# ---- design 1 ----
Fig. 1: design 1, register map, names as in the netlist
Bar = 10 um.
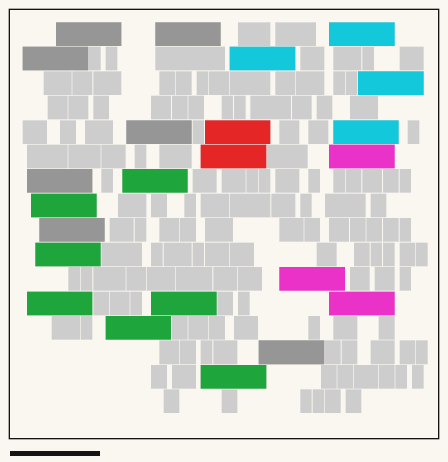
Fig. 2: design 1, wires at chosen ports, followed through buffers
Bar = 10 um.
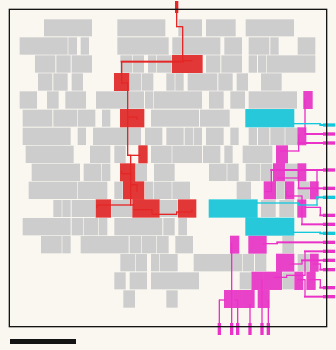
$ cat src/rtl/layer_compositor.sv
// rtl/layer_compositor.sv - N-layer priority pixel compositor with round/overlay state machine (option: LAYER_COMPOSITOR_BLINK_EN)
module layer_compositor #(
    parameter int N_LAYERS    = 6,
    parameter int COL_W       = 3,
    parameter int HOLD_FRAMES = 120,
    parameter int SCORE_W     = 4,
    parameter logic [COL_W-1:0] BG_COL   = 3'b000,
    parameter logic [COL_W-1:0] P1_COL   = 3'b010,
    parameter logic [COL_W-1:0] P2_COL   = 3'b100,
    parameter logic [COL_W-1:0] DRAW_COL = 3'b111
) (
    input  logic                      clk,
    input  logic                      reset,
    input  logic                      video_on,
    input  logic                      frame_start,
    input  logic [N_LAYERS-1:0]       layer_on,
    input  logic [N_LAYERS*COL_W-1:0] layer_col,
    input  logic                      end_on,
    input  logic                      p1_dead,
    input  logic                      p2_dead,
    output logic [COL_W-1:0]          rgb,
    output logic [1:0]                game_state,
    output logic                      round_restart,
    output logic [SCORE_W-1:0]        score1,
    output logic [SCORE_W-1:0]        score2
);

    localparam int HOLD_W = $clog2(HOLD_FRAMES + 1);
    localparam logic [HOLD_W-1:0]  HOLD_LAST = HOLD_W'(HOLD_FRAMES - 1);
    localparam logic [SCORE_W-1:0] SCORE_MAX = '1;

    typedef enum logic [1:0] {
        ST_PLAY = 2'd0,
        ST_WIN1 = 2'd1,
        ST_WIN2 = 2'd2,
        ST_DRAW = 2'd3
    } state_t;

    state_t              state_q;
    logic [COL_W-1:0]    rgb_q;
    logic                round_restart_q;
    logic [SCORE_W-1:0]  score1_q;
    logic [SCORE_W-1:0]  score2_q;
    logic                d1_q;
    logic                d2_q;
    logic [HOLD_W-1:0]   hold_q;

    logic [COL_W-1:0]    layer_pix;
    logic [COL_W-1:0]    overlay_col;
    logic                overlay_show;
    logic [COL_W-1:0]    rgb_d;
    logic                e1;
    logic                e2;

`ifdef LAYER_COMPOSITOR_BLINK_EN
    logic       blink_q;
    logic [3:0] blink_cnt_q;
`endif

    assign rgb           = rgb_q;
    assign game_state    = state_q;
    assign round_restart = round_restart_q;
    assign score1        = score1_q;
    assign score2        = score2_q;

    // A death asserted on the deciding cycle counts alongside the sticky flags.
    assign e1 = d1_q | p1_dead;
    assign e2 = d2_q | p2_dead;

    // Fixed-priority layer search: scanning downward lets the lowest index win.
    always_comb begin
        layer_pix = BG_COL;
        for (int i = N_LAYERS - 1; i >= 0; i--) begin
            if (layer_on[i]) begin
                layer_pix = layer_col[i*COL_W +: COL_W];
            end
        end
    end

    // Overlay colour for the current end state, gated by the glyph mask (and blink phase).
    always_comb begin
        case (state_q)
            ST_WIN1: overlay_col = P1_COL;
            ST_WIN2: overlay_col = P2_COL;
            default: overlay_col = DRAW_COL;
        endcase
`ifdef LAYER_COMPOSITOR_BLINK_EN
        overlay_show = end_on & ~blink_q;
`else
        overlay_show = end_on;
`endif
    end

    // Next pixel colour: blanking first, then layers in PLAY or overlay otherwise.
    always_comb begin
        if (!video_on) begin
            rgb_d = '0;
        end else if (state_q == ST_PLAY) begin
            rgb_d = layer_pix;
        end else begin
            rgb_d = overlay_show ? overlay_col : BG_COL;
        end
    end

    // Round state machine with registered pixel, restart pulse and scores.
    always_ff @(posedge clk) begin
        if (reset) begin
            state_q         <= ST_PLAY;
            rgb_q           <= '0;
            round_restart_q <= 1'b0;
            score1_q        <= '0;
            score2_q        <= '0;
            d1_q            <= 1'b0;
            d2_q            <= 1'b0;
            hold_q          <= '0;
`ifdef LAYER_COMPOSITOR_BLINK_EN
            blink_q         <= 1'b0;
            blink_cnt_q     <= '0;
`endif
        end else begin
            rgb_q           <= rgb_d;
            round_restart_q <= 1'b0;
            case (state_q)
                ST_PLAY: begin
                    if (frame_start && (e1 || e2)) begin
                        hold_q <= '0;
                        d1_q   <= 1'b0;
                        d2_q   <= 1'b0;
`ifdef LAYER_COMPOSITOR_BLINK_EN
                        blink_q     <= 1'b0;
                        blink_cnt_q <= '0;
`endif
                        if (e1 && e2) begin
                            state_q <= ST_DRAW;
                        end else if (e2) begin
                            state_q <= ST_WIN1;
                            if (score1_q != SCORE_MAX) begin
                                score1_q <= score1_q + 1'b1;
                            end
                        end else begin
                            state_q <= ST_WIN2;
                            if (score2_q != SCORE_MAX) begin
                                score2_q <= score2_q + 1'b1;
                            end
                        end
                    end else begin
                        d1_q <= e1;
                        d2_q <= e2;
                    end
                end
                default: begin
                    // Deaths are ignored here; only frame pulses advance the hold.
                    if (frame_start) begin
`ifdef LAYER_COMPOSITOR_BLINK_EN
                        blink_cnt_q <= blink_cnt_q + 4'd1;
                        if (blink_cnt_q == 4'd15) begin
                            blink_q <= ~blink_q;
                        end
`endif
                        if (hold_q == HOLD_LAST) begin
                            state_q         <= ST_PLAY;
                            hold_q          <= '0;
                            round_restart_q <= 1'b1;
                        end else begin
                            hold_q <= hold_q + 1'b1;
                        end
                    end
                end
            endcase
        end
    end

endmodule

$ cat config.mk
export PLATFORM = sky130hd
export DESIGN_NAME = layer_compositor
export DESIGN_NICKNAME = d
export VERILOG_FILES = /design/src/rtl/layer_compositor.sv
export SDC_FILE = /design/constraint.sdc
export NUM_CORES = 1
export LEC_CHECK = 0
export CORE_UTILIZATION = 61
export CTS_CLUSTER_DIAMETER = 40
export DETAILED_ROUTE_END_ITERATION = 10
export DONT_BUFFER_PORTS = 1
export HOLD_SLACK_MARGIN = 0.06
export PLACE_DENSITY = 0.77
export SLEW_MARGIN = 10
export SYNTH_ARGS = -nofsm -noshare
export SYNTH_HDL_FRONTEND = slang
export SYNTH_SLANG_ARGS = --single-unit
export TNS_END_PERCENT = 20
$ cat constraint.sdc
create_clock -name clk -period 2.2 [get_ports clk]
set_clock_uncertainty 0.1 [all_clocks]
set_input_delay 0.66 -clock clk [delete_from_list [all_inputs] [get_ports clk]]
set_output_delay 0.66 -clock clk [all_outputs]
set_load 0.05 [all_outputs]
==> run summary <==
yosys + openroad results -> run status finished, final reports clean, number of tap instances 27, Top class by area combinational gates, clock insertion delay at the later pin of the skew report around 0.30 ns, slowest stage cell, crit path sky130_fd_sc_hd__ha_1, worst-case register-to-register setup slack 0.36 ns, clock tree buffer count of the final layout 4, library cells used by synthesis 34, largest net degree at the start of global routing 18, flip-flop and latch count after synthesis 23, startpoint kind of the worst setup timing path flip-flop, Bufs and invs on worst path 1, post-place setup slack 0.389 ns, clock root buffer sky130_fd_sc_hd__clkbuf_4, number of warnings in the stage logs 28, static leakage 0.558 nW, number of enable flip-flop cells 0
About Fig. 1:
| color | signal | flops |
|---|---|---|
| red | `game_state` | 2 |
| cyan | `score1` | 4 |
| green | `hold_q` | 7 |
| magenta | `rgb` | 3 |
not colored: 7
sequential cell area: 460 um2
end-of-flow core utilization: 0.695
sequential power: 0.466 mW

About Fig. 2:
| color | port | bits | direction | end cells | buffers | wire |
|---|---|---|---|---|---|---|
| magenta | `layer_col` | 18 | input | 21 | 0 | 130 um |
| cyan | `rgb` | 3 | output | 3 | 0 | 21.9 um |
| red | `frame_start` | 1 | input | 9 | 0 | 65.1 um |
tally of buffers added on design ports: 0
Boundary Pins: 45

metal layers:
metal	wire length (um)	global-route usage	vias up
met5	0	0	-
met4	0	0.0333	0
met3	164	0.0679	0
met2	1180	0.378	36
met1	1070	0.268	491
li1	-	-	571
kinds of logic after synthesis:
group	synth area share
compound gates	0.205
xor+xnor	0.0622
fa+ha+maj	0.0593
buf+inv	0.0306
flops	0.364
mux	0.0237
simple gates	0.256
stage by stage:
stage                     cell area (um2)   util  cells
after CTS                            1360  0.695    189
after global placement               1340  0.681    185
after global routing                 1360  0.695    189
final                                1360  0.695    189
after floorplan                      1270      -    155
after detailed placement             1340  0.681    185

# ---- design 2 ----
File: config.mk
export PLATFORM = sky130hd
export DESIGN_NAME = mem_stage_lsu
export DESIGN_NICKNAME = d
export VERILOG_FILES = /design/src/rtl/mem_stage_lsu.sv
export SDC_FILE = /design/constraint.sdc
export NUM_CORES = 1
export LEC_CHECK = 0
export CAP_MARGIN = 10
export CORE_MARGIN = 3
export CORE_UTILIZATION = 49
export CTS_CLUSTER_SIZE = 30
export DETAILED_ROUTE_END_ITERATION = 16
export PLACE_DENSITY = 0.9
export SLEW_MARGIN = 10
export SYNTH_ARGS = -nofsm -noshare
export SYNTH_HDL_FRONTEND = slang
export SYNTH_SLANG_ARGS = --single-unit
File: constraint.sdc
create_clock -name clk -period 3.8 [get_ports clk]
set_input_delay 0.38 -clock clk [delete_from_list [all_inputs] [get_ports clk]]
set_output_delay 0.38 -clock clk [all_outputs]
set_load 0.005 [all_outputs]
File: src/rtl/mem_stage_lsu.sv
// mem_stage_lsu
// Load/store unit for the MEM stage of the 5-stage RV32I pipeline. It takes the
// EX-stage effective address, store operand and funct3, and turns them into one
// byte-lane access on a req/gnt/rvalid data-memory bus. While the access is in
// flight it stalls the pipeline. Loads are aligned and sign- or zero-extended
// before they are handed to MEM2WB.
//
// Ports:
//   clk, rst_n         clock; asynchronous active-low reset
//   valid_i            MEM-stage instruction is valid
//   mem_read_c_i       instruction is a load
//   mem_write_c_i      instruction is a store (takes priority over load)
//   funct3_i           [1:0] size (00 byte, 01 half, 1x word), [2] unsigned load
//   addr_i             effective byte address
//   store_data_i       rs2 value
//   stall_o            freeze the earlier pipeline stages
//   mem_read_data_o    formatted load result (held between loads)
//   misaligned_o       current access is misaligned; no bus access is made
//   dmem_*_o           request side of the data-memory bus
//   dmem_gnt_i         request accepted
//   dmem_rvalid_i      read data valid
//   dmem_rdata_i       read word
module mem_stage_lsu #(
    parameter int ADDR_W = 32
) (
    input  logic              clk,
    input  logic              rst_n,
    input  logic              valid_i,
    input  logic              mem_read_c_i,
    input  logic              mem_write_c_i,
    input  logic [2:0]        funct3_i,
    input  logic [ADDR_W-1:0] addr_i,
    input  logic [31:0]       store_data_i,
    output logic              stall_o,
    output logic [31:0]       mem_read_data_o,
    output logic              misaligned_o,
    output logic              dmem_req_o,
    output logic              dmem_we_o,
    output logic [ADDR_W-1:0] dmem_addr_o,
    output logic [3:0]        dmem_be_o,
    output logic [31:0]       dmem_wdata_o,
    input  logic              dmem_gnt_i,
    input  logic              dmem_rvalid_i,
    input  logic [31:0]       dmem_rdata_i
);

    typedef enum logic [1:0] {
        IDLE,
        REQ,
        RESP,
        DONE
    } state_e;

    state_e            state_q, state_d;
    logic [ADDR_W-1:0] addr_q, addr_d;
    logic [2:0]        funct3_q, funct3_d;
    logic              we_q, we_d;
    logic [3:0]        be_q, be_d;
    logic [31:0]       wdata_q, wdata_d;
    logic [31:0]       rdata_q, rdata_d;

    logic              mem_op;
    logic              misaligned;
    logic              access;
    logic [3:0]        be_calc;
    logic [31:0]       wdata_calc;
    logic [31:0]       lane;
    logic [31:0]       load_fmt;

    // Decode of the incoming instruction. Only used while IDLE; in every other
    // state the latched copy drives the bus.
    always_comb begin
        misaligned = 1'b0;
        be_calc    = 4'b1111;
        wdata_calc = store_data_i;
        case (funct3_i[1:0])
            2'b00: begin
                misaligned = 1'b0;
                be_calc    = 4'b0001 << addr_i[1:0];
                wdata_calc = {4{store_data_i[7:0]}};
            end
            2'b01: begin
                misaligned = addr_i[0];
                be_calc    = addr_i[1] ? 4'b1100 : 4'b0011;
                wdata_calc = {2{store_data_i[15:0]}};
            end
            default: begin
                misaligned = |addr_i[1:0];
                be_calc    = 4'b1111;
                wdata_calc = store_data_i;
            end
        endcase
    end

    assign mem_op = mem_read_c_i | mem_write_c_i;
    assign access = valid_i & mem_op & ~misaligned;

    // Load formatting works on the latched address/funct3 so it stays correct
    // however long the response takes.
    assign lane = dmem_rdata_i >> {addr_q[1:0], 3'b000};

    always_comb begin
        load_fmt = dmem_rdata_i;
        case (funct3_q[1:0])
            2'b00:   load_fmt = {{24{~funct3_q[2] & lane[7]}}, lane[7:0]};
            2'b01:   load_fmt = {{16{~funct3_q[2] & lane[15]}}, lane[15:0]};
            default: load_fmt = dmem_rdata_i;
        endcase
    end

    always_comb begin
        state_d  = state_q;
        addr_d   = addr_q;
        funct3_d = funct3_q;
        we_d     = we_q;
        be_d     = be_q;
        wdata_d  = wdata_q;
        rdata_d  = rdata_q;
        case (state_q)
            IDLE: begin
                if (access) begin
                    addr_d   = addr_i;
                    funct3_d = funct3_i;
                    we_d     = mem_write_c_i;
                    be_d     = be_calc;
                    wdata_d  = wdata_calc;
                    state_d  = REQ;
                end
            end
            REQ: begin
                // An rvalid in the grant cycle is not ours yet; the bus only
                // returns data from the following cycle on.
                if (dmem_gnt_i) begin
                    state_d = we_q ? DONE : RESP;
                end
            end
            RESP: begin
                if (dmem_rvalid_i) begin
                    rdata_d = load_fmt;
                    state_d = DONE;
                end
            end
            DONE: begin
                state_d = IDLE;
            end
            default: begin
                state_d = IDLE;
            end
        endcase
    end

    always_ff @(posedge clk or negedge rst_n) begin
        if (!rst_n) begin
            state_q  <= IDLE;
            addr_q   <= '0;
            funct3_q <= '0;
            we_q     <= 1'b0;
            be_q     <= '0;
            wdata_q  <= '0;
            rdata_q  <= '0;
        end else begin
            state_q  <= state_d;
            addr_q   <= addr_d;
            funct3_q <= funct3_d;
            we_q     <= we_d;
            be_q     <= be_d;
            wdata_q  <= wdata_d;
            rdata_q  <= rdata_d;
        end
    end

    // Bus outputs come only from flops, and are gated to zero outside REQ so
    // the memory never sees stale enables.
    assign dmem_req_o      = (state_q == REQ);
    assign dmem_we_o       = (state_q == REQ) & we_q;
    assign dmem_be_o       = (state_q == REQ) ? be_q : 4'b0000;
    assign dmem_wdata_o    = (state_q == REQ) ? wdata_q : 32'h0;
    assign dmem_addr_o     = {addr_q[ADDR_W-1:2], 2'b00};
    assign mem_read_data_o = rdata_q;

    // The IDLE term lets the stall begin in the same cycle the access shows up.
    assign stall_o      = ((state_q == IDLE) & access) | (state_q == REQ) | (state_q == RESP);
    assign misaligned_o = (state_q == IDLE) & valid_i & mem_op & misaligned;

endmodule

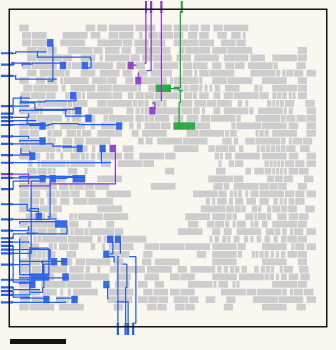
Fig. 3. Wires at chosen ports, followed through buffers (design 2).
Bar = 20 um.
| color | port | bits | direction | end cells | buffers | wire |
|---|---|---|---|---|---|---|
| green | `mem_read_c_i` | 1 | input | 2 | 1 | 50.4 um |
| purple | `dmem_be_o` | 4 | output | 4 | 4 | 140 um |
| blue | `dmem_wdata_o` | 32 | output | 32 | 32 | 922 um |
Boundary Pins: 210
tally of buffers added on design ports: 207

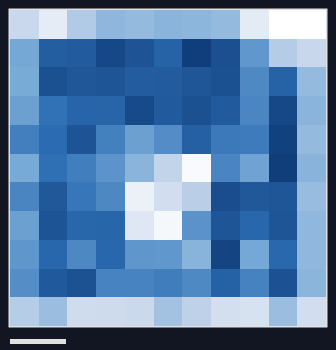
Fig. 4. Cell area per tile (design 2).
Bar = 20 um. 11 x 11 tiles, from white (low) to dark blue (high), 0 to 100% covered.
fullest tile: 95%
nearly empty tiles: 1.7%
mean over tiles: 59%
tiles over 75% full: 37%
standard cell core area: 0.0111 mm2
starting density of the core: 0.514
end-of-flow core utilization: 0.707

[logic make-up (layout without fill, tap and decap cells)]
group,count (synthesis),after routing,synth area share
flops,106,106,0.465
compound gates,97,97,0.111
mux,80,80,0.177
simple gates,178,178,0.153
buf+inv,73,234,0.0832
xor+xnor,1,1,0.00154
fa+ha+maj,4,4,0.00878
other cells,1,2,0.000658
[cells in the mapped netlist (all sizes together), types with 7 or more instances]
cell / instances
clkbuf: 17
a2bb2oi: 9
o22ai: 7
o21ai: 39
dfrtp: 106
buf: 52
mux2: 45
nor2: 26
mux2i: 35
and2: 39
nand3: 33
nand2: 61
a21oi: 25
==> run summary <==
yosys + openroad results -> R2R depth 6, flip-flop and latch count after synthesis 106, unrepaired setup endpoints after global routing no, Non-clock buffers 214, remaining max-slew budget at the tightest pin 0.411, met1 usage 0.300, Final Worst Setup Slack 0.935 ns, beginning of the worst register-to-register path state_q[0], combinational gate power 2.72 mW, worst voltage drop across the vdd grid just under 0.0004 V, initial antenna violation count 0, static leakage 3.53 nW, run status finished, final reports clean, post-synthesis instance area 0.00570 mm2, flop share of the area 0.339, max-slew violation count 0, post-detailed-placement cell area 0.00755 mm2

# ---- design 3 ----
===== src/rtl/fetch_queue_pkg.sv =====
// Shared widths for the fetch queue: the bundle field sizes and the packed entry width.
`ifndef ADDR_LEN
`define ADDR_LEN 32
`endif
`ifndef INSN_LEN
`define INSN_LEN 32
`endif
`ifndef GSH_BHR_LEN
`define GSH_BHR_LEN 10
`endif

package fetch_queue_pkg;
  localparam int ADDR_W  = `ADDR_LEN;
  localparam int INSN_W  = `INSN_LEN;
  localparam int BHR_W   = `GSH_BHR_LEN;
  // pc + npc + inst1 + inst2 + bhr + invalid2 + predict_cond
  localparam int ENTRY_W = 2*ADDR_W + 2*INSN_W + BHR_W + 2;
endpackage


===== src/rtl/fq_ptr_ctrl.sv =====
// Head/tail pointer control for the fetch queue. Pointers carry an extra wrap
// bit so full and empty are distinguishable without a separate counter.
module fq_ptr_ctrl #(
  parameter int PTR_W = 2
) (
  input  logic             clk,
  input  logic             reset,
  input  logic             i_flush,
  input  logic             i_enq_valid,
  input  logic             i_deq_ready,
  output logic             o_enq_ready,
  output logic             o_deq_valid,
  output logic             o_enq_fire,
  output logic             o_deq_fire,
  output logic [PTR_W-1:0] o_head_idx,
  output logic [PTR_W-1:0] o_tail_idx,
  output logic [PTR_W:0]   o_count
);
  import fetch_queue_pkg::*;

  localparam logic [PTR_W:0] PTR_ONE = {{PTR_W{1'b0}}, 1'b1};

  logic [PTR_W:0] r_head;
  logic [PTR_W:0] r_tail;
  logic           w_full;
  logic           w_empty;

  // Full when pointers match on the index bits but sit on opposite laps.
  assign w_empty = (r_head == r_tail);
  assign w_full  = (r_head[PTR_W] != r_tail[PTR_W]) &&
                   (r_head[PTR_W-1:0] == r_tail[PTR_W-1:0]);

  // Ready/valid come from pointer state only, never from the partner handshake.
  assign o_enq_ready = !w_full;
  assign o_deq_valid = !w_empty;
  assign o_enq_fire  = i_enq_valid && o_enq_ready && !i_flush;
  assign o_deq_fire  = o_deq_valid && i_deq_ready && !i_flush;

  assign o_head_idx = r_head[PTR_W-1:0];
  assign o_tail_idx = r_tail[PTR_W-1:0];
  assign o_count    = r_tail - r_head;

  // Pointer update: flush dominates, otherwise each side advances on its own fire.
  always_ff @(posedge clk or negedge reset) begin
    if (!reset) begin
      r_head <= '0;
      r_tail <= '0;
    end else if (i_flush) begin
      r_head <= '0;
      r_tail <= '0;
    end else begin
      if (o_enq_fire) r_tail <= r_tail + PTR_ONE;
      if (o_deq_fire) r_head <= r_head + PTR_ONE;
    end
  end
endmodule


===== src/rtl/fetch_queue.sv =====
// Fetch-to-decode decoupling FIFO. Stores fetched bundles with their prediction
// metadata and presents the oldest one to decode; emptied on misprediction.
`ifndef ADDR_LEN
`define ADDR_LEN 32
`endif
`ifndef INSN_LEN
`define INSN_LEN 32
`endif
`ifndef GSH_BHR_LEN
`define GSH_BHR_LEN 10
`endif

module fetch_queue
  import fetch_queue_pkg::*;
#(
  parameter int DEPTH = 4,
  parameter int PTR_W = 2
) (
  input  logic                    clk,
  input  logic                    reset,
  input  logic                    flush,
  input  logic                    enq_valid,
  output logic                    enq_ready,
  input  logic [`ADDR_LEN-1:0]    enq_pc,
  input  logic [`ADDR_LEN-1:0]    enq_npc,
  input  logic [`INSN_LEN-1:0]    enq_inst1,
  input  logic [`INSN_LEN-1:0]    enq_inst2,
  input  logic                    enq_invalid2,
  input  logic                    enq_predict_cond,
  input  logic [`GSH_BHR_LEN-1:0] enq_bhr,
  output logic                    deq_valid,
  input  logic                    deq_ready,
  output logic [`ADDR_LEN-1:0]    deq_pc,
  output logic [`ADDR_LEN-1:0]    deq_npc,
  output logic [`INSN_LEN-1:0]    deq_inst1,
  output logic [`INSN_LEN-1:0]    deq_inst2,
  output logic                    deq_invalid2,
  output logic                    deq_predict_cond,
  output logic [`GSH_BHR_LEN-1:0] deq_bhr,
  output logic [PTR_W:0]          count
);

  logic [ENTRY_W-1:0] r_mem [DEPTH];
  logic [ENTRY_W-1:0] w_enq_data;
  logic [ENTRY_W-1:0] w_head_data;
  logic               w_enq_fire;
  logic               w_deq_fire;
  logic [PTR_W-1:0]   w_head_idx;
  logic [PTR_W-1:0]   w_tail_idx;

  fq_ptr_ctrl #(
    .PTR_W (PTR_W)
  ) u_ptr_ctrl (
    .clk         (clk),
    .reset       (reset),
    .i_flush     (flush),
    .i_enq_valid (enq_valid),
    .i_deq_ready (deq_ready),
    .o_enq_ready (enq_ready),
    .o_deq_valid (deq_valid),
    .o_enq_fire  (w_enq_fire),
    .o_deq_fire  (w_deq_fire),
    .o_head_idx  (w_head_idx),
    .o_tail_idx  (w_tail_idx),
    .o_count     (count)
  );

  assign w_enq_data = {enq_pc, enq_npc, enq_inst1, enq_inst2,
                       enq_bhr, enq_invalid2, enq_predict_cond};

  // Entry storage: cleared on reset, written at tail on an accepted enqueue.
  always_ff @(posedge clk or negedge reset) begin
    if (!reset) begin
      for (int i = 0; i < DEPTH; i++) r_mem[i] <= '0;
    end else if (w_enq_fire) begin
      r_mem[w_tail_idx] <= w_enq_data;
    end
  end

  // Head entry straight from storage; a new bundle is visible one cycle after it is written.
  assign w_head_data = r_mem[w_head_idx];
  assign {deq_pc, deq_npc, deq_inst1, deq_inst2,
          deq_bhr, deq_invalid2, deq_predict_cond} = w_head_data;

  // Dequeue acceptance only moves the head pointer; nothing else to do with it here.
  logic w_unused;
  assign w_unused = w_deq_fire;

endmodule


===== config.mk =====
export PLATFORM = sky130hd
export DESIGN_NAME = fetch_queue
export DESIGN_NICKNAME = d
export VERILOG_FILES = /design/src/rtl/fetch_queue_pkg.sv /design/src/rtl/fq_ptr_ctrl.sv /design/src/rtl/fetch_queue.sv
export SDC_FILE = /design/constraint.sdc
export NUM_CORES = 1
export LEC_CHECK = 0
export ABC_AREA = 1
export CAP_MARGIN = 20
export CELL_PAD_IN_SITES_DETAIL_PLACEMENT = 1
export CELL_PAD_IN_SITES_GLOBAL_PLACEMENT = 1
export CORE_UTILIZATION = 45
export CTS_CLUSTER_DIAMETER = 80
export DETAILED_ROUTE_END_ITERATION = 6
export PLACE_DENSITY = 0.92
export SKIP_LAST_GASP = 1
export SLEW_MARGIN = 20
export SYNTH_ARGS = -nofsm -noshare
export SYNTH_HDL_FRONTEND = slang
export SYNTH_SLANG_ARGS = --single-unit

===== constraint.sdc =====
create_clock -name clk -period 3.58 [get_ports clk]
set_input_delay 0.716 -clock clk [delete_from_list [all_inputs] [get_ports clk]]
set_output_delay 0.716 -clock clk [all_outputs]
set_load 0.02 [all_outputs]

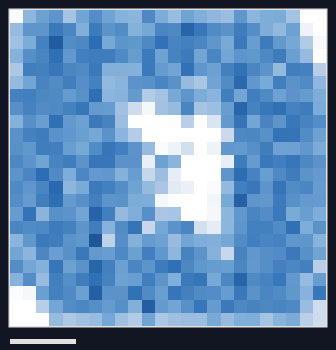
Fig. 5. Cell area per tile (design 3).
Bar = 50 um. 24 x 24 tiles, from white (low) to dark blue (high), 0 to 100% covered.
mean over tiles: 53%
emptiest ninth of the die: center
tiles over 75% full: 2.8%
fullest tile: 85%
nearly empty tiles: 5.9%
standard cell core area: 0.0552 mm2
starting density of the core: 0.456
end-of-flow core utilization: 0.558

==> run summary <==
yosys + openroad results -> sequential share of power 0.363, tightest hold margin 0.0704 ns, Post-synth mux share 0, Worst setup startpoint u_ptr_ctrl.r_head[1], number of buffers added to fix hold violations after cts 0, met2 layer usage reported by global route 0.538, post-synth area from yosys stat 0.0251 mm2, antenna viol nets, final 0, area share of and/or/nand/nor cells after synthesis 0.300, timing-limited maximum frequency roughly 0.29 GHz, grt ovf 0, XOR/XNOR Area Share 0.00104, Clk network pwr share 0.209, run status finished, final reports clean, dominant combinational cell family by area after synthesis simple AND/OR/NAND/NOR gates, non-clock buffer area fraction after layout 0.122, Clock group 6.09 mW, category of cells accounting for the largest share of critical-path delay buffers and inverters, arithmetic-cell share of the synthesized area counting full adders, half adders and majority gates 0.00428, complex-gate fraction of the synthesized area 0.0910, registers with the highest flip-flop counts r_mem: 560 flops, u_ptr_ctrl.r_head: 3 flops, u_ptr_ctrl.r_tail: 3 flops, Hold Fails Final Rpt 0, total power of the final layout 29.1 mW, Final setup violation count 0, # DRC 0, clock tree cell share of total cell area 0.0607, GRT met3 Usage 0.0489, combinational gate power 12.4 mW, number of tap instances between 700 and 800
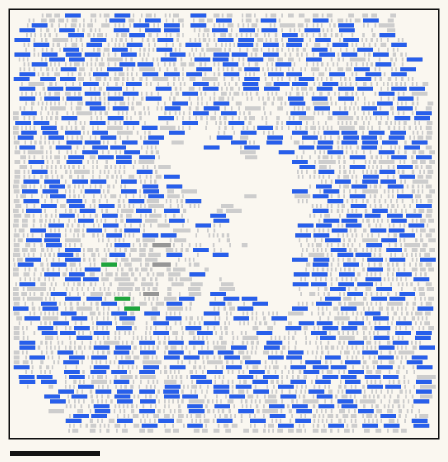
Fig. 6. Register map, names as in the netlist (design 3).
Bar = 50 um.
| color | signal | flops |
|---|---|---|
| green | `u_ptr_ctrl.r_tail` | 3 |
| blue | `r_mem` | 560 |
sequential cell area: 0.0142 mm2
sequential power: 10.6 mW
flop share of the area: 0.460

synth_stat cells, types with 7 or more instances:
cell type,instances
sky130_fd_sc_hd__buf_1,15
sky130_fd_sc_hd__buf_2,82
sky130_fd_sc_hd__buf_4,14
sky130_fd_sc_hd__clkbuf_1,103
sky130_fd_sc_hd__dfrtp_1,566
sky130_fd_sc_hd__ha_1,7
sky130_fd_sc_hd__inv_1,14
sky130_fd_sc_hd__nand2_1,1695
sky130_fd_sc_hd__nand3_1,8
sky130_fd_sc_hd__nor2_1,280
sky130_fd_sc_hd__o21ai_0,282
sky130_fd_sc_hd__o22ai_1,140

# ---- design 4 ----
### src/rtl/fb_arbiter_pkg.sv
`default_nettype none
// ============================================================================
// Module      : fb_arbiter_pkg
// Description : Shared definitions for the framebuffer RAM arbiter. Holds the
//               data-phase state encoding, the default CPU wait limit and a
//               small helper that classifies CPU data-phase states.
// Revision    : 1.0 - initial release
// ============================================================================
package fb_arbiter_pkg;

    // Data-phase state of the shared RAM: what the access granted in the
    // previous cycle is returning this cycle.
    typedef enum logic [1:0] {
        IDLE   = 2'd0,
        VGA_RD = 2'd1,
        CPU_RD = 2'd2,
        CPU_WR = 2'd3
    } dp_state_t;

    // CPU wait cycles before a forced grant.
    localparam int c_MAX_WAIT_DEFAULT = 16;

    // True while a CPU access is in its data phase (CPU is not eligible then).
    function automatic logic is_cpu_phase(input dp_state_t s);
        return (s == CPU_RD) || (s == CPU_WR);
    endfunction

endpackage
`default_nettype wire

### src/rtl/sat_counter.sv
`default_nettype none
// ============================================================================
// Module      : sat_counter
// Description : Up-counter that increments on inc and saturates at all-ones.
//               Cleared by the synchronous reset.
// Ports       : clk     - clock, rising edge
//               rst     - synchronous active-high reset (clears the count)
//               inc     - increment request for this cycle
//               o_count - current count value
// Revision    : 1.0 - initial release
// ============================================================================
module sat_counter #(
    parameter int WIDTH = 16
) (
    input  logic             clk,
    input  logic             rst,
    input  logic             inc,
    output logic [WIDTH-1:0] o_count
);

    logic [WIDTH-1:0] r_count;

    always_ff @(posedge clk) begin
        if (rst) begin
            r_count <= '0;
        end else if (inc && (r_count != {WIDTH{1'b1}})) begin
            r_count <= r_count + WIDTH'(1);
        end
    end

    assign o_count = r_count;

endmodule
`default_nettype wire

### src/rtl/fb_arbiter.sv
`default_nettype none
// ============================================================================
// Module      : fb_arbiter
// Description : Shares one single-port synchronous RAM (1-cycle read latency)
//               between VGA scan-out and a CPU. VGA has priority; a CPU that
//               has waited MAX_WAIT eligible cycles is granted anyway and the
//               displaced VGA request is reported as a miss.
// Ports       : clk, rst                      - clock / sync active-high reset
//               vga_req, vga_addr             - scan-out read request
//               vga_valid, vga_rdata          - scan-out read return
//               vga_miss, miss_count          - dropped scan-out reads
//               cpu_req/we/addr/wdata/wstrb   - CPU access, held until ack
//               cpu_ack, cpu_rdata            - CPU completion / read data
//               mem_en/we/addr/wdata, mem_rdata - RAM port
// Revision    : 1.0 - initial release
// ============================================================================
module fb_arbiter
    import fb_arbiter_pkg::*;
#(
    parameter int ADDR_W   = 13,
    parameter int DATA_W   = 32,
    parameter int MAX_WAIT = c_MAX_WAIT_DEFAULT
) (
    input  logic                clk,
    input  logic                rst,
    input  logic                vga_req,
    input  logic [ADDR_W-1:0]   vga_addr,
    output logic                vga_valid,
    output logic [DATA_W-1:0]   vga_rdata,
    output logic                vga_miss,
    input  logic                cpu_req,
    input  logic                cpu_we,
    input  logic [ADDR_W-1:0]   cpu_addr,
    input  logic [DATA_W-1:0]   cpu_wdata,
    input  logic [DATA_W/8-1:0] cpu_wstrb,
    output logic                cpu_ack,
    output logic [DATA_W-1:0]   cpu_rdata,
    output logic                mem_en,
    output logic [DATA_W/8-1:0] mem_we,
    output logic [ADDR_W-1:0]   mem_addr,
    output logic [DATA_W-1:0]   mem_wdata,
    input  logic [DATA_W-1:0]   mem_rdata,
    output logic [15:0]         miss_count
);

    localparam int c_STRB_W = DATA_W / 8;
    // One extra count value so the counter can sit at MAX_WAIT, which is the
    // "limit reached" condition that forces the next eligible grant.
    localparam int c_WAIT_W = $clog2(MAX_WAIT + 1);

    dp_state_t           r_state;
    logic [c_WAIT_W-1:0] r_wait_cnt;
    logic [DATA_W-1:0]   r_vga_rdata;
    logic [DATA_W-1:0]   r_cpu_rdata;

    logic w_cpu_elig;
    logic w_force;
    logic w_gnt_cpu;
    logic w_gnt_vga;
    logic w_miss;
    logic w_vga_valid;
    logic w_cpu_ack;
    logic w_cpu_rd_ack;

    // ------------------------------------------------------------------
    // Address-phase arbitration (combinational, grant cycle N)
    // ------------------------------------------------------------------
    always_comb begin
        w_cpu_elig = cpu_req && !is_cpu_phase(r_state);
        w_force    = w_cpu_elig && (r_wait_cnt >= c_WAIT_W'(MAX_WAIT));
        // Grants are suppressed during reset so the RAM sees no access.
        w_gnt_cpu  = !rst && w_cpu_elig && (!vga_req || w_force);
        w_gnt_vga  = !rst && vga_req && !w_gnt_cpu;
        // A CPU grant while VGA is requesting can only be a forced grant.
        w_miss     = w_gnt_cpu && vga_req;
    end

    assign mem_en    = w_gnt_vga || w_gnt_cpu;
    assign mem_we    = (w_gnt_cpu && cpu_we) ? cpu_wstrb : {c_STRB_W{1'b0}};
    assign mem_addr  = w_gnt_cpu ? cpu_addr : vga_addr;
    assign mem_wdata = cpu_wdata;
    assign vga_miss  = w_miss;

    // ------------------------------------------------------------------
    // Data phase (cycle N+1). Valid/ack are gated by rst so an access in
    // flight when reset arrives is abandoned without a completion.
    // ------------------------------------------------------------------
    assign w_vga_valid  = !rst && (r_state == VGA_RD);
    assign w_cpu_ack    = !rst && is_cpu_phase(r_state);
    assign w_cpu_rd_ack = !rst && (r_state == CPU_RD);

    // Read data is passed straight through in the valid/ack cycle and held
    // in a register afterwards, so the outputs only change with valid/ack.
    assign vga_valid = w_vga_valid;
    assign vga_rdata = w_vga_valid ? mem_rdata : r_vga_rdata;
    assign cpu_ack   = w_cpu_ack;
    assign cpu_rdata = w_cpu_rd_ack ? mem_rdata : r_cpu_rdata;

    // ------------------------------------------------------------------
    // State, wait counter and holding registers
    // ------------------------------------------------------------------
    always_ff @(posedge clk) begin
        if (rst) begin
            r_state     <= IDLE;
            r_wait_cnt  <= '0;
            r_vga_rdata <= '0;
            r_cpu_rdata <= '0;
        end else begin
            if (w_gnt_cpu) begin
                r_state <= cpu_we ? CPU_WR : CPU_RD;
            end else if (w_gnt_vga) begin
                r_state <= VGA_RD;
            end else begin
                r_state <= IDLE;
            end

            // Only eligible-but-ungranted cycles count toward starvation;
            // cycles spent in a CPU data phase neither count nor clear.
            if (!cpu_req || w_gnt_cpu) begin
                r_wait_cnt <= '0;
            end else if (w_cpu_elig && (r_wait_cnt < c_WAIT_W'(MAX_WAIT))) begin
                r_wait_cnt <= r_wait_cnt + c_WAIT_W'(1);
            end

            if (r_state == VGA_RD) begin
                r_vga_rdata <= mem_rdata;
            end
            if (r_state == CPU_RD) begin
                r_cpu_rdata <= mem_rdata;
            end
        end
    end

    sat_counter #(
        .WIDTH (16)
    ) u_miss_cnt (
        .clk     (clk),
        .rst     (rst),
        .inc     (w_miss),
        .o_count (miss_count)
    );

endmodule
`default_nettype wire

### config.mk
export PLATFORM = sky130hd
export DESIGN_NAME = fb_arbiter
export DESIGN_NICKNAME = d
export VERILOG_FILES = /design/src/rtl/fb_arbiter_pkg.sv /design/src/rtl/sat_counter.sv /design/src/rtl/fb_arbiter.sv
export SDC_FILE = /design/constraint.sdc
export NUM_CORES = 1
export LEC_CHECK = 0
export CORE_MARGIN = 2
export CORE_UTILIZATION = 43
export CTS_BUF_LIST = sky130_fd_sc_hd__clkbuf_2 sky130_fd_sc_hd__clkbuf_4 sky130_fd_sc_hd__clkbuf_8
export CTS_CLUSTER_SIZE = 40
export DETAILED_ROUTE_END_ITERATION = 12
export GPL_ROUTABILITY_DRIVEN = 0
export PLACE_DENSITY = 0.9
export SLEW_MARGIN = 20
export SYNTH_ARGS = -nofsm -noshare
export SYNTH_HDL_FRONTEND = slang
export SYNTH_SLANG_ARGS = --single-unit
### constraint.sdc
create_clock -name clk -period 3.95 [get_ports clk]
set_input_delay 0.79 -clock clk [delete_from_list [all_inputs] [get_ports clk]]
set_output_delay 0.79 -clock clk [all_outputs]
set_load 0.01 [all_outputs]
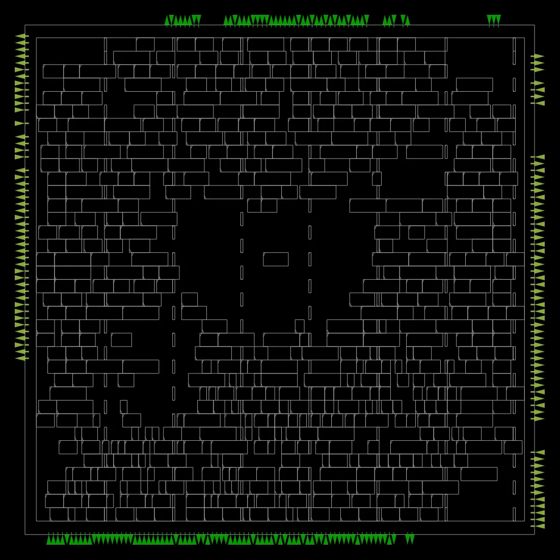
Fig. 7. Placement view (design 4).
standard cell core area: 0.00968 mm2
FILL cells: 824
final cell count without fillers: 690

==> run summary <==
yosys + openroad results -> run status finished, final reports clean, arithmetic-cell share of the synthesized area counting full adders, half adders and majority gates 0.00591, type of the tightest min-delay check reg -> reg, worst setup path end mem_addr[8], footprint of the multi-input gates 0.00212 mm2, Hold Fails Final Rpt 0, tightest hold margin 0.478 ns, share of the synthesized area in the top cell type 0.411, post-synthesis instance area around 0.0042 mm2, cells after synthesis 428, Post-synth mux share 0.177, clock slew seen by the registers of the worst setup and hold paths 0.08 ns, synthesized net count 529, Switching Share 0.250, startpoint kind of the worst setup timing path input port, main area contributors sky130_fd_sc_hd__dfxtp_1, sky130_fd_sc_hd__mux2_2, sky130_fd_sc_hd__a22o_1, Worst path max stage delay 0.55 ns, unrepaired setup endpoints after global routing no, clock tree cell share of total cell area 0.0272, total via count in the routed design 3745
-- routing by layer --
metal / vias to the layer above / part of all wire
met3: 22 / 0.051
met5: - / 0
met4: 0 / 0.011
met2: 119 / 0.52
li1: 1796 / -
met1: 1808 / 0.42
-- Yosys cell counts (all sizes together) (3+ instances only) --
library cell	number
and3	6
clkbuf	21
dfxtp	87
inv	8
nand4	7
o21ai	6
a22o	64
nor3	5
or4	5
nor4	4
nand3	6
nand2	48
or3	4
mux2	64
o31ai	5
buf	39
a21oi	10
nor2	8
mux2i	3

# ---- design 5 ----
## src/rtl/thermal_pkg.sv

```systemverilog
// Shared thermal-path definitions: Peltier drive FSM encoding and default ramp/PWM settings.
package thermal_pkg;

   typedef enum logic [2:0] {
      ST_IDLE      = 3'd0,
      ST_RAMP_UP   = 3'd1,
      ST_HOLD      = 3'd2,
      ST_RAMP_DOWN = 3'd3,
      ST_FAULT     = 3'd4
   } state_t;

   localparam int         PWM_BITS_DEF  = 8;
   localparam logic [7:0] DUTY_MAX_DEF  = 8'd240;
   localparam logic [7:0] RAMP_STEP_DEF = 8'd16;

endpackage

```

## src/rtl/peltier_drive_ctrl_pwm_gen.sv

```systemverilog
// Free-running PWM counter with registered compare; pwm follows duty one cycle later.
// i_kill forces the output low on the same edge, used when the power stage must be cut.
module pwm_gen #(
   parameter int PWM_BITS = 8
) (
   input  logic                clk,
   input  logic                rst,
   input  logic                i_kill,
   input  logic [PWM_BITS-1:0] i_duty,
   output logic                o_pwm
);

   logic [PWM_BITS-1:0] r_cnt;
   logic                r_pwm;

   always_ff @(posedge clk) begin
      if (rst) begin
         r_cnt <= '0;
         r_pwm <= 1'b0;
      end else begin
         r_cnt <= r_cnt + PWM_BITS'(1);
         r_pwm <= !i_kill && (r_cnt < i_duty);
      end
   end

   assign o_pwm = r_pwm;

endmodule

```

## src/rtl/peltier_drive_ctrl.sv

```systemverilog
// Peltier H-bridge drive: soft-start/stop duty ramp, minimum off time, latched fault.
// Inputs act one edge after sampling; pwm_out lags duty by one cycle except on fault entry.
module peltier_drive_ctrl
   import thermal_pkg::*;
#(
   parameter int                  PWM_BITS  = PWM_BITS_DEF,
   parameter logic [PWM_BITS-1:0] DUTY_MAX  = DUTY_MAX_DEF,
   parameter logic [PWM_BITS-1:0] RAMP_STEP = RAMP_STEP_DEF,
   parameter logic [15:0]         RAMP_DIV  = 16'd1000,
   parameter logic [15:0]         MIN_OFF   = 16'd50000
) (
   input  logic                clk,
   input  logic                rst,
   input  logic                peltier_enable,
   input  logic                critical_shutdown,
   input  logic                fault_clear,
   output logic                pwm_out,
   output logic [PWM_BITS-1:0] duty,
   output logic                power_cut,
   output logic [2:0]          state
);

   state_t              r_state;
   logic [PWM_BITS-1:0] r_duty;
   logic                r_power_cut;
   logic [15:0]         r_presc;
   logic [15:0]         r_minoff;

   state_t              w_state_nxt;
   logic [PWM_BITS-1:0] w_duty_nxt;
   logic                w_reload;
   logic                w_tick;
   logic [PWM_BITS:0]   w_up_sum;
   logic [PWM_BITS-1:0] w_up_duty;
   logic [PWM_BITS-1:0] w_dn_duty;

   assign w_tick    = (r_presc == RAMP_DIV - 16'd1);
   // One extra bit so duty+step near the top of the range cannot wrap before clamping.
   assign w_up_sum  = {1'b0, r_duty} + {1'b0, RAMP_STEP};
   assign w_up_duty = (w_up_sum > {1'b0, DUTY_MAX}) ? DUTY_MAX : w_up_sum[PWM_BITS-1:0];
   assign w_dn_duty = (r_duty > RAMP_STEP) ? (r_duty - RAMP_STEP) : '0;

   always_comb begin
      w_state_nxt = r_state;
      w_duty_nxt  = r_duty;
      w_reload    = 1'b0;
      if (critical_shutdown) begin
         w_state_nxt = ST_FAULT;
         w_duty_nxt  = '0;
      end else begin
         case (r_state)
            ST_IDLE: begin
               w_duty_nxt = '0;
               if (peltier_enable && (r_minoff == 16'd0)) w_state_nxt = ST_RAMP_UP;
            end
            ST_RAMP_UP: begin
               if (!peltier_enable) begin
                  w_state_nxt = ST_RAMP_DOWN;
               end else if (w_tick) begin
                  w_duty_nxt = w_up_duty;
                  if (w_up_duty == DUTY_MAX) w_state_nxt = ST_HOLD;
               end
            end
            ST_HOLD: begin
               w_duty_nxt = DUTY_MAX;
               if (!peltier_enable) w_state_nxt = ST_RAMP_DOWN;
            end
            ST_RAMP_DOWN: begin
               // Reversal skips the min-off wait: duty never reached zero.
               if (peltier_enable) begin
                  w_state_nxt = ST_RAMP_UP;
               end else if (w_tick) begin
                  w_duty_nxt = w_dn_duty;
                  if (w_dn_duty == '0) begin
                     w_state_nxt = ST_IDLE;
                     w_reload    = 1'b1;
                  end
               end
            end
            ST_FAULT: begin
               w_duty_nxt = '0;
               if (fault_clear) begin
                  w_state_nxt = ST_IDLE;
                  w_reload    = 1'b1;
               end
            end
            default: begin
               w_state_nxt = ST_IDLE;
               w_duty_nxt  = '0;
               w_reload    = 1'b1;
            end
         endcase
      end
   end

   always_ff @(posedge clk) begin
      if (rst) begin
         r_state     <= ST_IDLE;
         r_duty      <= '0;
         r_power_cut <= 1'b0;
         r_presc     <= '0;
         r_minoff    <= MIN_OFF;
      end else begin
         r_state     <= w_state_nxt;
         r_duty      <= w_duty_nxt;
         r_power_cut <= (w_state_nxt == ST_FAULT);
         if ((w_state_nxt != r_state) || w_tick) r_presc <= '0;
         else                                    r_presc <= r_presc + 16'd1;
         if (w_reload)                                        r_minoff <= MIN_OFF;
         else if ((r_state == ST_IDLE) && (r_minoff != 16'd0)) r_minoff <= r_minoff - 16'd1;
      end
   end

   pwm_gen #(
      .PWM_BITS (PWM_BITS)
   ) u_pwm (
      .clk    (clk),
      .rst    (rst),
      .i_kill (w_state_nxt == ST_FAULT),
      .i_duty (r_duty),
      .o_pwm  (pwm_out)
   );

   assign duty      = r_duty;
   assign power_cut = r_power_cut;
   assign state     = r_state;

endmodule

```

## config.mk

```make
export PLATFORM = sky130hd
export DESIGN_NAME = peltier_drive_ctrl
export DESIGN_NICKNAME = d
export VERILOG_FILES = /design/src/rtl/thermal_pkg.sv /design/src/rtl/peltier_drive_ctrl_pwm_gen.sv /design/src/rtl/peltier_drive_ctrl.sv
export SDC_FILE = /design/constraint.sdc
export NUM_CORES = 1
export LEC_CHECK = 0
export CAP_MARGIN = 10
export CORE_MARGIN = 2
export CORE_UTILIZATION = 60
export CTS_BUF_LIST = sky130_fd_sc_hd__clkbuf_4
export DETAILED_ROUTE_END_ITERATION = 8
export PLACE_DENSITY = 0.8
export SLEW_MARGIN = 20
export SYNTH_ARGS = -nofsm -noshare
export SYNTH_HDL_FRONTEND = slang
export SYNTH_SLANG_ARGS = --single-unit
```

## constraint.sdc

```tcl
create_clock -name clk -period 3 [get_ports clk]
set_input_delay 0.6 -clock clk [delete_from_list [all_inputs] [get_ports clk]]
set_output_delay 0.6 -clock clk [all_outputs]
set_load 0.02 [all_outputs]
```

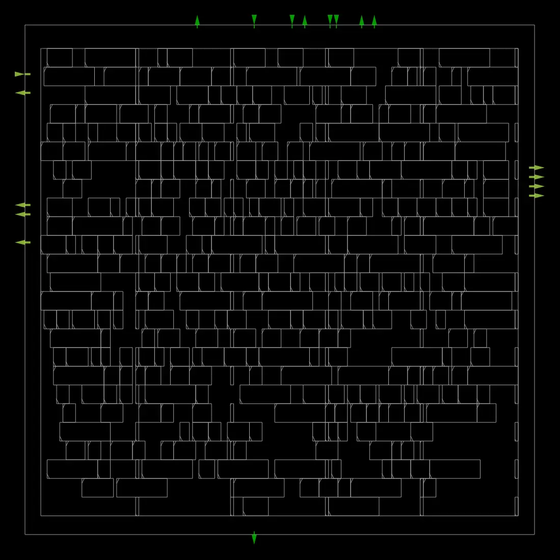
Fig. 8. Placement view (design 5).
number of standard-cell rows in the floorplan: 25
standard cell core area: 0.00472 mm2

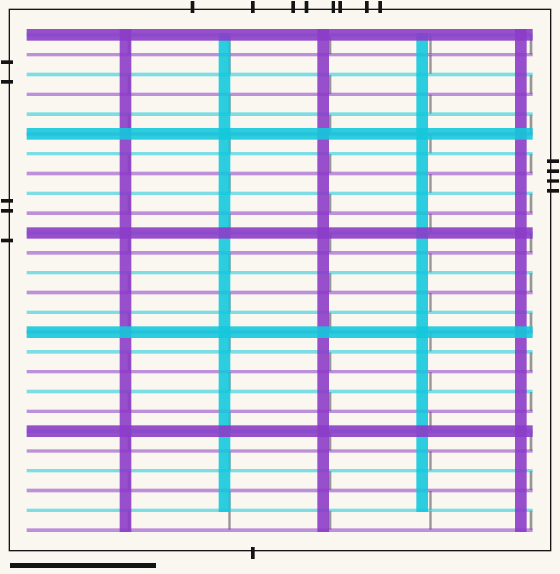
Fig. 9. PDN straps and rails (design 5).
Bar = 20 um. Pins as bars on the die edge. Tap cells in gray.
| color | net |
|---|---|
| cyan | VDD |
| purple | VSS |
tap cells: 67
met1 rails: 26
rows: 25
die y size: 74.1 um
worst voltage drop across the vdd grid: 0.000243 V

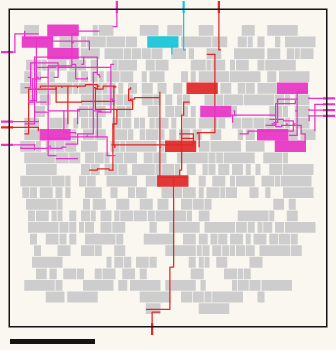
Fig. 10. Wires at chosen ports, followed through buffers (design 5).
Bar = 20 um.
| color | port | bits | direction | end cells | buffers | wire |
|---|---|---|---|---|---|---|
| magenta | `duty` | 8 | output | 8 | 8 | 424 um |
| red | `state` | 3 | output | 3 | 3 | 293 um |
| cyan | `pwm_out` | 1 | output | 1 | 1 | 12.9 um |
Boundary Pins: 18
tally of buffers added on design ports: 17

==> run summary <==
yosys + openroad results -> number of cells in the yosys synthesis report 354, Clk network pwr share 0.271, gr usage total 0.245, yosys synthesis warning count 0, worst-path maximum fanout 19, XOR/XNOR Area Share 0.0920, Final setup violation count 0, top power consumer group sequential cells, post-synthesis instance area 0.00295 mm2, dominant combinational cell family by area after synthesis simple AND/OR/NAND/NOR gates, commonest register cell after synthesis sky130_fd_sc_hd__dfxtp_1, total power of the final layout 1.21 mW, most popular library cell in the synthesized design by count sky130_fd_sc_hd__dfxtp_1, non-clock buffer area fraction after layout 0.0683, Bufs and invs on worst path 1, share of the synthesized area in the top cell type 0.359, total routed wire length on the met1 layer 2.99 mm, sequential share of power 0.616, clock root buffer sky130_fd_sc_hd__clkbuf_4, clock insertion delay at the later pin of the skew report 0.38 ns, GRT met3 Usage 0.0515, multi-input gate share of total cell area 0.547, Post-synth ARST share 0, run status finished, final reports clean
worst min-delay path by stage:
stage                               from  slack [ns]  depth (start not counted)             end
after floorplan           u_pwm.r_cnt[0]        0.42                          1  u_pwm.r_cnt[0]
after global placement    u_pwm.r_cnt[0]        0.44                          1  u_pwm.r_cnt[0]
after detailed placement  u_pwm.r_cnt[0]        0.45                          1  u_pwm.r_cnt[0]
after CTS                     r_presc[0]        0.47                          1      r_presc[0]
after global routing      u_pwm.r_cnt[0]        0.51                          1  u_pwm.r_cnt[0]
final                         r_presc[0]        0.47                          1      r_presc[0]

# ---- design 6 ----
[src/rtl/fft_pkg.sv]
// Shared constants and FSM state type for the radix-2 FFT sequencer.
package fft_pkg;

   localparam int unsigned LOG2_NMIN = 6;
   localparam int unsigned LOG2_NMAX = 10;
   localparam int unsigned MODE_MAX  = 4;
   localparam int unsigned TW_FRAC   = 14;

   typedef enum logic [1:0] {
      IDLE,
      RUN,
      DRAIN,
      DONE
   } state_t;

endpackage

[src/rtl/fft_wr_delay.sv]
// Fixed-depth shift register carrying {valid, addr_a, addr_b}; async reset flushes it.
module fft_wr_delay
   import fft_pkg::*;
#(
   parameter int unsigned DEPTH = 1,
   parameter int unsigned AW    = 10
) (
   input  logic          clk,
   input  logic          rst_n,
   input  logic          valid_in,
   input  logic [AW-1:0] addr_a_in,
   input  logic [AW-1:0] addr_b_in,
   output logic          valid_out,
   output logic [AW-1:0] addr_a_out,
   output logic [AW-1:0] addr_b_out
);

   localparam int unsigned W = 2 * AW + 1;

   logic [W-1:0] pipe [DEPTH];

   always_ff @(posedge clk or negedge rst_n) begin
      if (!rst_n) begin
         for (int unsigned i = 0; i < DEPTH; i++) pipe[i] <= '0;
      end else begin
         pipe[0] <= {valid_in, addr_a_in, addr_b_in};
         for (int unsigned i = 1; i < DEPTH; i++) pipe[i] <= pipe[i-1];
      end
   end

   assign {valid_out, addr_a_out, addr_b_out} = pipe[DEPTH-1];

endmodule

[src/rtl/fft_stage_ctrl.sv]
// Stage/butterfly/twiddle sequencer for the in-place radix-2 DIT FFT.
// Optional macro FFT_CTRL_SCALE_EN: request divide-by-2 on every butterfly.
module fft_stage_ctrl
   import fft_pkg::*;
#(
   parameter int unsigned LOG2_NMAX = fft_pkg::LOG2_NMAX,
   parameter int unsigned RD_LAT    = 1,
   parameter int unsigned BFY_LAT   = 1
) (
   input  logic                 clk,
   input  logic                 rst_n,
   input  logic                 start,
   input  logic [2:0]           mode,
   output logic                 busy,
   output logic                 done,
   output logic                 err,
   output logic [3:0]           stage,
   output logic                 rd_en,
   output logic [LOG2_NMAX-1:0] rd_addr_a,
   output logic [LOG2_NMAX-1:0] rd_addr_b,
   output logic [LOG2_NMAX-2:0] tw_addr,
   output logic                 bf_en,
   output logic                 wr_en,
   output logic [LOG2_NMAX-1:0] wr_addr_a,
   output logic [LOG2_NMAX-1:0] wr_addr_b,
   output logic                 scale
);

   localparam int unsigned AW       = LOG2_NMAX;
   localparam int unsigned KW       = LOG2_NMAX - 1;
   localparam int unsigned PIPE_LAT = RD_LAT + BFY_LAT;
   localparam int unsigned DW       = $clog2(PIPE_LAT + 1);

   state_t        state, state_nx;
   logic [KW-1:0] k, k_nx, k_last, tw_nx;
   logic [3:0]    s, s_nx, log2n;
   logic [DW-1:0] d, d_nx;
   logic [AW-1:0] span, a_nx;
   logic          mode_ok;
   logic [AW-1:0] unused_bf_addr_a, unused_bf_addr_b;

   assign mode_ok = (mode <= 3'(MODE_MAX));
   assign k_last  = (KW'(1) << (log2n - 4'd1)) - 1'b1;

   always_comb begin
      state_nx = state;
      k_nx     = k;
      s_nx     = s;
      d_nx     = '0;
      case (state)
         IDLE: if (start && mode_ok) begin
            state_nx = RUN;
            k_nx     = '0;
            s_nx     = '0;
         end
         RUN: if (k == k_last) begin
            state_nx = DRAIN;
            k_nx     = '0;
         end else begin
            k_nx = k + 1'b1;
         end
         DRAIN: if (d == DW'(PIPE_LAT - 1)) begin
            if (s == log2n - 4'd1) begin
               state_nx = DONE;
            end else begin
               state_nx = RUN;
               s_nx     = s + 4'd1;
            end
         end else begin
            d_nx = d + 1'b1;
         end
         DONE: begin
            state_nx = IDLE;
            s_nx     = '0;
         end
         default: state_nx = IDLE;
      endcase
   end

   // Addresses are computed from the next counter values so they register alongside rd_en.
   assign span  = AW'(1) << s_nx;
   assign a_nx  = (({1'b0, k_nx} >> s_nx) << (s_nx + 4'd1)) | ({1'b0, k_nx} & (span - 1'b1));
   assign tw_nx = (k_nx & KW'(span - 1'b1)) << (4'(KW) - s_nx);

   always_ff @(posedge clk or negedge rst_n) begin
      if (!rst_n) begin
         state     <= IDLE;
         k         <= '0;
         s         <= '0;
         d         <= '0;
         log2n     <= '0;
         busy      <= 1'b0;
         done      <= 1'b0;
         err       <= 1'b0;
         rd_en     <= 1'b0;
         rd_addr_a <= '0;
         rd_addr_b <= '0;
         tw_addr   <= '0;
      end else begin
         state <= state_nx;
         k     <= k_nx;
         s     <= s_nx;
         d     <= d_nx;
         if (state == IDLE && start && mode_ok) log2n <= 4'(LOG2_NMIN) + {1'b0, mode};
         busy      <= (state_nx != IDLE);
         done      <= (state_nx == DONE);
         err       <= (state == IDLE) && start && !mode_ok;
         rd_en     <= (state_nx == RUN);
         rd_addr_a <= (state_nx == RUN) ? a_nx : '0;
         rd_addr_b <= (state_nx == RUN) ? (a_nx | span) : '0;
         tw_addr   <= (state_nx == RUN) ? tw_nx : '0;
      end
   end

   assign stage = s;

   fft_wr_delay #(.DEPTH(RD_LAT), .AW(AW)) u_bf_dly (
      .clk        (clk),
      .rst_n      (rst_n),
      .valid_in   (rd_en),
      .addr_a_in  (rd_addr_a),
      .addr_b_in  (rd_addr_b),
      .valid_out  (bf_en),
      .addr_a_out (unused_bf_addr_a),
      .addr_b_out (unused_bf_addr_b)
   );

   fft_wr_delay #(.DEPTH(PIPE_LAT), .AW(AW)) u_wr_dly (
      .clk        (clk),
      .rst_n      (rst_n),
      .valid_in   (rd_en),
      .addr_a_in  (rd_addr_a),
      .addr_b_in  (rd_addr_b),
      .valid_out  (wr_en),
      .addr_a_out (wr_addr_a),
      .addr_b_out (wr_addr_b)
   );

`ifdef FFT_CTRL_SCALE_EN
   assign scale = bf_en;
`else
   assign scale = 1'b0;
`endif

endmodule

[config.mk]
export PLATFORM = sky130hd
export DESIGN_NAME = fft_stage_ctrl
export DESIGN_NICKNAME = d
export VERILOG_FILES = /design/src/rtl/fft_pkg.sv /design/src/rtl/fft_wr_delay.sv /design/src/rtl/fft_stage_ctrl.sv
export SDC_FILE = /design/constraint.sdc
export NUM_CORES = 1
export LEC_CHECK = 0
export ABC_AREA = 0
export CAP_MARGIN = 20
export CORE_MARGIN = 2
export CORE_UTILIZATION = 60
export DETAILED_ROUTE_END_ITERATION = 10
export GPL_TIMING_DRIVEN = 0
export PLACE_DENSITY = 0.85
export SYNTH_ARGS = -nofsm -noshare
export SYNTH_HDL_FRONTEND = slang
export SYNTH_SLANG_ARGS = --single-unit
[constraint.sdc]
create_clock -name clk -period 10.9 [get_ports clk]
set_input_delay 1.635 -clock clk [delete_from_list [all_inputs] [get_ports clk]]
set_output_delay 1.635 -clock clk [all_outputs]
set_load 0.02 [all_outputs]
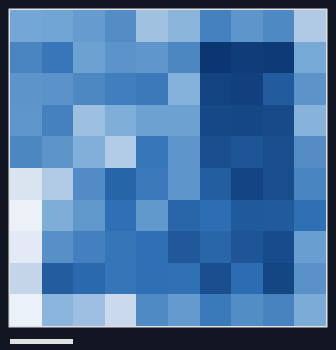
Fig. 11. Cell area per tile (design 6).
Bar = 20 um. 10 x 10 tiles, from white (low) to dark blue (high), 0 to 100% covered.
tiles over 75% full: 29%
densest ninth of the die: middle right
fullest tile: 98%
starting density of the core: 0.612
standard cell core area: 0.00911 mm2
end-of-flow core utilization: 0.723

==> run summary <==
yosys + openroad results -> number of warnings in the stage logs 35, Vias/cell 6.70, Post-synth ARST share 1.00, number of global-route vias before repair 5188, run status finished, final reports clean, CTS sink cnt 96, iteration count of the initial detailed-routing pass 7, worst voltage drop across the vdd grid 0.000190 V, total power of the final layout 2.39 mW, arithmetic-cell share of the synthesized area counting full adders, half adders and majority gates 0.0404, number of tap instances 111, routed wire length between 15 and 20 mm, critical-path cell list clkdlybuf4s50_1, o21ai_0, a31oi_1, o21ai_0, o211ai_2, clkinv_1, clkbuf_1, buf_1, ha_1, nand2_1, ha_1, o21ai_1, xor2_1, nand2b_1, o21ai_0, nor2_1, a211oi_1, o21a_1, Non-clock buffers 101, total via count in the routed design 5431, Pwr Density 363 mW/mm2, combinational gate power between 1.5 and 2 mW, count of buffers added by post-CTS timing repair for setup 0, clk buf depth 2
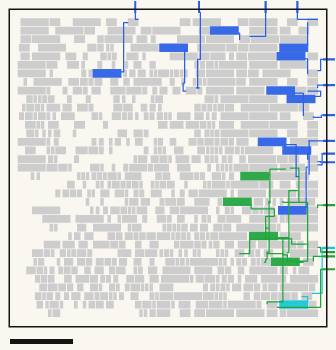
Fig. 12. Wires at chosen ports, followed through buffers (design 6).
Bar = 20 um.
| color | port | bits | direction | end cells | buffers | wire |
|---|---|---|---|---|---|---|
| cyan | `done` | 1 | output | 1 | 1 | 21.9 um |
| green | `stage` | 4 | output | 4 | 4 | 237 um |
| blue | `wr_addr_a` | 10 | output | 10 | 10 | 186 um |
tally of buffers added on design ports: 64
Boundary Pins: 66

## critical path: cells and delay by family
kind                     cells  cell delay, ns
AND/OR/NAND/NOR              3            0.46
XOR/XNOR                     1            0.23
AND-OR/OR-AND                8            2.29
buffers and inverters        4            1.63
adder cells (fa/ha/maj)      2            0.70
## layer usage
metal	part of all wire	vias up	track usage	routed length, um
li1	-	2415	-	-
met1	0.42	2582	0.470	6990
met2	0.45	371	0.546	7590
met3	0.10	63	0.0766	1670
met4	0.029	0	0.105	484
met5	0	-	0	0

# ---- design 7 ----
Fig. 13: design 7, PDN straps and rails
Bar = 20 um. Pins as bars on the die edge. Tap cells in gray.
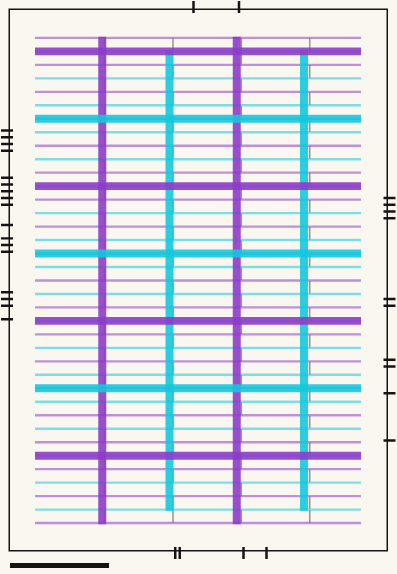
### src/rtl/sync_fifo_ext.sv
// Single-clock FIFO with arbitrary depth, occupancy count, programmable
// almost-full/almost-empty thresholds, flush, sticky error flags and either show-ahead or registered read data.
module sync_fifo_ext #(
    parameter int DEPTH      = 8,
    parameter int WIDTH      = 8,
    parameter int AF_LEVEL   = DEPTH - 1,
    parameter int AE_LEVEL   = 1,
    parameter bit SHOW_AHEAD = 1'b1
) (
    input  logic                         clk,
    input  logic                         reset,
    input  logic                         write,
    input  logic [WIDTH-1:0]             write_data,
    input  logic                         read,
    output logic [WIDTH-1:0]             read_data,
    output logic                         read_valid,
    input  logic                         flush,
    input  logic                         clear_err,
    output logic                         full,
    output logic                         empty,
    output logic                         almost_full,
    output logic                         almost_empty,
    output logic [$clog2(DEPTH+1)-1:0]   count,
    output logic                         overflow,
    output logic                         underflow
);

    localparam int PW = (DEPTH > 1) ? $clog2(DEPTH) : 1;
    localparam int CW = $clog2(DEPTH + 1);
    localparam logic [PW-1:0] LAST_PTR = PW'(DEPTH - 1);
    localparam logic [CW-1:0] DEPTH_C  = CW'(DEPTH);

    logic [WIDTH-1:0] mem_q [DEPTH];

    logic [PW-1:0] rd_ptr_q, rd_ptr_d;
    logic [PW-1:0] wr_ptr_q, wr_ptr_d;
    logic [CW-1:0] count_q,  count_d;
    logic          full_q,   full_d;
    logic          empty_q,  empty_d;
    logic          af_q,     af_d;
    logic          ae_q,     ae_d;
    logic          ovf_q,    ovf_d;
    logic          udf_q,    udf_d;
    logic          rd_ok;
    logic          wr_ok;

    // Explicit wrap so non-power-of-two depths never index past the last entry.
    function automatic logic [PW-1:0] ptr_inc(input logic [PW-1:0] p);
        if (p == LAST_PTR) begin
            return '0;
        end
        return p + 1'b1;
    endfunction

    always_comb begin
        rd_ptr_d = rd_ptr_q;
        wr_ptr_d = wr_ptr_q;
        count_d  = count_q;

        // Flush suppresses both requests, so it also suppresses any error they would raise.
        rd_ok = read && !empty_q && !flush;
        wr_ok = write && (!full_q || rd_ok) && !flush;

        if (flush) begin
            rd_ptr_d = '0;
            wr_ptr_d = '0;
            count_d  = '0;
        end else begin
            if (rd_ok) begin
                rd_ptr_d = ptr_inc(rd_ptr_q);
            end
            if (wr_ok) begin
                wr_ptr_d = ptr_inc(wr_ptr_q);
            end
            if (wr_ok && !rd_ok) begin
                count_d = count_q + 1'b1;
            end else if (rd_ok && !wr_ok) begin
                count_d = count_q - 1'b1;
            end
        end

        full_d  = (count_d == DEPTH_C);
        empty_d = (count_d == '0);
        af_d    = (int'(count_d) >= AF_LEVEL);
        ae_d    = (int'(count_d) <= AE_LEVEL);

        // A new error in the same cycle as clear_err leaves the flag set.
        ovf_d = (ovf_q && !clear_err) || (write && !wr_ok && !flush);
        udf_d = (udf_q && !clear_err) || (read && empty_q && !flush);
    end

    always_ff @(posedge clk) begin
        if (reset) begin
            rd_ptr_q <= '0;
            wr_ptr_q <= '0;
            count_q  <= '0;
            full_q   <= 1'b0;
            empty_q  <= 1'b1;
            af_q     <= (AF_LEVEL <= 0);
            ae_q     <= 1'b1;
            ovf_q    <= 1'b0;
            udf_q    <= 1'b0;
        end else begin
            rd_ptr_q <= rd_ptr_d;
            wr_ptr_q <= wr_ptr_d;
            count_q  <= count_d;
            full_q   <= full_d;
            empty_q  <= empty_d;
            af_q     <= af_d;
            ae_q     <= ae_d;
            ovf_q    <= ovf_d;
            udf_q    <= udf_d;
        end
    end

    always_ff @(posedge clk) begin
        if (wr_ok) begin
            mem_q[wr_ptr_q] <= write_data;
        end
    end

    generate
        if (SHOW_AHEAD) begin : g_show_ahead
            assign read_data  = mem_q[rd_ptr_q];
            assign read_valid = !empty_q;
        end else begin : g_registered
            logic [WIDTH-1:0] rdata_q;
            logic             rvalid_q;

            always_ff @(posedge clk) begin
                if (reset) begin
                    rdata_q  <= '0;
                    rvalid_q <= 1'b0;
                end else begin
                    rvalid_q <= rd_ok;
                    if (rd_ok) begin
                        rdata_q <= mem_q[rd_ptr_q];
                    end
                end
            end

            assign read_data  = rdata_q;
            assign read_valid = rvalid_q;
        end
    endgenerate

    assign full         = full_q;
    assign empty        = empty_q;
    assign almost_full  = af_q;
    assign almost_empty = ae_q;
    assign count        = count_q;
    assign overflow     = ovf_q;
    assign underflow    = udf_q;

endmodule

### config.mk
export PLATFORM = sky130hd
export DESIGN_NAME = sync_fifo_ext
export DESIGN_NICKNAME = d
export VERILOG_FILES = /design/src/rtl/sync_fifo_ext.sv
export SDC_FILE = /design/constraint.sdc
export NUM_CORES = 1
export LEC_CHECK = 0
export CORE_ASPECT_RATIO = 1.5
export CORE_MARGIN = 5
export CORE_UTILIZATION = 51
export DETAILED_ROUTE_END_ITERATION = 8
export HOLD_SLACK_MARGIN = 0.08
export PLACE_DENSITY = 0.83
export SLEW_MARGIN = 20
export SYNTH_ARGS = -nofsm -noshare
export SYNTH_HDL_FRONTEND = slang
export SYNTH_SLANG_ARGS = --single-unit
### constraint.sdc
create_clock -name clk -period 2.05 [get_ports clk]
set_input_delay 0.41 -clock clk [delete_from_list [all_inputs] [get_ports clk]]
set_output_delay 0.41 -clock clk [all_outputs]
set_load 0.005 [all_outputs]
==> run summary <==
yosys + openroad results -> clock slew seen by the registers of the worst setup and hold paths 0.08 ns, Vias/cell ~5.5, beginning of the worst register-to-register path count[0], reported net switching power between 0.6 and 0.7 mW, total via count in the routed design slightly below 2000, post-synthesis instance area 0.00333 mm2, R2R depth 6, category of cells accounting for the largest share of critical-path delay multiplexers, post-route clock period utilization 1.13, worst setup path end read_data[1], run status finished with violations, clock root buffer sky130_fd_sc_hd__clkbuf_8, Multi-input comb cells between 100 and 150, number of global-route vias before repair 2047, Top class by area registers, cells after synthesis 198, Final Worst Setup Slack -0.272 ns, Final setup violation count 8, Antenna diodes 0, failing checks negative setup slack
## Picture notes: Fig. 13
| color | net |
|---|---|
| purple | VSS |
| cyan | VDD |
signal pins: 33
rows: 36
tap cells: 76
met5 straps: 7
die y size: 109 um
standard cell core area: 0.00644 mm2
worst voltage drop across the vdd grid: 0.000361 V
Die Width: 76.0 um

stage by stage:
step	cells	util	hold slack [ns]	instance area, um2
floorplan	198	-	0.468	3340
global placement	326	0.612	0.471	3940
detailed placement	326	0.612	0.490	3940
CTS	354	0.663	0.506	4270
global route	354	0.666	0.534	4290
finish	354	0.666	0.501	4290
state kept, by name (all words and copies together) (netlist names), named ones only:
signal / cells
overflow: 1
empty: 1
rd_ptr_q: 3
almost_empty: 1
wr_ptr_q: 3
mem_q: 64
almost_full: 1
full: 1
count: 4
underflow: 1

# ---- design 8 ----
`config.mk`:
```
export PLATFORM = sky130hd
export DESIGN_NAME = dot_matrix_scanner
export DESIGN_NICKNAME = d
export VERILOG_FILES = /design/src/rtl/dot_matrix_pkg.sv /design/src/rtl/dot_frame_buffer.sv /design/src/rtl/dot_matrix_scanner.sv
export SDC_FILE = /design/constraint.sdc
export NUM_CORES = 1
export LEC_CHECK = 0
export CORE_MARGIN = 1.5
export CORE_UTILIZATION = 35
export DETAILED_ROUTE_END_ITERATION = 16
export PLACE_DENSITY = 0.5
export SYNTH_ARGS = -nofsm -noshare
export SYNTH_HDL_FRONTEND = slang
export SYNTH_SLANG_ARGS = --single-unit
export TNS_END_PERCENT = 100
```
`constraint.sdc`:
```
create_clock -name clk -period 3.65 [get_ports clk]
set_input_delay 0.365 -clock clk [delete_from_list [all_inputs] [get_ports clk]]
set_output_delay 0.365 -clock clk [all_outputs]
set_load 0.1 [all_outputs]
```
`src/rtl/dot_matrix_pkg.sv`:
```
// -----------------------------------------------------------------------------
// dot_matrix_pkg
// Shared definitions for the dot-matrix column scanner and its frame buffer:
// default geometry, PWM counter width, bank-select encoding and the scan
// phase encoding used by the top-level FSM.
// -----------------------------------------------------------------------------
package dot_matrix_pkg;

    localparam int DEF_COLS = 5;
    localparam int DEF_ROWS = 7;
    localparam int PWM_W    = 4;

    // Which physical bank is currently displayed (front).
    typedef enum logic {
        BANK_A = 1'b0,
        BANK_B = 1'b1
    } bank_sel_e;

    // First cycle of every column slot is a blanking cycle; the rest drive.
    typedef enum logic {
        SCAN_BLANK = 1'b0,
        SCAN_DRIVE = 1'b1
    } scan_state_e;

    function automatic bank_sel_e other_bank(input bank_sel_e b);
        return (b == BANK_A) ? BANK_B : BANK_A;
    endfunction

endpackage

```
`src/rtl/dot_frame_buffer.sv`:
```
// -----------------------------------------------------------------------------
// dot_frame_buffer
// Two COLS x ROWS pattern banks. One bank is displayed (front) and read by the
// scanner; the other (back) receives writes. A swap request is remembered
// until the scanner signals the end of a frame, at which point the banks
// exchange roles and swap_ack pulses for one cycle.
//
// Ports
//   clk, reset   : clock, asynchronous active-high reset
//   wr_en        : write strobe into the back bank
//   wr_addr      : column to write; values >= COLS are ignored
//   wr_data      : row pattern for wr_addr
//   swap_req     : sets the swap-pending flag
//   frame_end    : enabled cycle that ends the last column slot
//   rd_col       : column read from the front bank
//   rd_data      : front-bank pattern for rd_col (combinational)
//   swap_ack     : registered one-cycle pulse when the swap takes effect
// -----------------------------------------------------------------------------
module dot_frame_buffer
    import dot_matrix_pkg::*;
#(
    parameter int COLS = DEF_COLS,
    parameter int ROWS = DEF_ROWS,
    localparam int AW  = $clog2(COLS)
) (
    input  logic            clk,
    input  logic            reset,
    input  logic            wr_en,
    input  logic [AW-1:0]   wr_addr,
    input  logic [ROWS-1:0] wr_data,
    input  logic            swap_req,
    input  logic            frame_end,
    input  logic [AW-1:0]   rd_col,
    output logic [ROWS-1:0] rd_data,
    output logic            swap_ack
);

    localparam logic [AW:0] COLS_L = COLS[AW:0];

    logic [ROWS-1:0] bank_a_q [COLS];
    logic [ROWS-1:0] bank_b_q [COLS];
    bank_sel_e       sel_q, sel_d;
    logic            pending_q, pending_d;
    logic            swap_ack_q;
    logic            wr_ok;
    logic            swap_fire;

    assign wr_ok     = wr_en && ({1'b0, wr_addr} < COLS_L);
    assign swap_fire = frame_end && pending_q;

    // A request arriving on the swap cycle itself arms the following frame,
    // because the clear from the swap and the new set are merged here.
    always_comb begin
        sel_d     = swap_fire ? other_bank(sel_q) : sel_q;
        pending_d = swap_req | (pending_q & ~swap_fire);
    end

    // Writes target the back bank as selected before any swap on this edge,
    // so a write coinciding with a swap ends up in the new front bank.
    always_ff @(posedge clk or posedge reset) begin
        if (reset) begin
            for (int c = 0; c < COLS; c++) begin
                bank_a_q[c] <= '0;
                bank_b_q[c] <= '0;
            end
        end else if (wr_ok) begin
            if (sel_q == BANK_A) begin
                bank_b_q[wr_addr] <= wr_data;
            end else begin
                bank_a_q[wr_addr] <= wr_data;
            end
        end
    end

    always_ff @(posedge clk or posedge reset) begin
        if (reset) begin
            sel_q      <= BANK_A;
            pending_q  <= 1'b0;
            swap_ack_q <= 1'b0;
        end else begin
            sel_q      <= sel_d;
            pending_q  <= pending_d;
            swap_ack_q <= swap_fire;
        end
    end

    assign rd_data  = (sel_q == BANK_A) ? bank_a_q[rd_col] : bank_b_q[rd_col];
    assign swap_ack = swap_ack_q;

endmodule

```
`src/rtl/dot_matrix_scanner.sv`:
```
// -----------------------------------------------------------------------------
// dot_matrix_scanner
// Column-multiplexed LED dot-matrix driver. Steps through COLS columns, each
// for dwell+1 enabled cycles; the first cycle of each slot is blanked to
// avoid ghosting between columns. Row data of the active column is gated by
// a free-running 4-bit PWM counter against the bright setting. Pattern data
// lives in a double-buffered frame store with frame-synchronous swapping.
//
// Ports
//   clk, reset   : clock, asynchronous active-high reset
//   enable       : advance qualifier; low freezes scan and holds outputs
//   wr_en/wr_addr/wr_data : write a column pattern into the back bank
//   swap_req     : request bank swap at the next frame boundary
//   dwell        : slot length minus one, sampled at each slot start
//   bright       : row duty in sixteenths
//   swap_ack     : one-cycle pulse when a swap takes effect
//   frame_start  : one-cycle pulse when the column-0 slot begins
//   col_out      : registered one-hot column select, column 0 on MSB
//   row_out      : registered row data of the active column
// -----------------------------------------------------------------------------
module dot_matrix_scanner
    import dot_matrix_pkg::*;
#(
    parameter int COLS           = DEF_COLS,
    parameter int ROWS           = DEF_ROWS,
    parameter int DWELL_W        = 16,
    parameter int COL_ACTIVE_LOW = 0,
    localparam int CW            = $clog2(COLS)
) (
    input  logic               clk,
    input  logic               reset,
    input  logic               enable,
    input  logic               wr_en,
    input  logic [CW-1:0]      wr_addr,
    input  logic [ROWS-1:0]    wr_data,
    input  logic               swap_req,
    input  logic [DWELL_W-1:0] dwell,
    input  logic [PWM_W-1:0]   bright,
    output logic               swap_ack,
    output logic               frame_start,
    output logic [COLS-1:0]    col_out,
    output logic [ROWS-1:0]    row_out
);

    localparam logic [CW-1:0]   LAST_COL = CW'(COLS - 1);
    localparam logic [COLS-1:0] COL_IDLE = (COL_ACTIVE_LOW != 0) ? '1 : '0;

    scan_state_e        state_q;
    logic [CW-1:0]      col_q;
    logic [CW-1:0]      col_d;
    logic [DWELL_W-1:0] rem_q;
    logic [PWM_W-1:0]   pwm_q;
    logic [COLS-1:0]    col_out_q;
    logic [ROWS-1:0]    row_out_q;
    logic               frame_start_q;
    logic               slot_end;
    logic               frame_end;
    logic [ROWS-1:0]    front_row;

    // Column 0 maps to the most significant bit of col_out.
    function automatic logic [COLS-1:0] col_select(input logic [CW-1:0] idx);
        logic [COLS-1:0] oh;
        oh = '0;
        oh[COLS - 1 - int'(idx)] = 1'b1;
        return (COL_ACTIVE_LOW != 0) ? ~oh : oh;
    endfunction

    // In the blanking cycle the live dwell input decides the slot length;
    // afterwards the sampled remaining count does.
    always_comb begin
        slot_end = 1'b0;
        if (state_q == SCAN_BLANK) begin
            slot_end = (dwell == '0);
        end else begin
            slot_end = (rem_q == '0);
        end
    end

    assign col_d     = (col_q == LAST_COL) ? '0 : col_q + CW'(1);
    assign frame_end = enable && slot_end && (col_q == LAST_COL);

    dot_frame_buffer #(
        .COLS (COLS),
        .ROWS (ROWS)
    ) u_fb (
        .clk       (clk),
        .reset     (reset),
        .wr_en     (wr_en),
        .wr_addr   (wr_addr),
        .wr_data   (wr_data),
        .swap_req  (swap_req),
        .frame_end (frame_end),
        .rd_col    (col_q),
        .rd_data   (front_row),
        .swap_ack  (swap_ack)
    );

    // Scan FSM with registered outputs. Outputs reflect the column index
    // held during the enabled cycle, so they trail it by one enabled cycle.
    always_ff @(posedge clk or posedge reset) begin
        if (reset) begin
            state_q       <= SCAN_BLANK;
            col_q         <= '0;
            rem_q         <= '0;
            pwm_q         <= '0;
            col_out_q     <= COL_IDLE;
            row_out_q     <= '0;
            frame_start_q <= 1'b0;
        end else begin
            frame_start_q <= 1'b0;
            if (enable) begin
                pwm_q <= pwm_q + PWM_W'(1);
                case (state_q)
                    SCAN_BLANK: begin
                        col_out_q     <= COL_IDLE;
                        row_out_q     <= '0;
                        frame_start_q <= (col_q == '0);
                        if (slot_end) begin
                            col_q <= col_d;
                        end else begin
                            state_q <= SCAN_DRIVE;
                            rem_q   <= dwell - DWELL_W'(1);
                        end
                    end
                    SCAN_DRIVE: begin
                        col_out_q <= col_select(col_q);
                        row_out_q <= (pwm_q < bright) ? front_row : '0;
                        if (slot_end) begin
                            state_q <= SCAN_BLANK;
                            col_q   <= col_d;
                        end else begin
                            rem_q <= rem_q - DWELL_W'(1);
                        end
                    end
                    default: state_q <= SCAN_BLANK;
                endcase
            end
        end
    end

    assign col_out     = col_out_q;
    assign row_out     = row_out_q;
    assign frame_start = frame_start_q;

endmodule
```
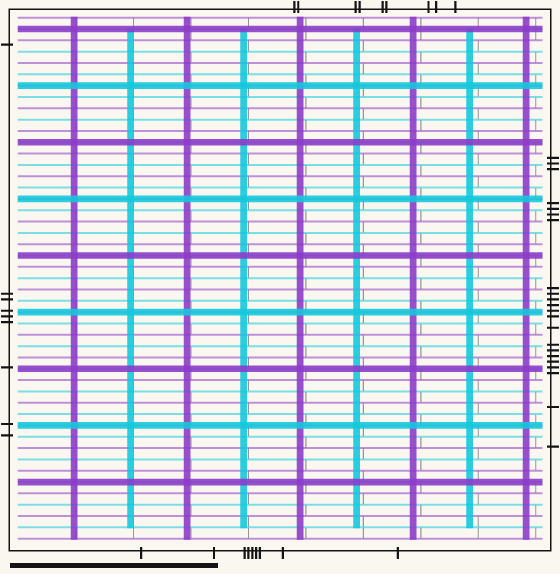
Fig. 14. PDN straps and rails (design 8).
Bar = 50 um. Pins as bars on the die edge. Tap cells in gray.
| color | net |
|---|---|
| purple | VSS |
| cyan | VDD |
signal pins: 49
rows: 46
met4 straps: 9
Die Width: 130 um
worst voltage drop across the vdd grid: 0.000245 V

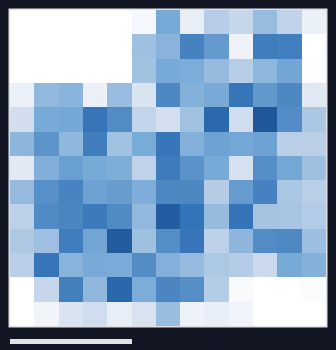
Fig. 15. Cell area per tile (design 8).
Bar = 50 um. 13 x 13 tiles, from white (low) to dark blue (high), 0 to 100% covered.
fullest tile: 84%
mean over tiles: 38%
emptiest ninth of the die: upper left
starting density of the core: 0.356
standard cell core area: 0.0158 mm2

==> run summary <==
yosys + openroad results -> clock buffer count from CTS 9, clock tree cell share of total cell area 0.0450, Most Used Layer, Global Route met2, initial antenna violation count 0, run status finished, final reports clean, Boundary Pins 49, endpoint required time on the critical path between 3 and 4 ns, area of all placed cells without fillers 0.00667 mm2, final cell count without fillers 739, number of standard-cell rows in the floorplan ~46, static leakage 2.73 nW, sequential share of power 0.493, Logic inverters 22, complex-gate fraction of the synthesized area 0.114, startpoint kind of the worst setup timing path flip-flop
==> worst max-delay path: cells and delay by family, from the launching register on <==
family	cells	cell delay (ns)
simple gates	2	0.74
compound gates	3	0.56
mux	1	0.28
flops	1	0.45
buf+inv	1	0.30
fa+ha+maj	1	0.34
==> power groups by stage <==
| stage | registers, mW | logic (mW) | clock network (mW) |
|---|---|---|---|
| finish | 1.51 | 0.561 | 0.995 |
| CTS | 1.51 | 0.566 | 1.03 |
| floorplan | 1.51 | 0.403 | 0 |
| global route | 1.53 | 0.626 | 1.08 |
| global placement | 1.53 | 0.554 | 0 |
| detailed placement | 1.53 | 0.562 | 0 |

# ---- design 9 ----
$ cat config.mk
export PLATFORM = sky130hd
export DESIGN_NAME = dmem_access_ctrl
export DESIGN_NICKNAME = d
export VERILOG_FILES = /design/src/rtl/dmem_pkg.sv /design/src/rtl/dmem_load_align.sv /design/src/rtl/dmem_access_ctrl.sv
export SDC_FILE = /design/constraint.sdc
export NUM_CORES = 1
export LEC_CHECK = 0
export CORE_MARGIN = 2
export CORE_UTILIZATION = 45
export CTS_CLUSTER_DIAMETER = 30
export DETAILED_ROUTE_END_ITERATION = 16
export PLACE_DENSITY = 0.95
export SETUP_SLACK_MARGIN = 0.05
export SYNTH_ARGS = -nofsm -noshare
export SYNTH_HDL_FRONTEND = slang
export SYNTH_HIERARCHICAL = 1
export SYNTH_SLANG_ARGS = --single-unit
$ cat constraint.sdc
create_clock -name clk_i -period 5 [get_ports clk_i]
set_input_delay 1 -clock clk_i [delete_from_list [all_inputs] [get_ports clk_i]]
set_output_delay 1 -clock clk_i [all_outputs]
set_load 0.02 [all_outputs]
$ cat src/rtl/dmem_pkg.sv
// Shared constants and types for the data-memory access sequencer.
// Included by the top and the load aligner.
package dmem_pkg;

  localparam logic [2:0] F3_B  = 3'b000;
  localparam logic [2:0] F3_H  = 3'b001;
  localparam logic [2:0] F3_W  = 3'b010;
  localparam logic [2:0] F3_BU = 3'b100;
  localparam logic [2:0] F3_HU = 3'b101;

  localparam logic [2:0] ST_IDLE  = 3'd0;
  localparam logic [2:0] ST_ISSUE = 3'd1;
  localparam logic [2:0] ST_WAIT  = 3'd2;
  localparam logic [2:0] ST_RESP  = 3'd3;
  localparam logic [2:0] ST_FAULT = 3'd4;

  localparam logic OWN_CPU = 1'b0;
  localparam logic OWN_DBG = 1'b1;

  typedef struct packed {
    logic        we;
    logic [2:0]  f3;
    logic [31:0] addr;
    logic [31:0] wdata;
  } mem_req_t;

endpackage

$ cat src/rtl/dmem_load_align.sv
// Picks the addressed lane out of a raw little-endian memory word and
// sign- or zero-extends it according to the RV32I load funct3.
module dmem_load_align
  import dmem_pkg::*;
(
  input  logic [31:0] rdata_i,
  input  logic [1:0]  lane_i,
  input  logic [2:0]  funct3_i,
  output logic [31:0] data_o
);

  logic [7:0]  byte_s;
  logic [15:0] half_s;

  // Lane selection followed by extension.
  always_comb begin
    case (lane_i)
      2'b00:   byte_s = rdata_i[7:0];
      2'b01:   byte_s = rdata_i[15:8];
      2'b10:   byte_s = rdata_i[23:16];
      2'b11:   byte_s = rdata_i[31:24];
      default: byte_s = 8'h00;
    endcase

    if (lane_i[1]) begin
      half_s = rdata_i[31:16];
    end else begin
      half_s = rdata_i[15:0];
    end

    case (funct3_i)
      F3_B:    data_o = {{24{byte_s[7]}}, byte_s};
      F3_BU:   data_o = {24'h000000, byte_s};
      F3_H:    data_o = {{16{half_s[15]}}, half_s};
      F3_HU:   data_o = {16'h0000, half_s};
      F3_W:    data_o = rdata_i;
      default: data_o = 32'h00000000;
    endcase
  end

endmodule

$ cat src/rtl/dmem_access_ctrl.sv
// Arbitrates CPU and debug access to the data memory, issues one strobe per
// transaction, sizes/steers stores and aligns/extends loads.
module dmem_access_ctrl
  import dmem_pkg::*;
#(
  parameter int ADDR_W  = 5,
  parameter int MEM_LAT = 1
) (
  input  logic              clk_i,
  input  logic              reset_ni,
  input  logic              cpu_req_i,
  input  logic              cpu_we_i,
  input  logic [2:0]        cpu_funct3_i,
  input  logic [31:0]       cpu_addr_i,
  input  logic [31:0]       cpu_wdata_i,
  output logic              cpu_done_o,
  output logic [31:0]       cpu_rdata_o,
  output logic              cpu_fault_o,
  input  logic              dbg_req_i,
  input  logic              dbg_we_i,
  input  logic [31:0]       dbg_addr_i,
  input  logic [31:0]       dbg_wdata_i,
  output logic              dbg_done_o,
  output logic [31:0]       dbg_rdata_o,
  output logic              dbg_fault_o,
  output logic              mem_en_o,
  output logic              mem_load_o,
  output logic              mem_store_o,
  output logic [ADDR_W-1:0] mem_addr_o,
  output logic [3:0]        mem_be_o,
  output logic [31:0]       mem_wdata_o,
  input  logic [31:0]       mem_rdata_i
);

  logic [2:0]        state_q, state_d;
  logic              last_grant_q, last_grant_d;
  logic              owner_q, owner_d;
  logic              we_q, we_d;
  logic [2:0]        f3_q, f3_d;
  logic [1:0]        lane_q, lane_d;
  logic [2:0]        cnt_q, cnt_d;
  logic              mem_en_q, mem_en_d;
  logic              mem_load_q, mem_load_d;
  logic              mem_store_q, mem_store_d;
  logic [ADDR_W-1:0] mem_addr_q, mem_addr_d;
  logic [3:0]        mem_be_q, mem_be_d;
  logic [31:0]       mem_wdata_q, mem_wdata_d;
  logic              cpu_done_q, cpu_done_d;
  logic              cpu_fault_q, cpu_fault_d;
  logic [31:0]       cpu_rdata_q, cpu_rdata_d;
  logic              dbg_done_q, dbg_done_d;
  logic              dbg_fault_q, dbg_fault_d;
  logic [31:0]       dbg_rdata_q, dbg_rdata_d;

  mem_req_t    req_s;
  logic        any_req_s;
  logic        sel_dbg_s;
  logic        legal_s;
  logic        misal_s;
  logic        range_s;
  logic        fault_s;
  logic [3:0]  be_s;
  logic [31:0] wdata_s;
  logic [31:0] ld_data_s;

  // Round-robin: on a tie DBG wins only if CPU held the last grant.
  always_comb begin
    any_req_s = cpu_req_i | dbg_req_i;
    sel_dbg_s = dbg_req_i & (~cpu_req_i | (last_grant_q == OWN_CPU));
    if (sel_dbg_s) begin
      req_s.we    = dbg_we_i;
      req_s.f3    = F3_W;
      req_s.addr  = dbg_addr_i;
      req_s.wdata = dbg_wdata_i;
    end else begin
      req_s.we    = cpu_we_i;
      req_s.f3    = cpu_funct3_i;
      req_s.addr  = cpu_addr_i;
      req_s.wdata = cpu_wdata_i;
    end
  end

  // Legality of the selected request; unsigned variants exist only for loads.
  always_comb begin
    case (req_s.f3)
      F3_B: begin
        legal_s = 1'b1;
        misal_s = 1'b0;
      end
      F3_H: begin
        legal_s = 1'b1;
        misal_s = req_s.addr[0];
      end
      F3_W: begin
        legal_s = 1'b1;
        misal_s = |req_s.addr[1:0];
      end
      F3_BU: begin
        legal_s = ~req_s.we;
        misal_s = 1'b0;
      end
      F3_HU: begin
        legal_s = ~req_s.we;
        misal_s = req_s.addr[0];
      end
      default: begin
        legal_s = 1'b0;
        misal_s = 1'b0;
      end
    endcase
    range_s = |req_s.addr[31:ADDR_W];
    fault_s = ~legal_s | misal_s | range_s;
  end

  // Store lane steering: narrow data is replicated so every lane carries it.
  always_comb begin
    if (req_s.we) begin
      case (req_s.f3)
        F3_B: begin
          be_s    = 4'b0001 << req_s.addr[1:0];
          wdata_s = {4{req_s.wdata[7:0]}};
        end
        F3_H: begin
          be_s    = 4'b0011 << req_s.addr[1:0];
          wdata_s = {2{req_s.wdata[15:0]}};
        end
        default: begin
          be_s    = 4'b1111;
          wdata_s = req_s.wdata;
        end
      endcase
    end else begin
      be_s    = 4'b0000;
      wdata_s = 32'h00000000;
    end
  end

  dmem_load_align u_load_align (
    .rdata_i  (mem_rdata_i),
    .lane_i   (lane_q),
    .funct3_i (f3_q),
    .data_o   (ld_data_s)
  );

  // Sequencer next state; strobes and done pulses default low every cycle.
  always_comb begin
    state_d      = state_q;
    last_grant_d = last_grant_q;
    owner_d      = owner_q;
    we_d         = we_q;
    f3_d         = f3_q;
    lane_d       = lane_q;
    cnt_d        = cnt_q;
    mem_en_d     = 1'b0;
    mem_load_d   = 1'b0;
    mem_store_d  = 1'b0;
    mem_addr_d   = mem_addr_q;
    mem_be_d     = mem_be_q;
    mem_wdata_d  = mem_wdata_q;
    cpu_done_d   = 1'b0;
    cpu_fault_d  = 1'b0;
    cpu_rdata_d  = 32'h00000000;
    dbg_done_d   = 1'b0;
    dbg_fault_d  = 1'b0;
    dbg_rdata_d  = 32'h00000000;

    case (state_q)
      ST_IDLE: begin
        if (any_req_s) begin
          last_grant_d = sel_dbg_s;
          owner_d      = sel_dbg_s;
          we_d         = req_s.we;
          f3_d         = req_s.f3;
          lane_d       = req_s.addr[1:0];
          if (fault_s) begin
            state_d = ST_FAULT;
            if (sel_dbg_s) begin
              dbg_done_d  = 1'b1;
              dbg_fault_d = 1'b1;
            end else begin
              cpu_done_d  = 1'b1;
              cpu_fault_d = 1'b1;
            end
          end else begin
            state_d     = ST_ISSUE;
            mem_en_d    = 1'b1;
            mem_load_d  = ~req_s.we;
            mem_store_d = req_s.we;
            mem_addr_d  = {req_s.addr[ADDR_W-1:2], 2'b00};
            mem_be_d    = be_s;
            mem_wdata_d = wdata_s;
          end
        end else begin
          state_d = ST_IDLE;
        end
      end
      ST_ISSUE: begin
        state_d = ST_WAIT;
        cnt_d   = 3'(MEM_LAT - 1);
      end
      ST_WAIT: begin
        if (cnt_q == 3'd0) begin
          state_d = ST_RESP;
          if (owner_q == OWN_DBG) begin
            dbg_done_d  = 1'b1;
            dbg_rdata_d = we_q ? 32'h00000000 : ld_data_s;
          end else begin
            cpu_done_d  = 1'b1;
            cpu_rdata_d = we_q ? 32'h00000000 : ld_data_s;
          end
        end else begin
          cnt_d = cnt_q - 3'd1;
        end
      end
      ST_RESP:  state_d = ST_IDLE;
      ST_FAULT: state_d = ST_IDLE;
      default:  state_d = ST_IDLE;
    endcase
  end

  // State and output registers; reset abandons any access in flight.
  always_ff @(posedge clk_i) begin
    if (!reset_ni) begin
      state_q      <= ST_IDLE;
      last_grant_q <= OWN_DBG;
      owner_q      <= OWN_CPU;
      we_q         <= 1'b0;
      f3_q         <= 3'b000;
      lane_q       <= 2'b00;
      cnt_q        <= 3'd0;
      mem_en_q     <= 1'b0;
      mem_load_q   <= 1'b0;
      mem_store_q  <= 1'b0;
      mem_addr_q   <= '0;
      mem_be_q     <= 4'b0000;
      mem_wdata_q  <= 32'h00000000;
      cpu_done_q   <= 1'b0;
      cpu_fault_q  <= 1'b0;
      cpu_rdata_q  <= 32'h00000000;
      dbg_done_q   <= 1'b0;
      dbg_fault_q  <= 1'b0;
      dbg_rdata_q  <= 32'h00000000;
    end else begin
      state_q      <= state_d;
      last_grant_q <= last_grant_d;
      owner_q      <= owner_d;
      we_q         <= we_d;
      f3_q         <= f3_d;
      lane_q       <= lane_d;
      cnt_q        <= cnt_d;
      mem_en_q     <= mem_en_d;
      mem_load_q   <= mem_load_d;
      mem_store_q  <= mem_store_d;
      mem_addr_q   <= mem_addr_d;
      mem_be_q     <= mem_be_d;
      mem_wdata_q  <= mem_wdata_d;
      cpu_done_q   <= cpu_done_d;
      cpu_fault_q  <= cpu_fault_d;
      cpu_rdata_q  <= cpu_rdata_d;
      dbg_done_q   <= dbg_done_d;
      dbg_fault_q  <= dbg_fault_d;
      dbg_rdata_q  <= dbg_rdata_d;
    end
  end

  assign cpu_done_o  = cpu_done_q;
  assign cpu_fault_o = cpu_fault_q;
  assign cpu_rdata_o = cpu_rdata_q;
  assign dbg_done_o  = dbg_done_q;
  assign dbg_fault_o = dbg_fault_q;
  assign dbg_rdata_o = dbg_rdata_q;
  assign mem_en_o    = mem_en_q;
  assign mem_load_o  = mem_load_q;
  assign mem_store_o = mem_store_q;
  assign mem_addr_o  = mem_addr_q;
  assign mem_be_o    = mem_be_q;
  assign mem_wdata_o = mem_wdata_q;

endmodule

==> run summary <==
yosys + openroad results -> clock buffer count from CTS 17, number of standard-cell rows in the floorplan between 40 and 50, TritonCTS clock tree yes, routed wire length 22.2 mm, most used standard cells in the synthesized netlist sky130_fd_sc_hd__nand2_1, sky130_fd_sc_hd__dfxtp_1, sky130_fd_sc_hd__nor2_1, number of cells in the yosys synthesis report about 740, most common logic cell in the routed design sky130_fd_sc_hd__clkdlybuf4s50_1, unrepaired setup endpoints after global routing no, R2R depth 7, Vias/cell approximately 5.8, Final Worst Setup Slack 1.36 ns, post-synth area from yosys stat around 0.0062 mm2, run status finished, final reports clean, antenna viol nets, final 0, Pwr Density 288 mW/mm2, accumulated negative setup slack 0 ns, initial antenna violation count 0, total via count in the routed design 6728, area share of and/or/nand/nor cells after synthesis 0.263, total power of the final layout 2.74 mW, worst voltage drop across the vdd grid 0.000244 V, Clock group 1.23 mW, part of the total power dissipated in combinational logic 0.179, flip-flop and latch count after synthesis 124, critical path endpoint category flip-flop, main area contributors sky130_fd_sc_hd__dfxtp_1, sky130_fd_sc_hd__nand2_1, sky130_fd_sc_hd__mux2i_1, number of buffers added to fix hold violations after cts 0, Placed Instances ~1100, timing-limited maximum frequency 0.275 GHz, worst-case register-to-register setup slack between 2 and 2.5 ns
==> per-layer routing <==
layer  GRT usage  wire (um)  vias up
met2       0.553      11500      487
met5           0          0        -
met1       0.331       7680     3081
met4       0.131        980        0
li1            -          -     3078
met3      0.0761       2070       82
==> final cells by class <==
cell class | instances | area, um2 | area share
Clock buffer | 22 | 464 | 0.0488
Clock inverter | 8 | 118 | 0.0124
Inverter | 9 | 33.8 | 0.00355
Multi-Input combinational cell | 541 | 3360 | 0.353
Sequential cell | 124 | 2480 | 0.261
Tap cell | 176 | 220 | 0.0231
Timing Repair Buffer | 285 | 2840 | 0.298
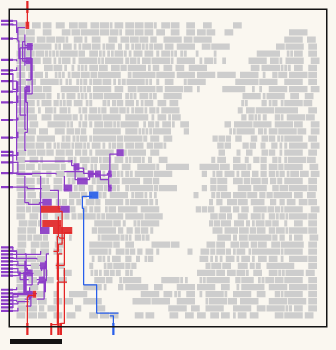
Fig. 16. Wires at chosen ports, followed through buffers (design 9).
Bar = 20 um.
| color | port | bits | direction | end cells | buffers | wire |
|---|---|---|---|---|---|---|
| purple | `cpu_addr_i` | 32 | input | 18 | 32 | 651 um |
| red | `mem_addr_o` | 5 | output | 5 | 3 | 162 um |
| blue | `dbg_we_i` | 1 | input | 1 | 1 | 67.3 um |
tally of buffers added on design ports: 278
Boundary Pins: 281

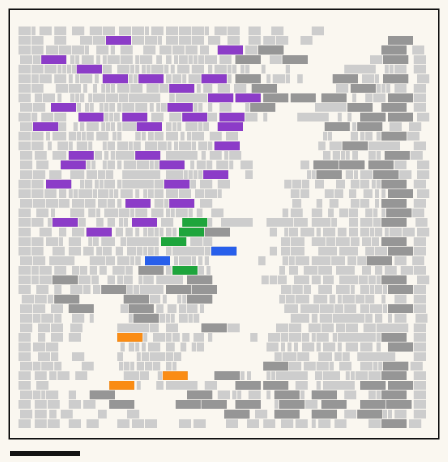
Fig. 17. Register map, names as in the netlist (design 9).
Bar = 20 um.
| color | signal | flops |
|---|---|---|
| blue | `lane_q` | 2 |
| green | `mem_be_o` | 4 |
| orange | `cnt_q` | 3 |
| purple | `mem_wdata_o` | 32 |
flop share of the area: 0.261
sequential cell area: 0.00248 mm2


# ---- design 10 ----
Fig. 18: design 10, cell area per tile
Bar = 20 um. 10 x 9 tiles, from white (low) to dark blue (high), 0 to 100% covered.
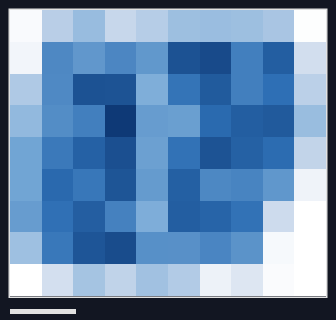
### config.mk
export PLATFORM = sky130hd
export DESIGN_NAME = ncl_sync_adder_bridge
export DESIGN_NICKNAME = d
export VERILOG_FILES = /design/src/rtl/ncl_bridge_pkg.sv /design/src/rtl/ncl_comp_sync.sv /design/src/rtl/ncl_sync_adder_bridge.sv
export SDC_FILE = /design/constraint.sdc
export NUM_CORES = 1
export LEC_CHECK = 0
export ABC_AREA = 1
export CAP_MARGIN = 20
export CORE_ASPECT_RATIO = 0.9
export CORE_MARGIN = 3
export CORE_UTILIZATION = 45
export DETAILED_ROUTE_END_ITERATION = 7
export PLACE_DENSITY = 0.76
export SYNTH_ARGS = -nofsm -noshare
export SYNTH_HDL_FRONTEND = slang
export SYNTH_SLANG_ARGS = --single-unit
### constraint.sdc
create_clock -name clk -period 3.05 [get_ports clk]
set_input_delay 0.61 -clock clk [delete_from_list [all_inputs] [get_ports clk]]
set_output_delay 0.61 -clock clk [all_outputs]
set_load 0.01 [all_outputs]
### src/rtl/ncl_bridge_pkg.sv
// rtl/ncl_bridge_pkg.sv - shared rail encodings, FSM states and dual-rail helper for the NCL adder bridge
package ncl_bridge_pkg;

  localparam logic [1:0] RAIL_NULL    = 2'b00;
  localparam logic [1:0] RAIL_DATA0   = 2'b01;
  localparam logic [1:0] RAIL_DATA1   = 2'b10;
  localparam logic [1:0] RAIL_ILLEGAL = 2'b11;

  typedef enum logic [1:0] {
    ST_IDLE,
    ST_WAIT_DATA,
    ST_WAIT_NULL
  } state_t;

  function automatic logic [1:0] enc_rail(input logic b);
    return b ? RAIL_DATA1 : RAIL_DATA0;
  endfunction

endpackage

### src/rtl/ncl_comp_sync.sv
// rtl/ncl_comp_sync.sv - DATA/NULL/illegal completion detect on N rail pairs plus a multi-flop synchronizer
module ncl_comp_sync
  import ncl_bridge_pkg::*;
#(
  parameter int N      = 9,
  parameter int STAGES = 2
) (
  input  logic           clk,
  input  logic           init_n,
  input  logic [2*N-1:0] rails,
  output logic           data_sync,
  output logic           null_sync,
  output logic           illegal
);

  logic              data_raw;
  logic              null_raw;
  logic [STAGES-1:0] data_sh;
  logic [STAGES-1:0] null_sh;

  always_comb begin
    data_raw = 1'b1;
    null_raw = 1'b1;
    illegal  = 1'b0;
    for (int i = 0; i < N; i++) begin
      if (rails[2*i+:2] == RAIL_NULL || rails[2*i+:2] == RAIL_ILLEGAL) data_raw = 1'b0;
      if (rails[2*i+:2] != RAIL_NULL) null_raw = 1'b0;
      if (rails[2*i+:2] == RAIL_ILLEGAL) illegal = 1'b1;
    end
  end

  always_ff @(posedge clk or negedge init_n) begin
    if (!init_n) begin
      data_sh <= '0;
      null_sh <= '0;
    end else begin
      data_sh <= {data_sh[STAGES-2:0], data_raw};
      null_sh <= {null_sh[STAGES-2:0], null_raw};
    end
  end

  assign data_sync = data_sh[STAGES-1];
  assign null_sync = null_sh[STAGES-1];

endmodule

### src/rtl/ncl_sync_adder_bridge.sv
// rtl/ncl_sync_adder_bridge.sv - clocked source/sink wrapper around a W-bit NCL dual-rail ripple adder
module ncl_sync_adder_bridge
  import ncl_bridge_pkg::*;
#(
  parameter int W           = 8,
  parameter int SYNC_STAGES = 2,
  parameter int TIMEOUT     = 1023
) (
  input  logic           clk,
  input  logic           init_n,
  input  logic           in_valid,
  output logic           in_ready,
  input  logic [W-1:0]   in_a,
  input  logic [W-1:0]   in_b,
  input  logic           in_cin,
  output logic           out_valid,
  input  logic           out_ready,
  output logic [W-1:0]   out_sum,
  output logic           out_cout,
  output logic [2*W-1:0] a_dr,
  output logic [2*W-1:0] b_dr,
  output logic [1:0]     cin_dr,
  input  logic [W-1:0]   ab_comp,
  input  logic           cin_comp,
  input  logic [2*W-1:0] sum_dr,
  input  logic [1:0]     cout_dr,
  output logic [W-1:0]   sum_comp,
  output logic           cout_comp,
  output logic           err_illegal,
  output logic           err_timeout
);

  localparam int TW = (TIMEOUT < 2) ? 1 : $clog2(TIMEOUT + 1);

  state_t         state;
  state_t         state_n;
  logic           accept;
  logic           capture;
  logic           rel;
  logic           take;
  logic           out_valid_n;
  logic           in_ready_n;
  logic           sum_data;
  logic           sum_null;
  logic           sum_ill;
  logic           comp_data;
  logic           comp_null;
  logic           comp_ill;
  logic [2*W+1:0] comp_rails;
  logic [2*W-1:0] a_enc;
  logic [2*W-1:0] b_enc;
  logic [W-1:0]   sum_bin;
  logic [TW-1:0]  timer;

  // Single-rail acks ride the DATA0 rail so the same detector yields all-1 / all-0.
  always_comb begin
    comp_rails = '0;
    a_enc      = '0;
    b_enc      = '0;
    sum_bin    = '0;
    for (int i = 0; i < W; i++) begin
      comp_rails[2*i] = ab_comp[i];
      a_enc[2*i+:2]   = enc_rail(in_a[i]);
      b_enc[2*i+:2]   = enc_rail(in_b[i]);
      sum_bin[i]      = sum_dr[2*i+1];
    end
    comp_rails[2*W] = cin_comp;
  end

  ncl_comp_sync #(.N(W + 1), .STAGES(SYNC_STAGES)) u_sum_sync (
    .clk       (clk),
    .init_n    (init_n),
    .rails     ({cout_dr, sum_dr}),
    .data_sync (sum_data),
    .null_sync (sum_null),
    .illegal   (sum_ill)
  );

  ncl_comp_sync #(.N(W + 1), .STAGES(SYNC_STAGES)) u_comp_sync (
    .clk       (clk),
    .init_n    (init_n),
    .rails     (comp_rails),
    .data_sync (comp_data),
    .null_sync (comp_null),
    .illegal   (comp_ill)
  );

  always_ff @(posedge clk or negedge init_n) begin
    if (!init_n) state <= ST_IDLE;
    else         state <= state_n;
  end

  always_comb begin
    state_n = state;
    case (state)
      ST_IDLE:      if (accept)  state_n = ST_WAIT_DATA;
      ST_WAIT_DATA: if (capture) state_n = ST_WAIT_NULL;
      ST_WAIT_NULL: if (rel)     state_n = ST_IDLE;
      default:                   state_n = ST_IDLE;
    endcase
  end

  // A pending result blocks capture, which keeps COMP low and stalls the adder.
  always_comb begin
    accept      = (state == ST_IDLE) && in_ready && in_valid;
    capture     = (state == ST_WAIT_DATA) && sum_data && comp_data && !out_valid;
    rel         = (state == ST_WAIT_NULL) && sum_null && comp_null;
    take        = out_valid && out_ready;
    out_valid_n = capture || (out_valid && !take);
    in_ready_n  = (state_n == ST_IDLE) && !out_valid_n;
  end

  always_ff @(posedge clk or negedge init_n) begin
    if (!init_n) begin
      in_ready    <= 1'b0;
      out_valid   <= 1'b0;
      out_sum     <= '0;
      out_cout    <= 1'b0;
      a_dr        <= '0;
      b_dr        <= '0;
      cin_dr      <= RAIL_NULL;
      sum_comp    <= '0;
      cout_comp   <= 1'b0;
      err_illegal <= 1'b0;
    end else begin
      in_ready  <= in_ready_n;
      out_valid <= out_valid_n;
      if (accept) begin
        a_dr   <= a_enc;
        b_dr   <= b_enc;
        cin_dr <= enc_rail(in_cin);
      end
      if (capture) begin
        out_sum   <= sum_bin;
        out_cout  <= cout_dr[1];
        a_dr      <= '0;
        b_dr      <= '0;
        cin_dr    <= RAIL_NULL;
        sum_comp  <= '1;
        cout_comp <= 1'b1;
      end
      if (rel) begin
        sum_comp  <= '0;
        cout_comp <= 1'b0;
      end
      if (sum_ill || comp_ill) err_illegal <= 1'b1;
    end
  end

  // Timer restarts on every state change and saturates at TIMEOUT while waiting.
  always_ff @(posedge clk or negedge init_n) begin
    if (!init_n) begin
      timer       <= '0;
      err_timeout <= 1'b0;
    end else if (state_n != state) begin
      timer <= '0;
    end else if (state != ST_IDLE && TIMEOUT != 0) begin
      if (timer == TW'(TIMEOUT)) err_timeout <= 1'b1;
      else                       timer <= timer + 1'b1;
    end
  end

endmodule

==> run summary <==
yosys + openroad results -> run status finished, final reports clean, detailed-route wire length per cell 13.3 um, fin nets roughly 520, post-route clock period utilization 0.677, complex-gate fraction of the synthesized area 0.0708, slowest stage cell, crit path sky130_fd_sc_hd__clkdlybuf4s50_1, Clk network pwr share 0.411, clock buffer count from CTS 9, library cells used by synthesis 35, reg-to-reg critical path endpoint a_dr[14], top power consumer group sequential cells, die y size 87.1 um, accumulated negative setup slack 0 ns, DRC marker count from the first detailed-route iteration 82, footprint of the multi-input gates between 0.001 and 0.0015 mm2
Notes on Fig. 18 above:
nearly empty tiles: 5.6%
emptiest ninth of the die: lower right
tiles over 75% full: 26%
standard cell core area: 0.00683 mm2
starting density of the core: 0.481

[cell usage in the layout, fill, tap and decap left out, drive strengths merged]
cell type and instances:
xor2 1, a21o 1, nand2 89, bufinv 3
nand4 9, a211oi 5, clkbuf 10, nand3b 3
a21oi 2, nor4 3, buf 4, ha 19
nor3 5, inv 38, o21ai 28, a31oi 1
nand3 39, dfrtp 68, clkdlybuf4s50 102, xnor2 1
clkinv 4, nor2 24, o21bai 1

# ---- design 11 ----
### src/rtl/staged_barrel_shifter.sv
// staged_barrel_shifter: multi-cycle barrel shifter with a valid/ready handshake
// on both sides. A shift command takes one cycle per stage (largest stage first)
// so latency does not depend on the shift amount. The result register o is also
// the operand of every shift command.
//
// Build option: define BARREL_ROTATE_EN to enable ROL/ROR (opcodes 4 and 5).
// Without it those opcodes are treated as illegal and no rotate logic exists.
//
// state    | meaning
// ---------+------------------------------------------------------------
// ST_IDLE  | waiting for a command, in_ready=1, o holds last result
// ST_SHIFT | applying one 2^k stage per cycle, k = SW-1 down to 0
// ST_DONE  | result valid on o, waiting for out_ready
module staged_barrel_shifter #(
    parameter int WIDTH = 8
) (
    input  logic                     clk,
    input  logic                     rst_n,
    input  logic                     in_valid,
    output logic                     in_ready,
    input  logic [WIDTH-1:0]         i,
    input  logic [$clog2(WIDTH)-1:0] s,
    input  logic [2:0]               c,
    output logic [WIDTH-1:0]         o,
    output logic                     out_valid,
    input  logic                     out_ready,
    output logic                     err
);
    localparam int SW = $clog2(WIDTH);

    localparam logic [2:0] OP_LOAD = 3'd0;
    localparam logic [2:0] OP_SHL  = 3'd1;
    localparam logic [2:0] OP_SHR  = 3'd2;
    localparam logic [2:0] OP_SAR  = 3'd3;
`ifdef BARREL_ROTATE_EN
    localparam logic [2:0] OP_ROL  = 3'd4;
    localparam logic [2:0] OP_ROR  = 3'd5;
    localparam logic [SW:0] W_AMT  = (SW+1)'(WIDTH);
`endif

    typedef enum logic [1:0] {
        ST_IDLE  = 2'd0,
        ST_SHIFT = 2'd1,
        ST_DONE  = 2'd2
    } state_t;

    state_t           state_q, state_d;
    logic [WIDTH-1:0] o_q, o_d;
    logic             err_q, err_d;
    logic [SW-1:0]    s_q, s_d;       // shifted left each stage; MSB is the current stage bit
    logic [2:0]       c_q, c_d;
    logic [SW-1:0]    stage_q, stage_d;
    logic [SW:0]      amt;
    logic [WIDTH-1:0] stage_res;
    logic             legal;

    // Opcode legality of the command presented on c.
    always_comb begin
        legal = 1'b0;
        case (c)
            OP_LOAD, OP_SHL, OP_SHR, OP_SAR: legal = 1'b1;
`ifdef BARREL_ROTATE_EN
            OP_ROL, OP_ROR:                  legal = 1'b1;
`endif
            default:                         legal = 1'b0;
        endcase
    end

    // One stage of the shift: move o by 2^stage according to the captured opcode.
    // SAR keeps o[WIDTH-1] at every stage, so the fill is the original sign bit.
    always_comb begin
        amt       = (SW+1)'(1) << stage_q;
        stage_res = o_q;
        case (c_q)
            OP_SHL: stage_res = o_q << amt;
            OP_SHR: stage_res = o_q >> amt;
            OP_SAR: stage_res = $signed(o_q) >>> amt;
`ifdef BARREL_ROTATE_EN
            OP_ROL: stage_res = (o_q << amt) | (o_q >> (W_AMT - amt));
            OP_ROR: stage_res = (o_q >> amt) | (o_q << (W_AMT - amt));
`endif
            default: stage_res = o_q;
        endcase
    end

    // Next-state and datapath updates; everything holds unless a transition says otherwise.
    always_comb begin
        state_d = state_q;
        o_d     = o_q;
        err_d   = err_q;
        s_d     = s_q;
        c_d     = c_q;
        stage_d = stage_q;
        case (state_q)
            ST_IDLE: begin
                if (in_valid) begin
                    c_d     = c;
                    s_d     = s;
                    stage_d = SW'(SW-1);
                    if (!legal) begin
                        err_d   = 1'b1;
                        state_d = ST_DONE;
                    end else if (c == OP_LOAD) begin
                        o_d     = i;
                        err_d   = 1'b0;
                        state_d = ST_DONE;
                    end else begin
                        state_d = ST_SHIFT;
                    end
                end
            end
            ST_SHIFT: begin
                if (s_q[SW-1]) begin
                    o_d = stage_res;
                end
                s_d = s_q << 1;
                if (stage_q == '0) begin
                    err_d   = 1'b0;
                    state_d = ST_DONE;
                end else begin
                    stage_d = stage_q - 1'b1;
                end
            end
            ST_DONE: begin
                if (out_ready) begin
                    state_d = ST_IDLE;
                end
            end
            default: state_d = ST_IDLE;
        endcase
    end

    // State register with synchronous active-low reset.
    always_ff @(posedge clk) begin
        if (!rst_n) begin
            state_q <= ST_IDLE;
        end else begin
            state_q <= state_d;
        end
    end

    // Datapath registers; reset clears the result and aborts any command in flight.
    always_ff @(posedge clk) begin
        if (!rst_n) begin
            o_q     <= '0;
            err_q   <= 1'b0;
            s_q     <= '0;
            c_q     <= '0;
            stage_q <= '0;
        end else begin
            o_q     <= o_d;
            err_q   <= err_d;
            s_q     <= s_d;
            c_q     <= c_d;
            stage_q <= stage_d;
        end
    end

    assign in_ready  = rst_n && (state_q == ST_IDLE);
    assign out_valid = (state_q == ST_DONE);
    assign o         = o_q;
    assign err       = err_q;

endmodule

### config.mk
export PLATFORM = sky130hd
export DESIGN_NAME = staged_barrel_shifter
export DESIGN_NICKNAME = d
export VERILOG_FILES = /design/src/rtl/staged_barrel_shifter.sv
export SDC_FILE = /design/constraint.sdc
export NUM_CORES = 1
export LEC_CHECK = 0
export ABC_AREA = 1
export CORE_MARGIN = 2
export CORE_UTILIZATION = 48
export DETAILED_ROUTE_END_ITERATION = 12
export MAX_ROUTING_LAYER = met4
export PLACE_DENSITY = 0.73
export SYNTH_ARGS = -nofsm -noshare
export SYNTH_HDL_FRONTEND = slang
export SYNTH_SLANG_ARGS = --single-unit
### constraint.sdc
create_clock -name clk -period 1.7 [get_ports clk]
set_input_delay 0.34 -clock clk [delete_from_list [all_inputs] [get_ports clk]]
set_output_delay 0.34 -clock clk [all_outputs]
set_load 0.03 [all_outputs]
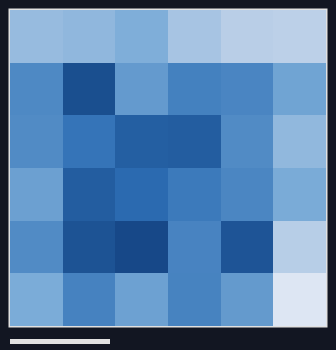
Fig. 19. Cell area per tile (design 11).
Bar = 20 um. 6 x 6 tiles, from white (low) to dark blue (high), 0 to 100% covered.
densest ninth of the die: center
tiles over 75% full: 22%
fullest tile: 90%
mean over tiles: 60%
end-of-flow core utilization: 0.729
standard cell core area: 0.00334 mm2
starting density of the core: 0.502

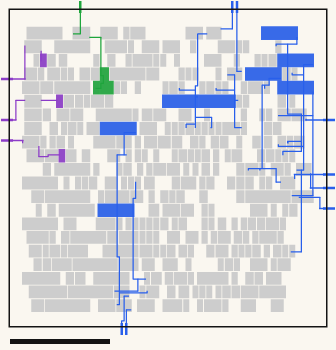
Fig. 20. Wires at chosen ports, followed through buffers (design 11).
Bar = 20 um.
| color | port | bits | direction | end cells | buffers | wire |
|---|---|---|---|---|---|---|
| blue | `o` | 8 | output | 8 | 8 | 331 um |
| green | `in_valid` | 1 | input | 3 | 1 | 20.4 um |
| purple | `s` | 3 | input | 3 | 3 | 30.0 um |
Boundary Pins: 29
tally of buffers added on design ports: 28

==> run summary <==
yosys + openroad results -> area share of and/or/nand/nor cells after synthesis 0.482, endpoint required time on the critical path approximately 1.4 ns, startpoint kind of the worst setup timing path flip-flop, slowest stage cell, crit path sky130_fd_sc_hd__dfxtp_1, run status finished, final reports clean, Highest Signal Layer met4, final setup skew 0.00932 ns, Non-clock buffers 62, clock tree cell share of total cell area 0.0149, Placed Instances 382, clk buf depth 2, sequential share of power 0.198, non-clock buffer area fraction after layout 0.234, reg-to-reg critical path endpoint o[6], clock slew seen by the registers of the worst setup and hold paths 0.12 ns, part of the total power dissipated in combinational logic 0.718, Most Used Layer, Global Route met2, clock root buffer sky130_fd_sc_hd__clkbuf_4, fin nets 371, Worst path depth 3, routed wire length 5.08 mm, Detail Route met3 WL roughly 240 um, first-pass GRT wire length 7.96 mm, Multi-input comb cells about 230, area of all placed cells without fillers 0.00243 mm2
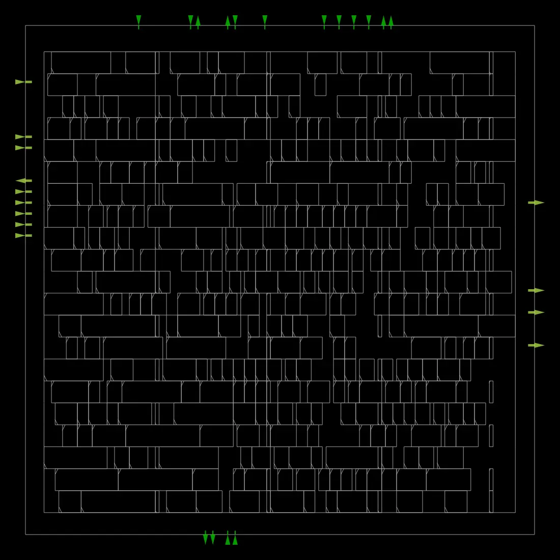
Fig. 21. Placement view (design 11).
FILL cells: 296
number of tap instances: 46
final cell count without fillers: 393
number of sequential storage elements: 20
flop share of the area: 0.166

## worst min-delay path by stage
stage	end	startpoint	slack [ns]
floorplan	c_q[2]	c_q[2]	0.44
global placement	c_q[2]	c_q[2]	0.45
detailed placement	err	err	0.46
CTS	c_q[2]	c_q[2]	0.48
global route	err	err	0.50
finish	err	err	0.47
## sequential cells by signal (all words and copies together) (netlist names)
| signal | flops |
|---|---|
| c_q | 3 |
| stage_q | 3 |
| s_q | 3 |
| o | 8 |
| state_q | 2 |
| err | 1 |

# ---- design 12 ----
Fig. 22: design 12, placement view
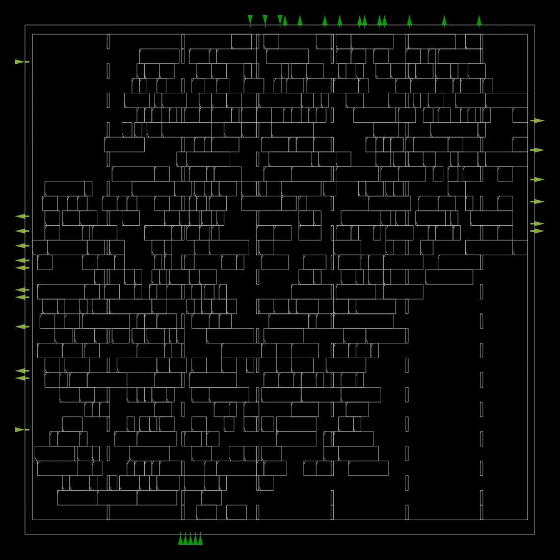
==> config.mk <==
export PLATFORM = sky130hd
export DESIGN_NAME = fetch_pc
export DESIGN_NICKNAME = d
export VERILOG_FILES = /design/src/rtl/fetch_pc_pkg.sv /design/src/rtl/pc_save_file.sv /design/src/rtl/fetch_pc.sv
export SDC_FILE = /design/constraint.sdc
export NUM_CORES = 1
export LEC_CHECK = 0
export CORE_UTILIZATION = 37
export DETAILED_ROUTE_END_ITERATION = 7
export SLEW_MARGIN = 20
export SYNTH_ARGS = -nofsm -noshare
export SYNTH_HDL_FRONTEND = slang
export SYNTH_SLANG_ARGS = --single-unit
==> constraint.sdc <==
create_clock -name Clk -period 2 [get_ports Clk]
set_clock_uncertainty 0.15 [all_clocks]
set_input_delay 0.2 -clock Clk [delete_from_list [all_inputs] [get_ports Clk]]
set_output_delay 0.2 -clock Clk [all_outputs]
set_load 0.1 [all_outputs]
==> src/rtl/fetch_pc_pkg.sv <==
// Shared types for the fetch/PC stage: FSM state encoding and save-register selects.
// Pure definitions; no logic, no latency.
package fetch_pc_pkg;

  typedef enum logic [1:0] {
    IDLE  = 2'd0,
    ARMED = 2'd1,
    RUN   = 2'd2,
    DONE  = 2'd3
  } pc_state_t;

  localparam logic [1:0] kPCSelNone = 2'b00;
  localparam logic [1:0] kPCSel1    = 2'b01;
  localparam logic [1:0] kPCSel2    = 2'b10;
  localparam logic [1:0] kPCSel3    = 2'b11;

endpackage

==> src/rtl/pc_save_file.sv <==
// Three PC save registers; write on the clock edge, combinational read of the selected entry.
// Select 00 reads zero and never writes; a write is visible to a read on the following cycle.
module pc_save_file
  import fetch_pc_pkg::*;
#(
  parameter int PC_W = 10
) (
  input  logic            clk_i,
  input  logic            reset_i,
  input  logic            we_i,
  input  logic [1:0]      sel_i,
  input  logic [PC_W-1:0] wdat_i,
  output logic [PC_W-1:0] rdat_o
);

  logic [PC_W-1:0] reg1_q, reg2_q, reg3_q;

  always_ff @(posedge clk_i) begin
    if (reset_i) begin
      reg1_q <= '0;
      reg2_q <= '0;
      reg3_q <= '0;
    end else if (we_i) begin
      case (sel_i)
        kPCSel1: reg1_q <= wdat_i;
        kPCSel2: reg2_q <= wdat_i;
        kPCSel3: reg3_q <= wdat_i;
        default: ;
      endcase
    end
  end

  always_comb begin
    rdat_o = '0;
    case (sel_i)
      kPCSel1: rdat_o = reg1_q;
      kPCSel2: rdat_o = reg2_q;
      kPCSel3: rdat_o = reg3_q;
      default: rdat_o = '0;
    endcase
  end

endmodule

==> src/rtl/fetch_pc.sv <==
// Program counter / fetch stage: IDLE/ARMED/RUN/DONE sequencer, next-PC mux, retired counter.
// All outputs registered; one instruction retired per RUN cycle, no input-to-output paths.
module fetch_pc
  import fetch_pc_pkg::*;
#(
  parameter int PC_W       = 10,
  parameter int SPC_OFFSET = 2,
  parameter int CNT_W      = 16
) (
  input  logic             Clk,
  input  logic             Reset,
  input  logic             Start,
  input  logic             Halt,
  input  logic             JumpEqual,
  input  logic             JumpNotEqual,
  input  logic             OffsetEn,
  input  logic [1:0]       PCRegSelect,
  input  logic             Equal,
  output logic [PC_W-1:0]  ProgCtr,
  output logic             Done,
  output logic [CNT_W-1:0] InstCount
);

  pc_state_t        state_q, state_d;
  logic [PC_W-1:0]  pc_q, pc_d;
  logic             done_q, done_d;
  logic [CNT_W-1:0] cnt_q, cnt_d;

  logic             sel_active;
  logic             jump_taken;
  logic             save_en;
  logic [PC_W-1:0]  pc_inc;
  logic [PC_W-1:0]  save_dat;
  logic [PC_W-1:0]  save_rdat;
  logic [CNT_W-1:0] cnt_inc;

  // JumpEqual wins when both jump decodes are asserted.
  assign sel_active = (PCRegSelect != kPCSelNone);
  assign jump_taken = sel_active &&
                      (JumpEqual ? Equal : (JumpNotEqual && !Equal));
  assign save_en    = (state_q == RUN) && !Halt && sel_active &&
                      !JumpEqual && !JumpNotEqual;

  assign pc_inc   = pc_q + PC_W'(1);
  assign save_dat = OffsetEn ? (pc_q + PC_W'(SPC_OFFSET)) : pc_inc;
  assign cnt_inc  = (&cnt_q) ? cnt_q : (cnt_q + CNT_W'(1));

  pc_save_file #(
    .PC_W (PC_W)
  ) u_save (
    .clk_i   (Clk),
    .reset_i (Reset),
    .we_i    (save_en),
    .sel_i   (PCRegSelect),
    .wdat_i  (save_dat),
    .rdat_o  (save_rdat)
  );

  always_comb begin
    state_d = state_q;
    pc_d    = pc_q;
    done_d  = done_q;
    cnt_d   = cnt_q;
    case (state_q)
      IDLE: begin
        pc_d   = '0;
        done_d = 1'b0;
        if (Start) begin
          state_d = ARMED;
          cnt_d   = '0;
        end
      end
      ARMED: begin
        pc_d   = '0;
        cnt_d  = '0;
        done_d = 1'b0;
        if (!Start) state_d = RUN;
      end
      RUN: begin
        cnt_d = cnt_inc;
        if (Halt) begin
          state_d = DONE;
          done_d  = 1'b1;
        end else if (jump_taken) begin
          pc_d = save_rdat;
        end else begin
          pc_d = pc_inc;
        end
      end
      DONE: begin
        done_d = 1'b1;
        if (Start) begin
          state_d = ARMED;
          done_d  = 1'b0;
          pc_d    = '0;
          cnt_d   = '0;
        end
      end
      default: state_d = IDLE;
    endcase
  end

  always_ff @(posedge Clk) begin
    if (Reset) begin
      state_q <= IDLE;
      pc_q    <= '0;
      done_q  <= 1'b0;
      cnt_q   <= '0;
    end else begin
      state_q <= state_d;
      pc_q    <= pc_d;
      done_q  <= done_d;
      cnt_q   <= cnt_d;
    end
  end

  assign ProgCtr   = pc_q;
  assign Done      = done_q;
  assign InstCount = cnt_q;

endmodule
==> run summary <==
yosys + openroad results -> reg-to-reg critical path endpoint ProgCtr[8], worst-path maximum fanout 8, Final setup violation count 0, Worst path depth 7, slowest stage cell, crit path sky130_fd_sc_hd__or3_1, number of enable flip-flop cells 0, timing-limited maximum frequency approximately 0.53 GHz, grt ovf 0, complex-gate fraction of the synthesized area 0.178, clock tree cell share of total cell area 0.0536, gr usage total 0.185, clock insertion delay at the later pin of the skew report 0.33 ns, Multi-input comb cells 279, top power consumer group sequential cells, met2 routed WL roughly 3.4 mm, sequential cell area between 0.001 and 0.0015 mm2, TritonCTS clock tree yes, run status finished, final reports clean, static leakage roughly 1.5 nW, placer congestion estimate 0.845, part of the total power dissipated in combinational logic 0.252, type of the tightest min-delay check reg -> reg
About Fig. 22:
final cell count without fillers: 540
number of standard-cell rows in the floorplan: 33
FILL cells: 782
standard cell core area: 0.00822 mm2
number of sequential storage elements: 59

metrics by stage:
step | util | hold slack [ns] | instances
after floorplan | - | 0.229 | 371
after global placement | 0.462 | 0.291 | 523
after detailed placement | 0.462 | 0.295 | 523
after CTS | 0.490 | 0.305 | 540
after global routing | 0.492 | 0.346 | 540
final | 0.492 | 0.308 | 540
state kept, by name (all words and copies together), names as in the netlist:
| register | cells |
|---|---|
| u_save.reg1_q | 10 |
| Done | 1 |
| u_save.reg3_q | 10 |
| ProgCtr | 10 |
| InstCount | 16 |
| state_q | 2 |
| u_save.reg2_q | 10 |


==> layout pictures side by side <==
Cell area per tile.
image #1
Bar = 20 um. 8 x 11 tiles, from white (low) to dark blue (high), 0 to 100% covered.
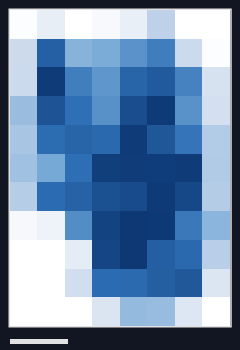
image #2
Bar = 20 um. 10 x 10 tiles, from white (low) to dark blue (high), 0 to 100% covered.
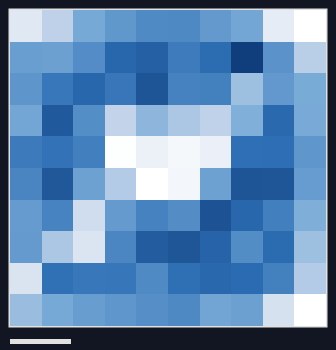
image #3
Bar = 20 um. 12 x 12 tiles, from white (low) to dark blue (high), 0 to 100% covered.
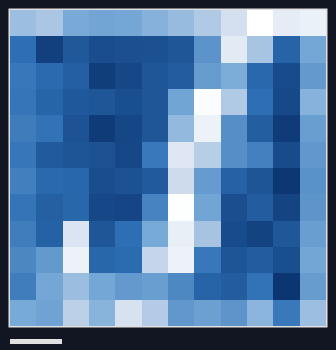
image #4
Bar = 10 um. 10 x 10 tiles, from white (low) to dark blue (high), 0 to 100% covered.
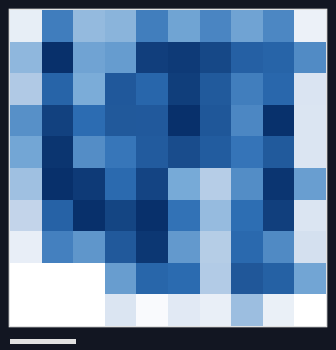
image #5
Bar = 20 um. 7 x 7 tiles, from white (low) to dark blue (high), 0 to 100% covered.
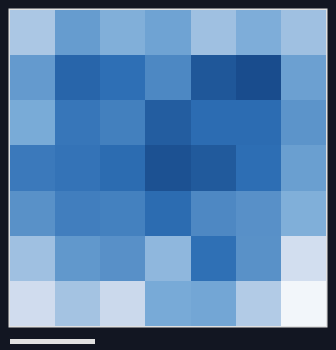
image #6
Bar = 20 um. 9 x 9 tiles, from white (low) to dark blue (high), 0 to 100% covered.
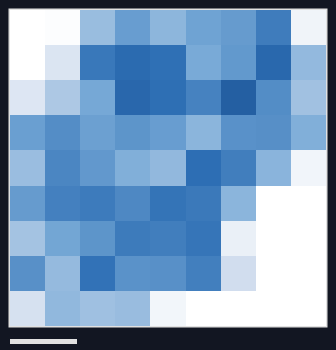
Image #1 comes from design 7.
Image #4 comes from design 1.
Image #2 comes from design 4.
Image #3 comes from design 9.
Image #6 comes from design 12.
Image #5 comes from design 5.
- lowest utilization: image #6

Key to image #5:
mean over tiles: 58%
densest ninth of the die: center
tiles over 75% full: 20%
fullest tile: 89%
emptiest ninth of the die: lower right


==> layout pictures side by side <==
Wires at chosen ports, followed through buffers.
panel A
Bar = 50 um.
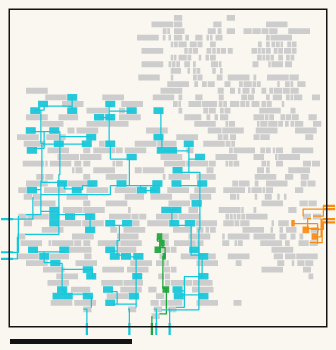
panel B
Bar = 20 um.
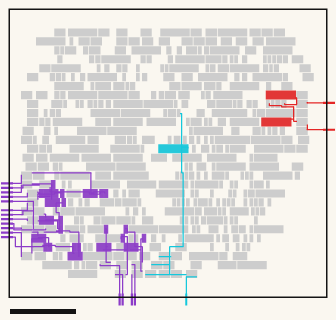
panel C
Bar = 20 um.
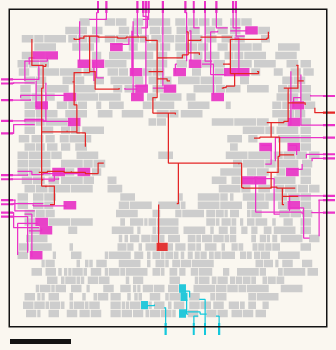
panel D
Bar = 20 um.
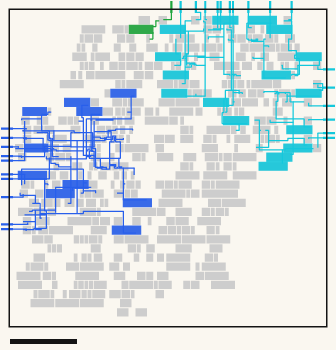
panel E
Bar = 20 um.
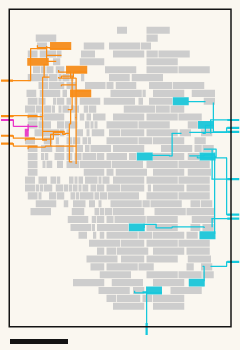
panel F
Bar = 50 um.
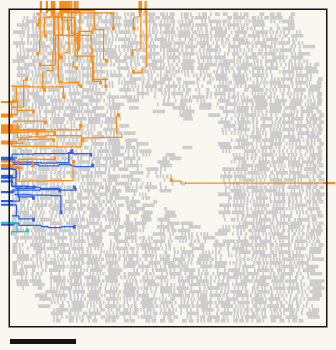
Of these, most cells: panel F
Of these, fewest cells: panel E
Design 10 is panel B.
Design 7 is panel E.
Design 4 is panel C.
Design 12 is panel D.
Design 3 is panel F.
Design 8 is panel A.

Key to panel A:
| color | port | bits | direction | end cells | buffers | wire |
|---|---|---|---|---|---|---|
| green | `wr_en` | 1 | input | 5 | 1 | 46.8 um |
| cyan | `wr_data` | 7 | input | 70 | 7 | 793 um |
| orange | `bright` | 4 | input | 4 | 4 | 86.8 um |

Power figures rest on the tool's default switching activity, not on a simulated workload.
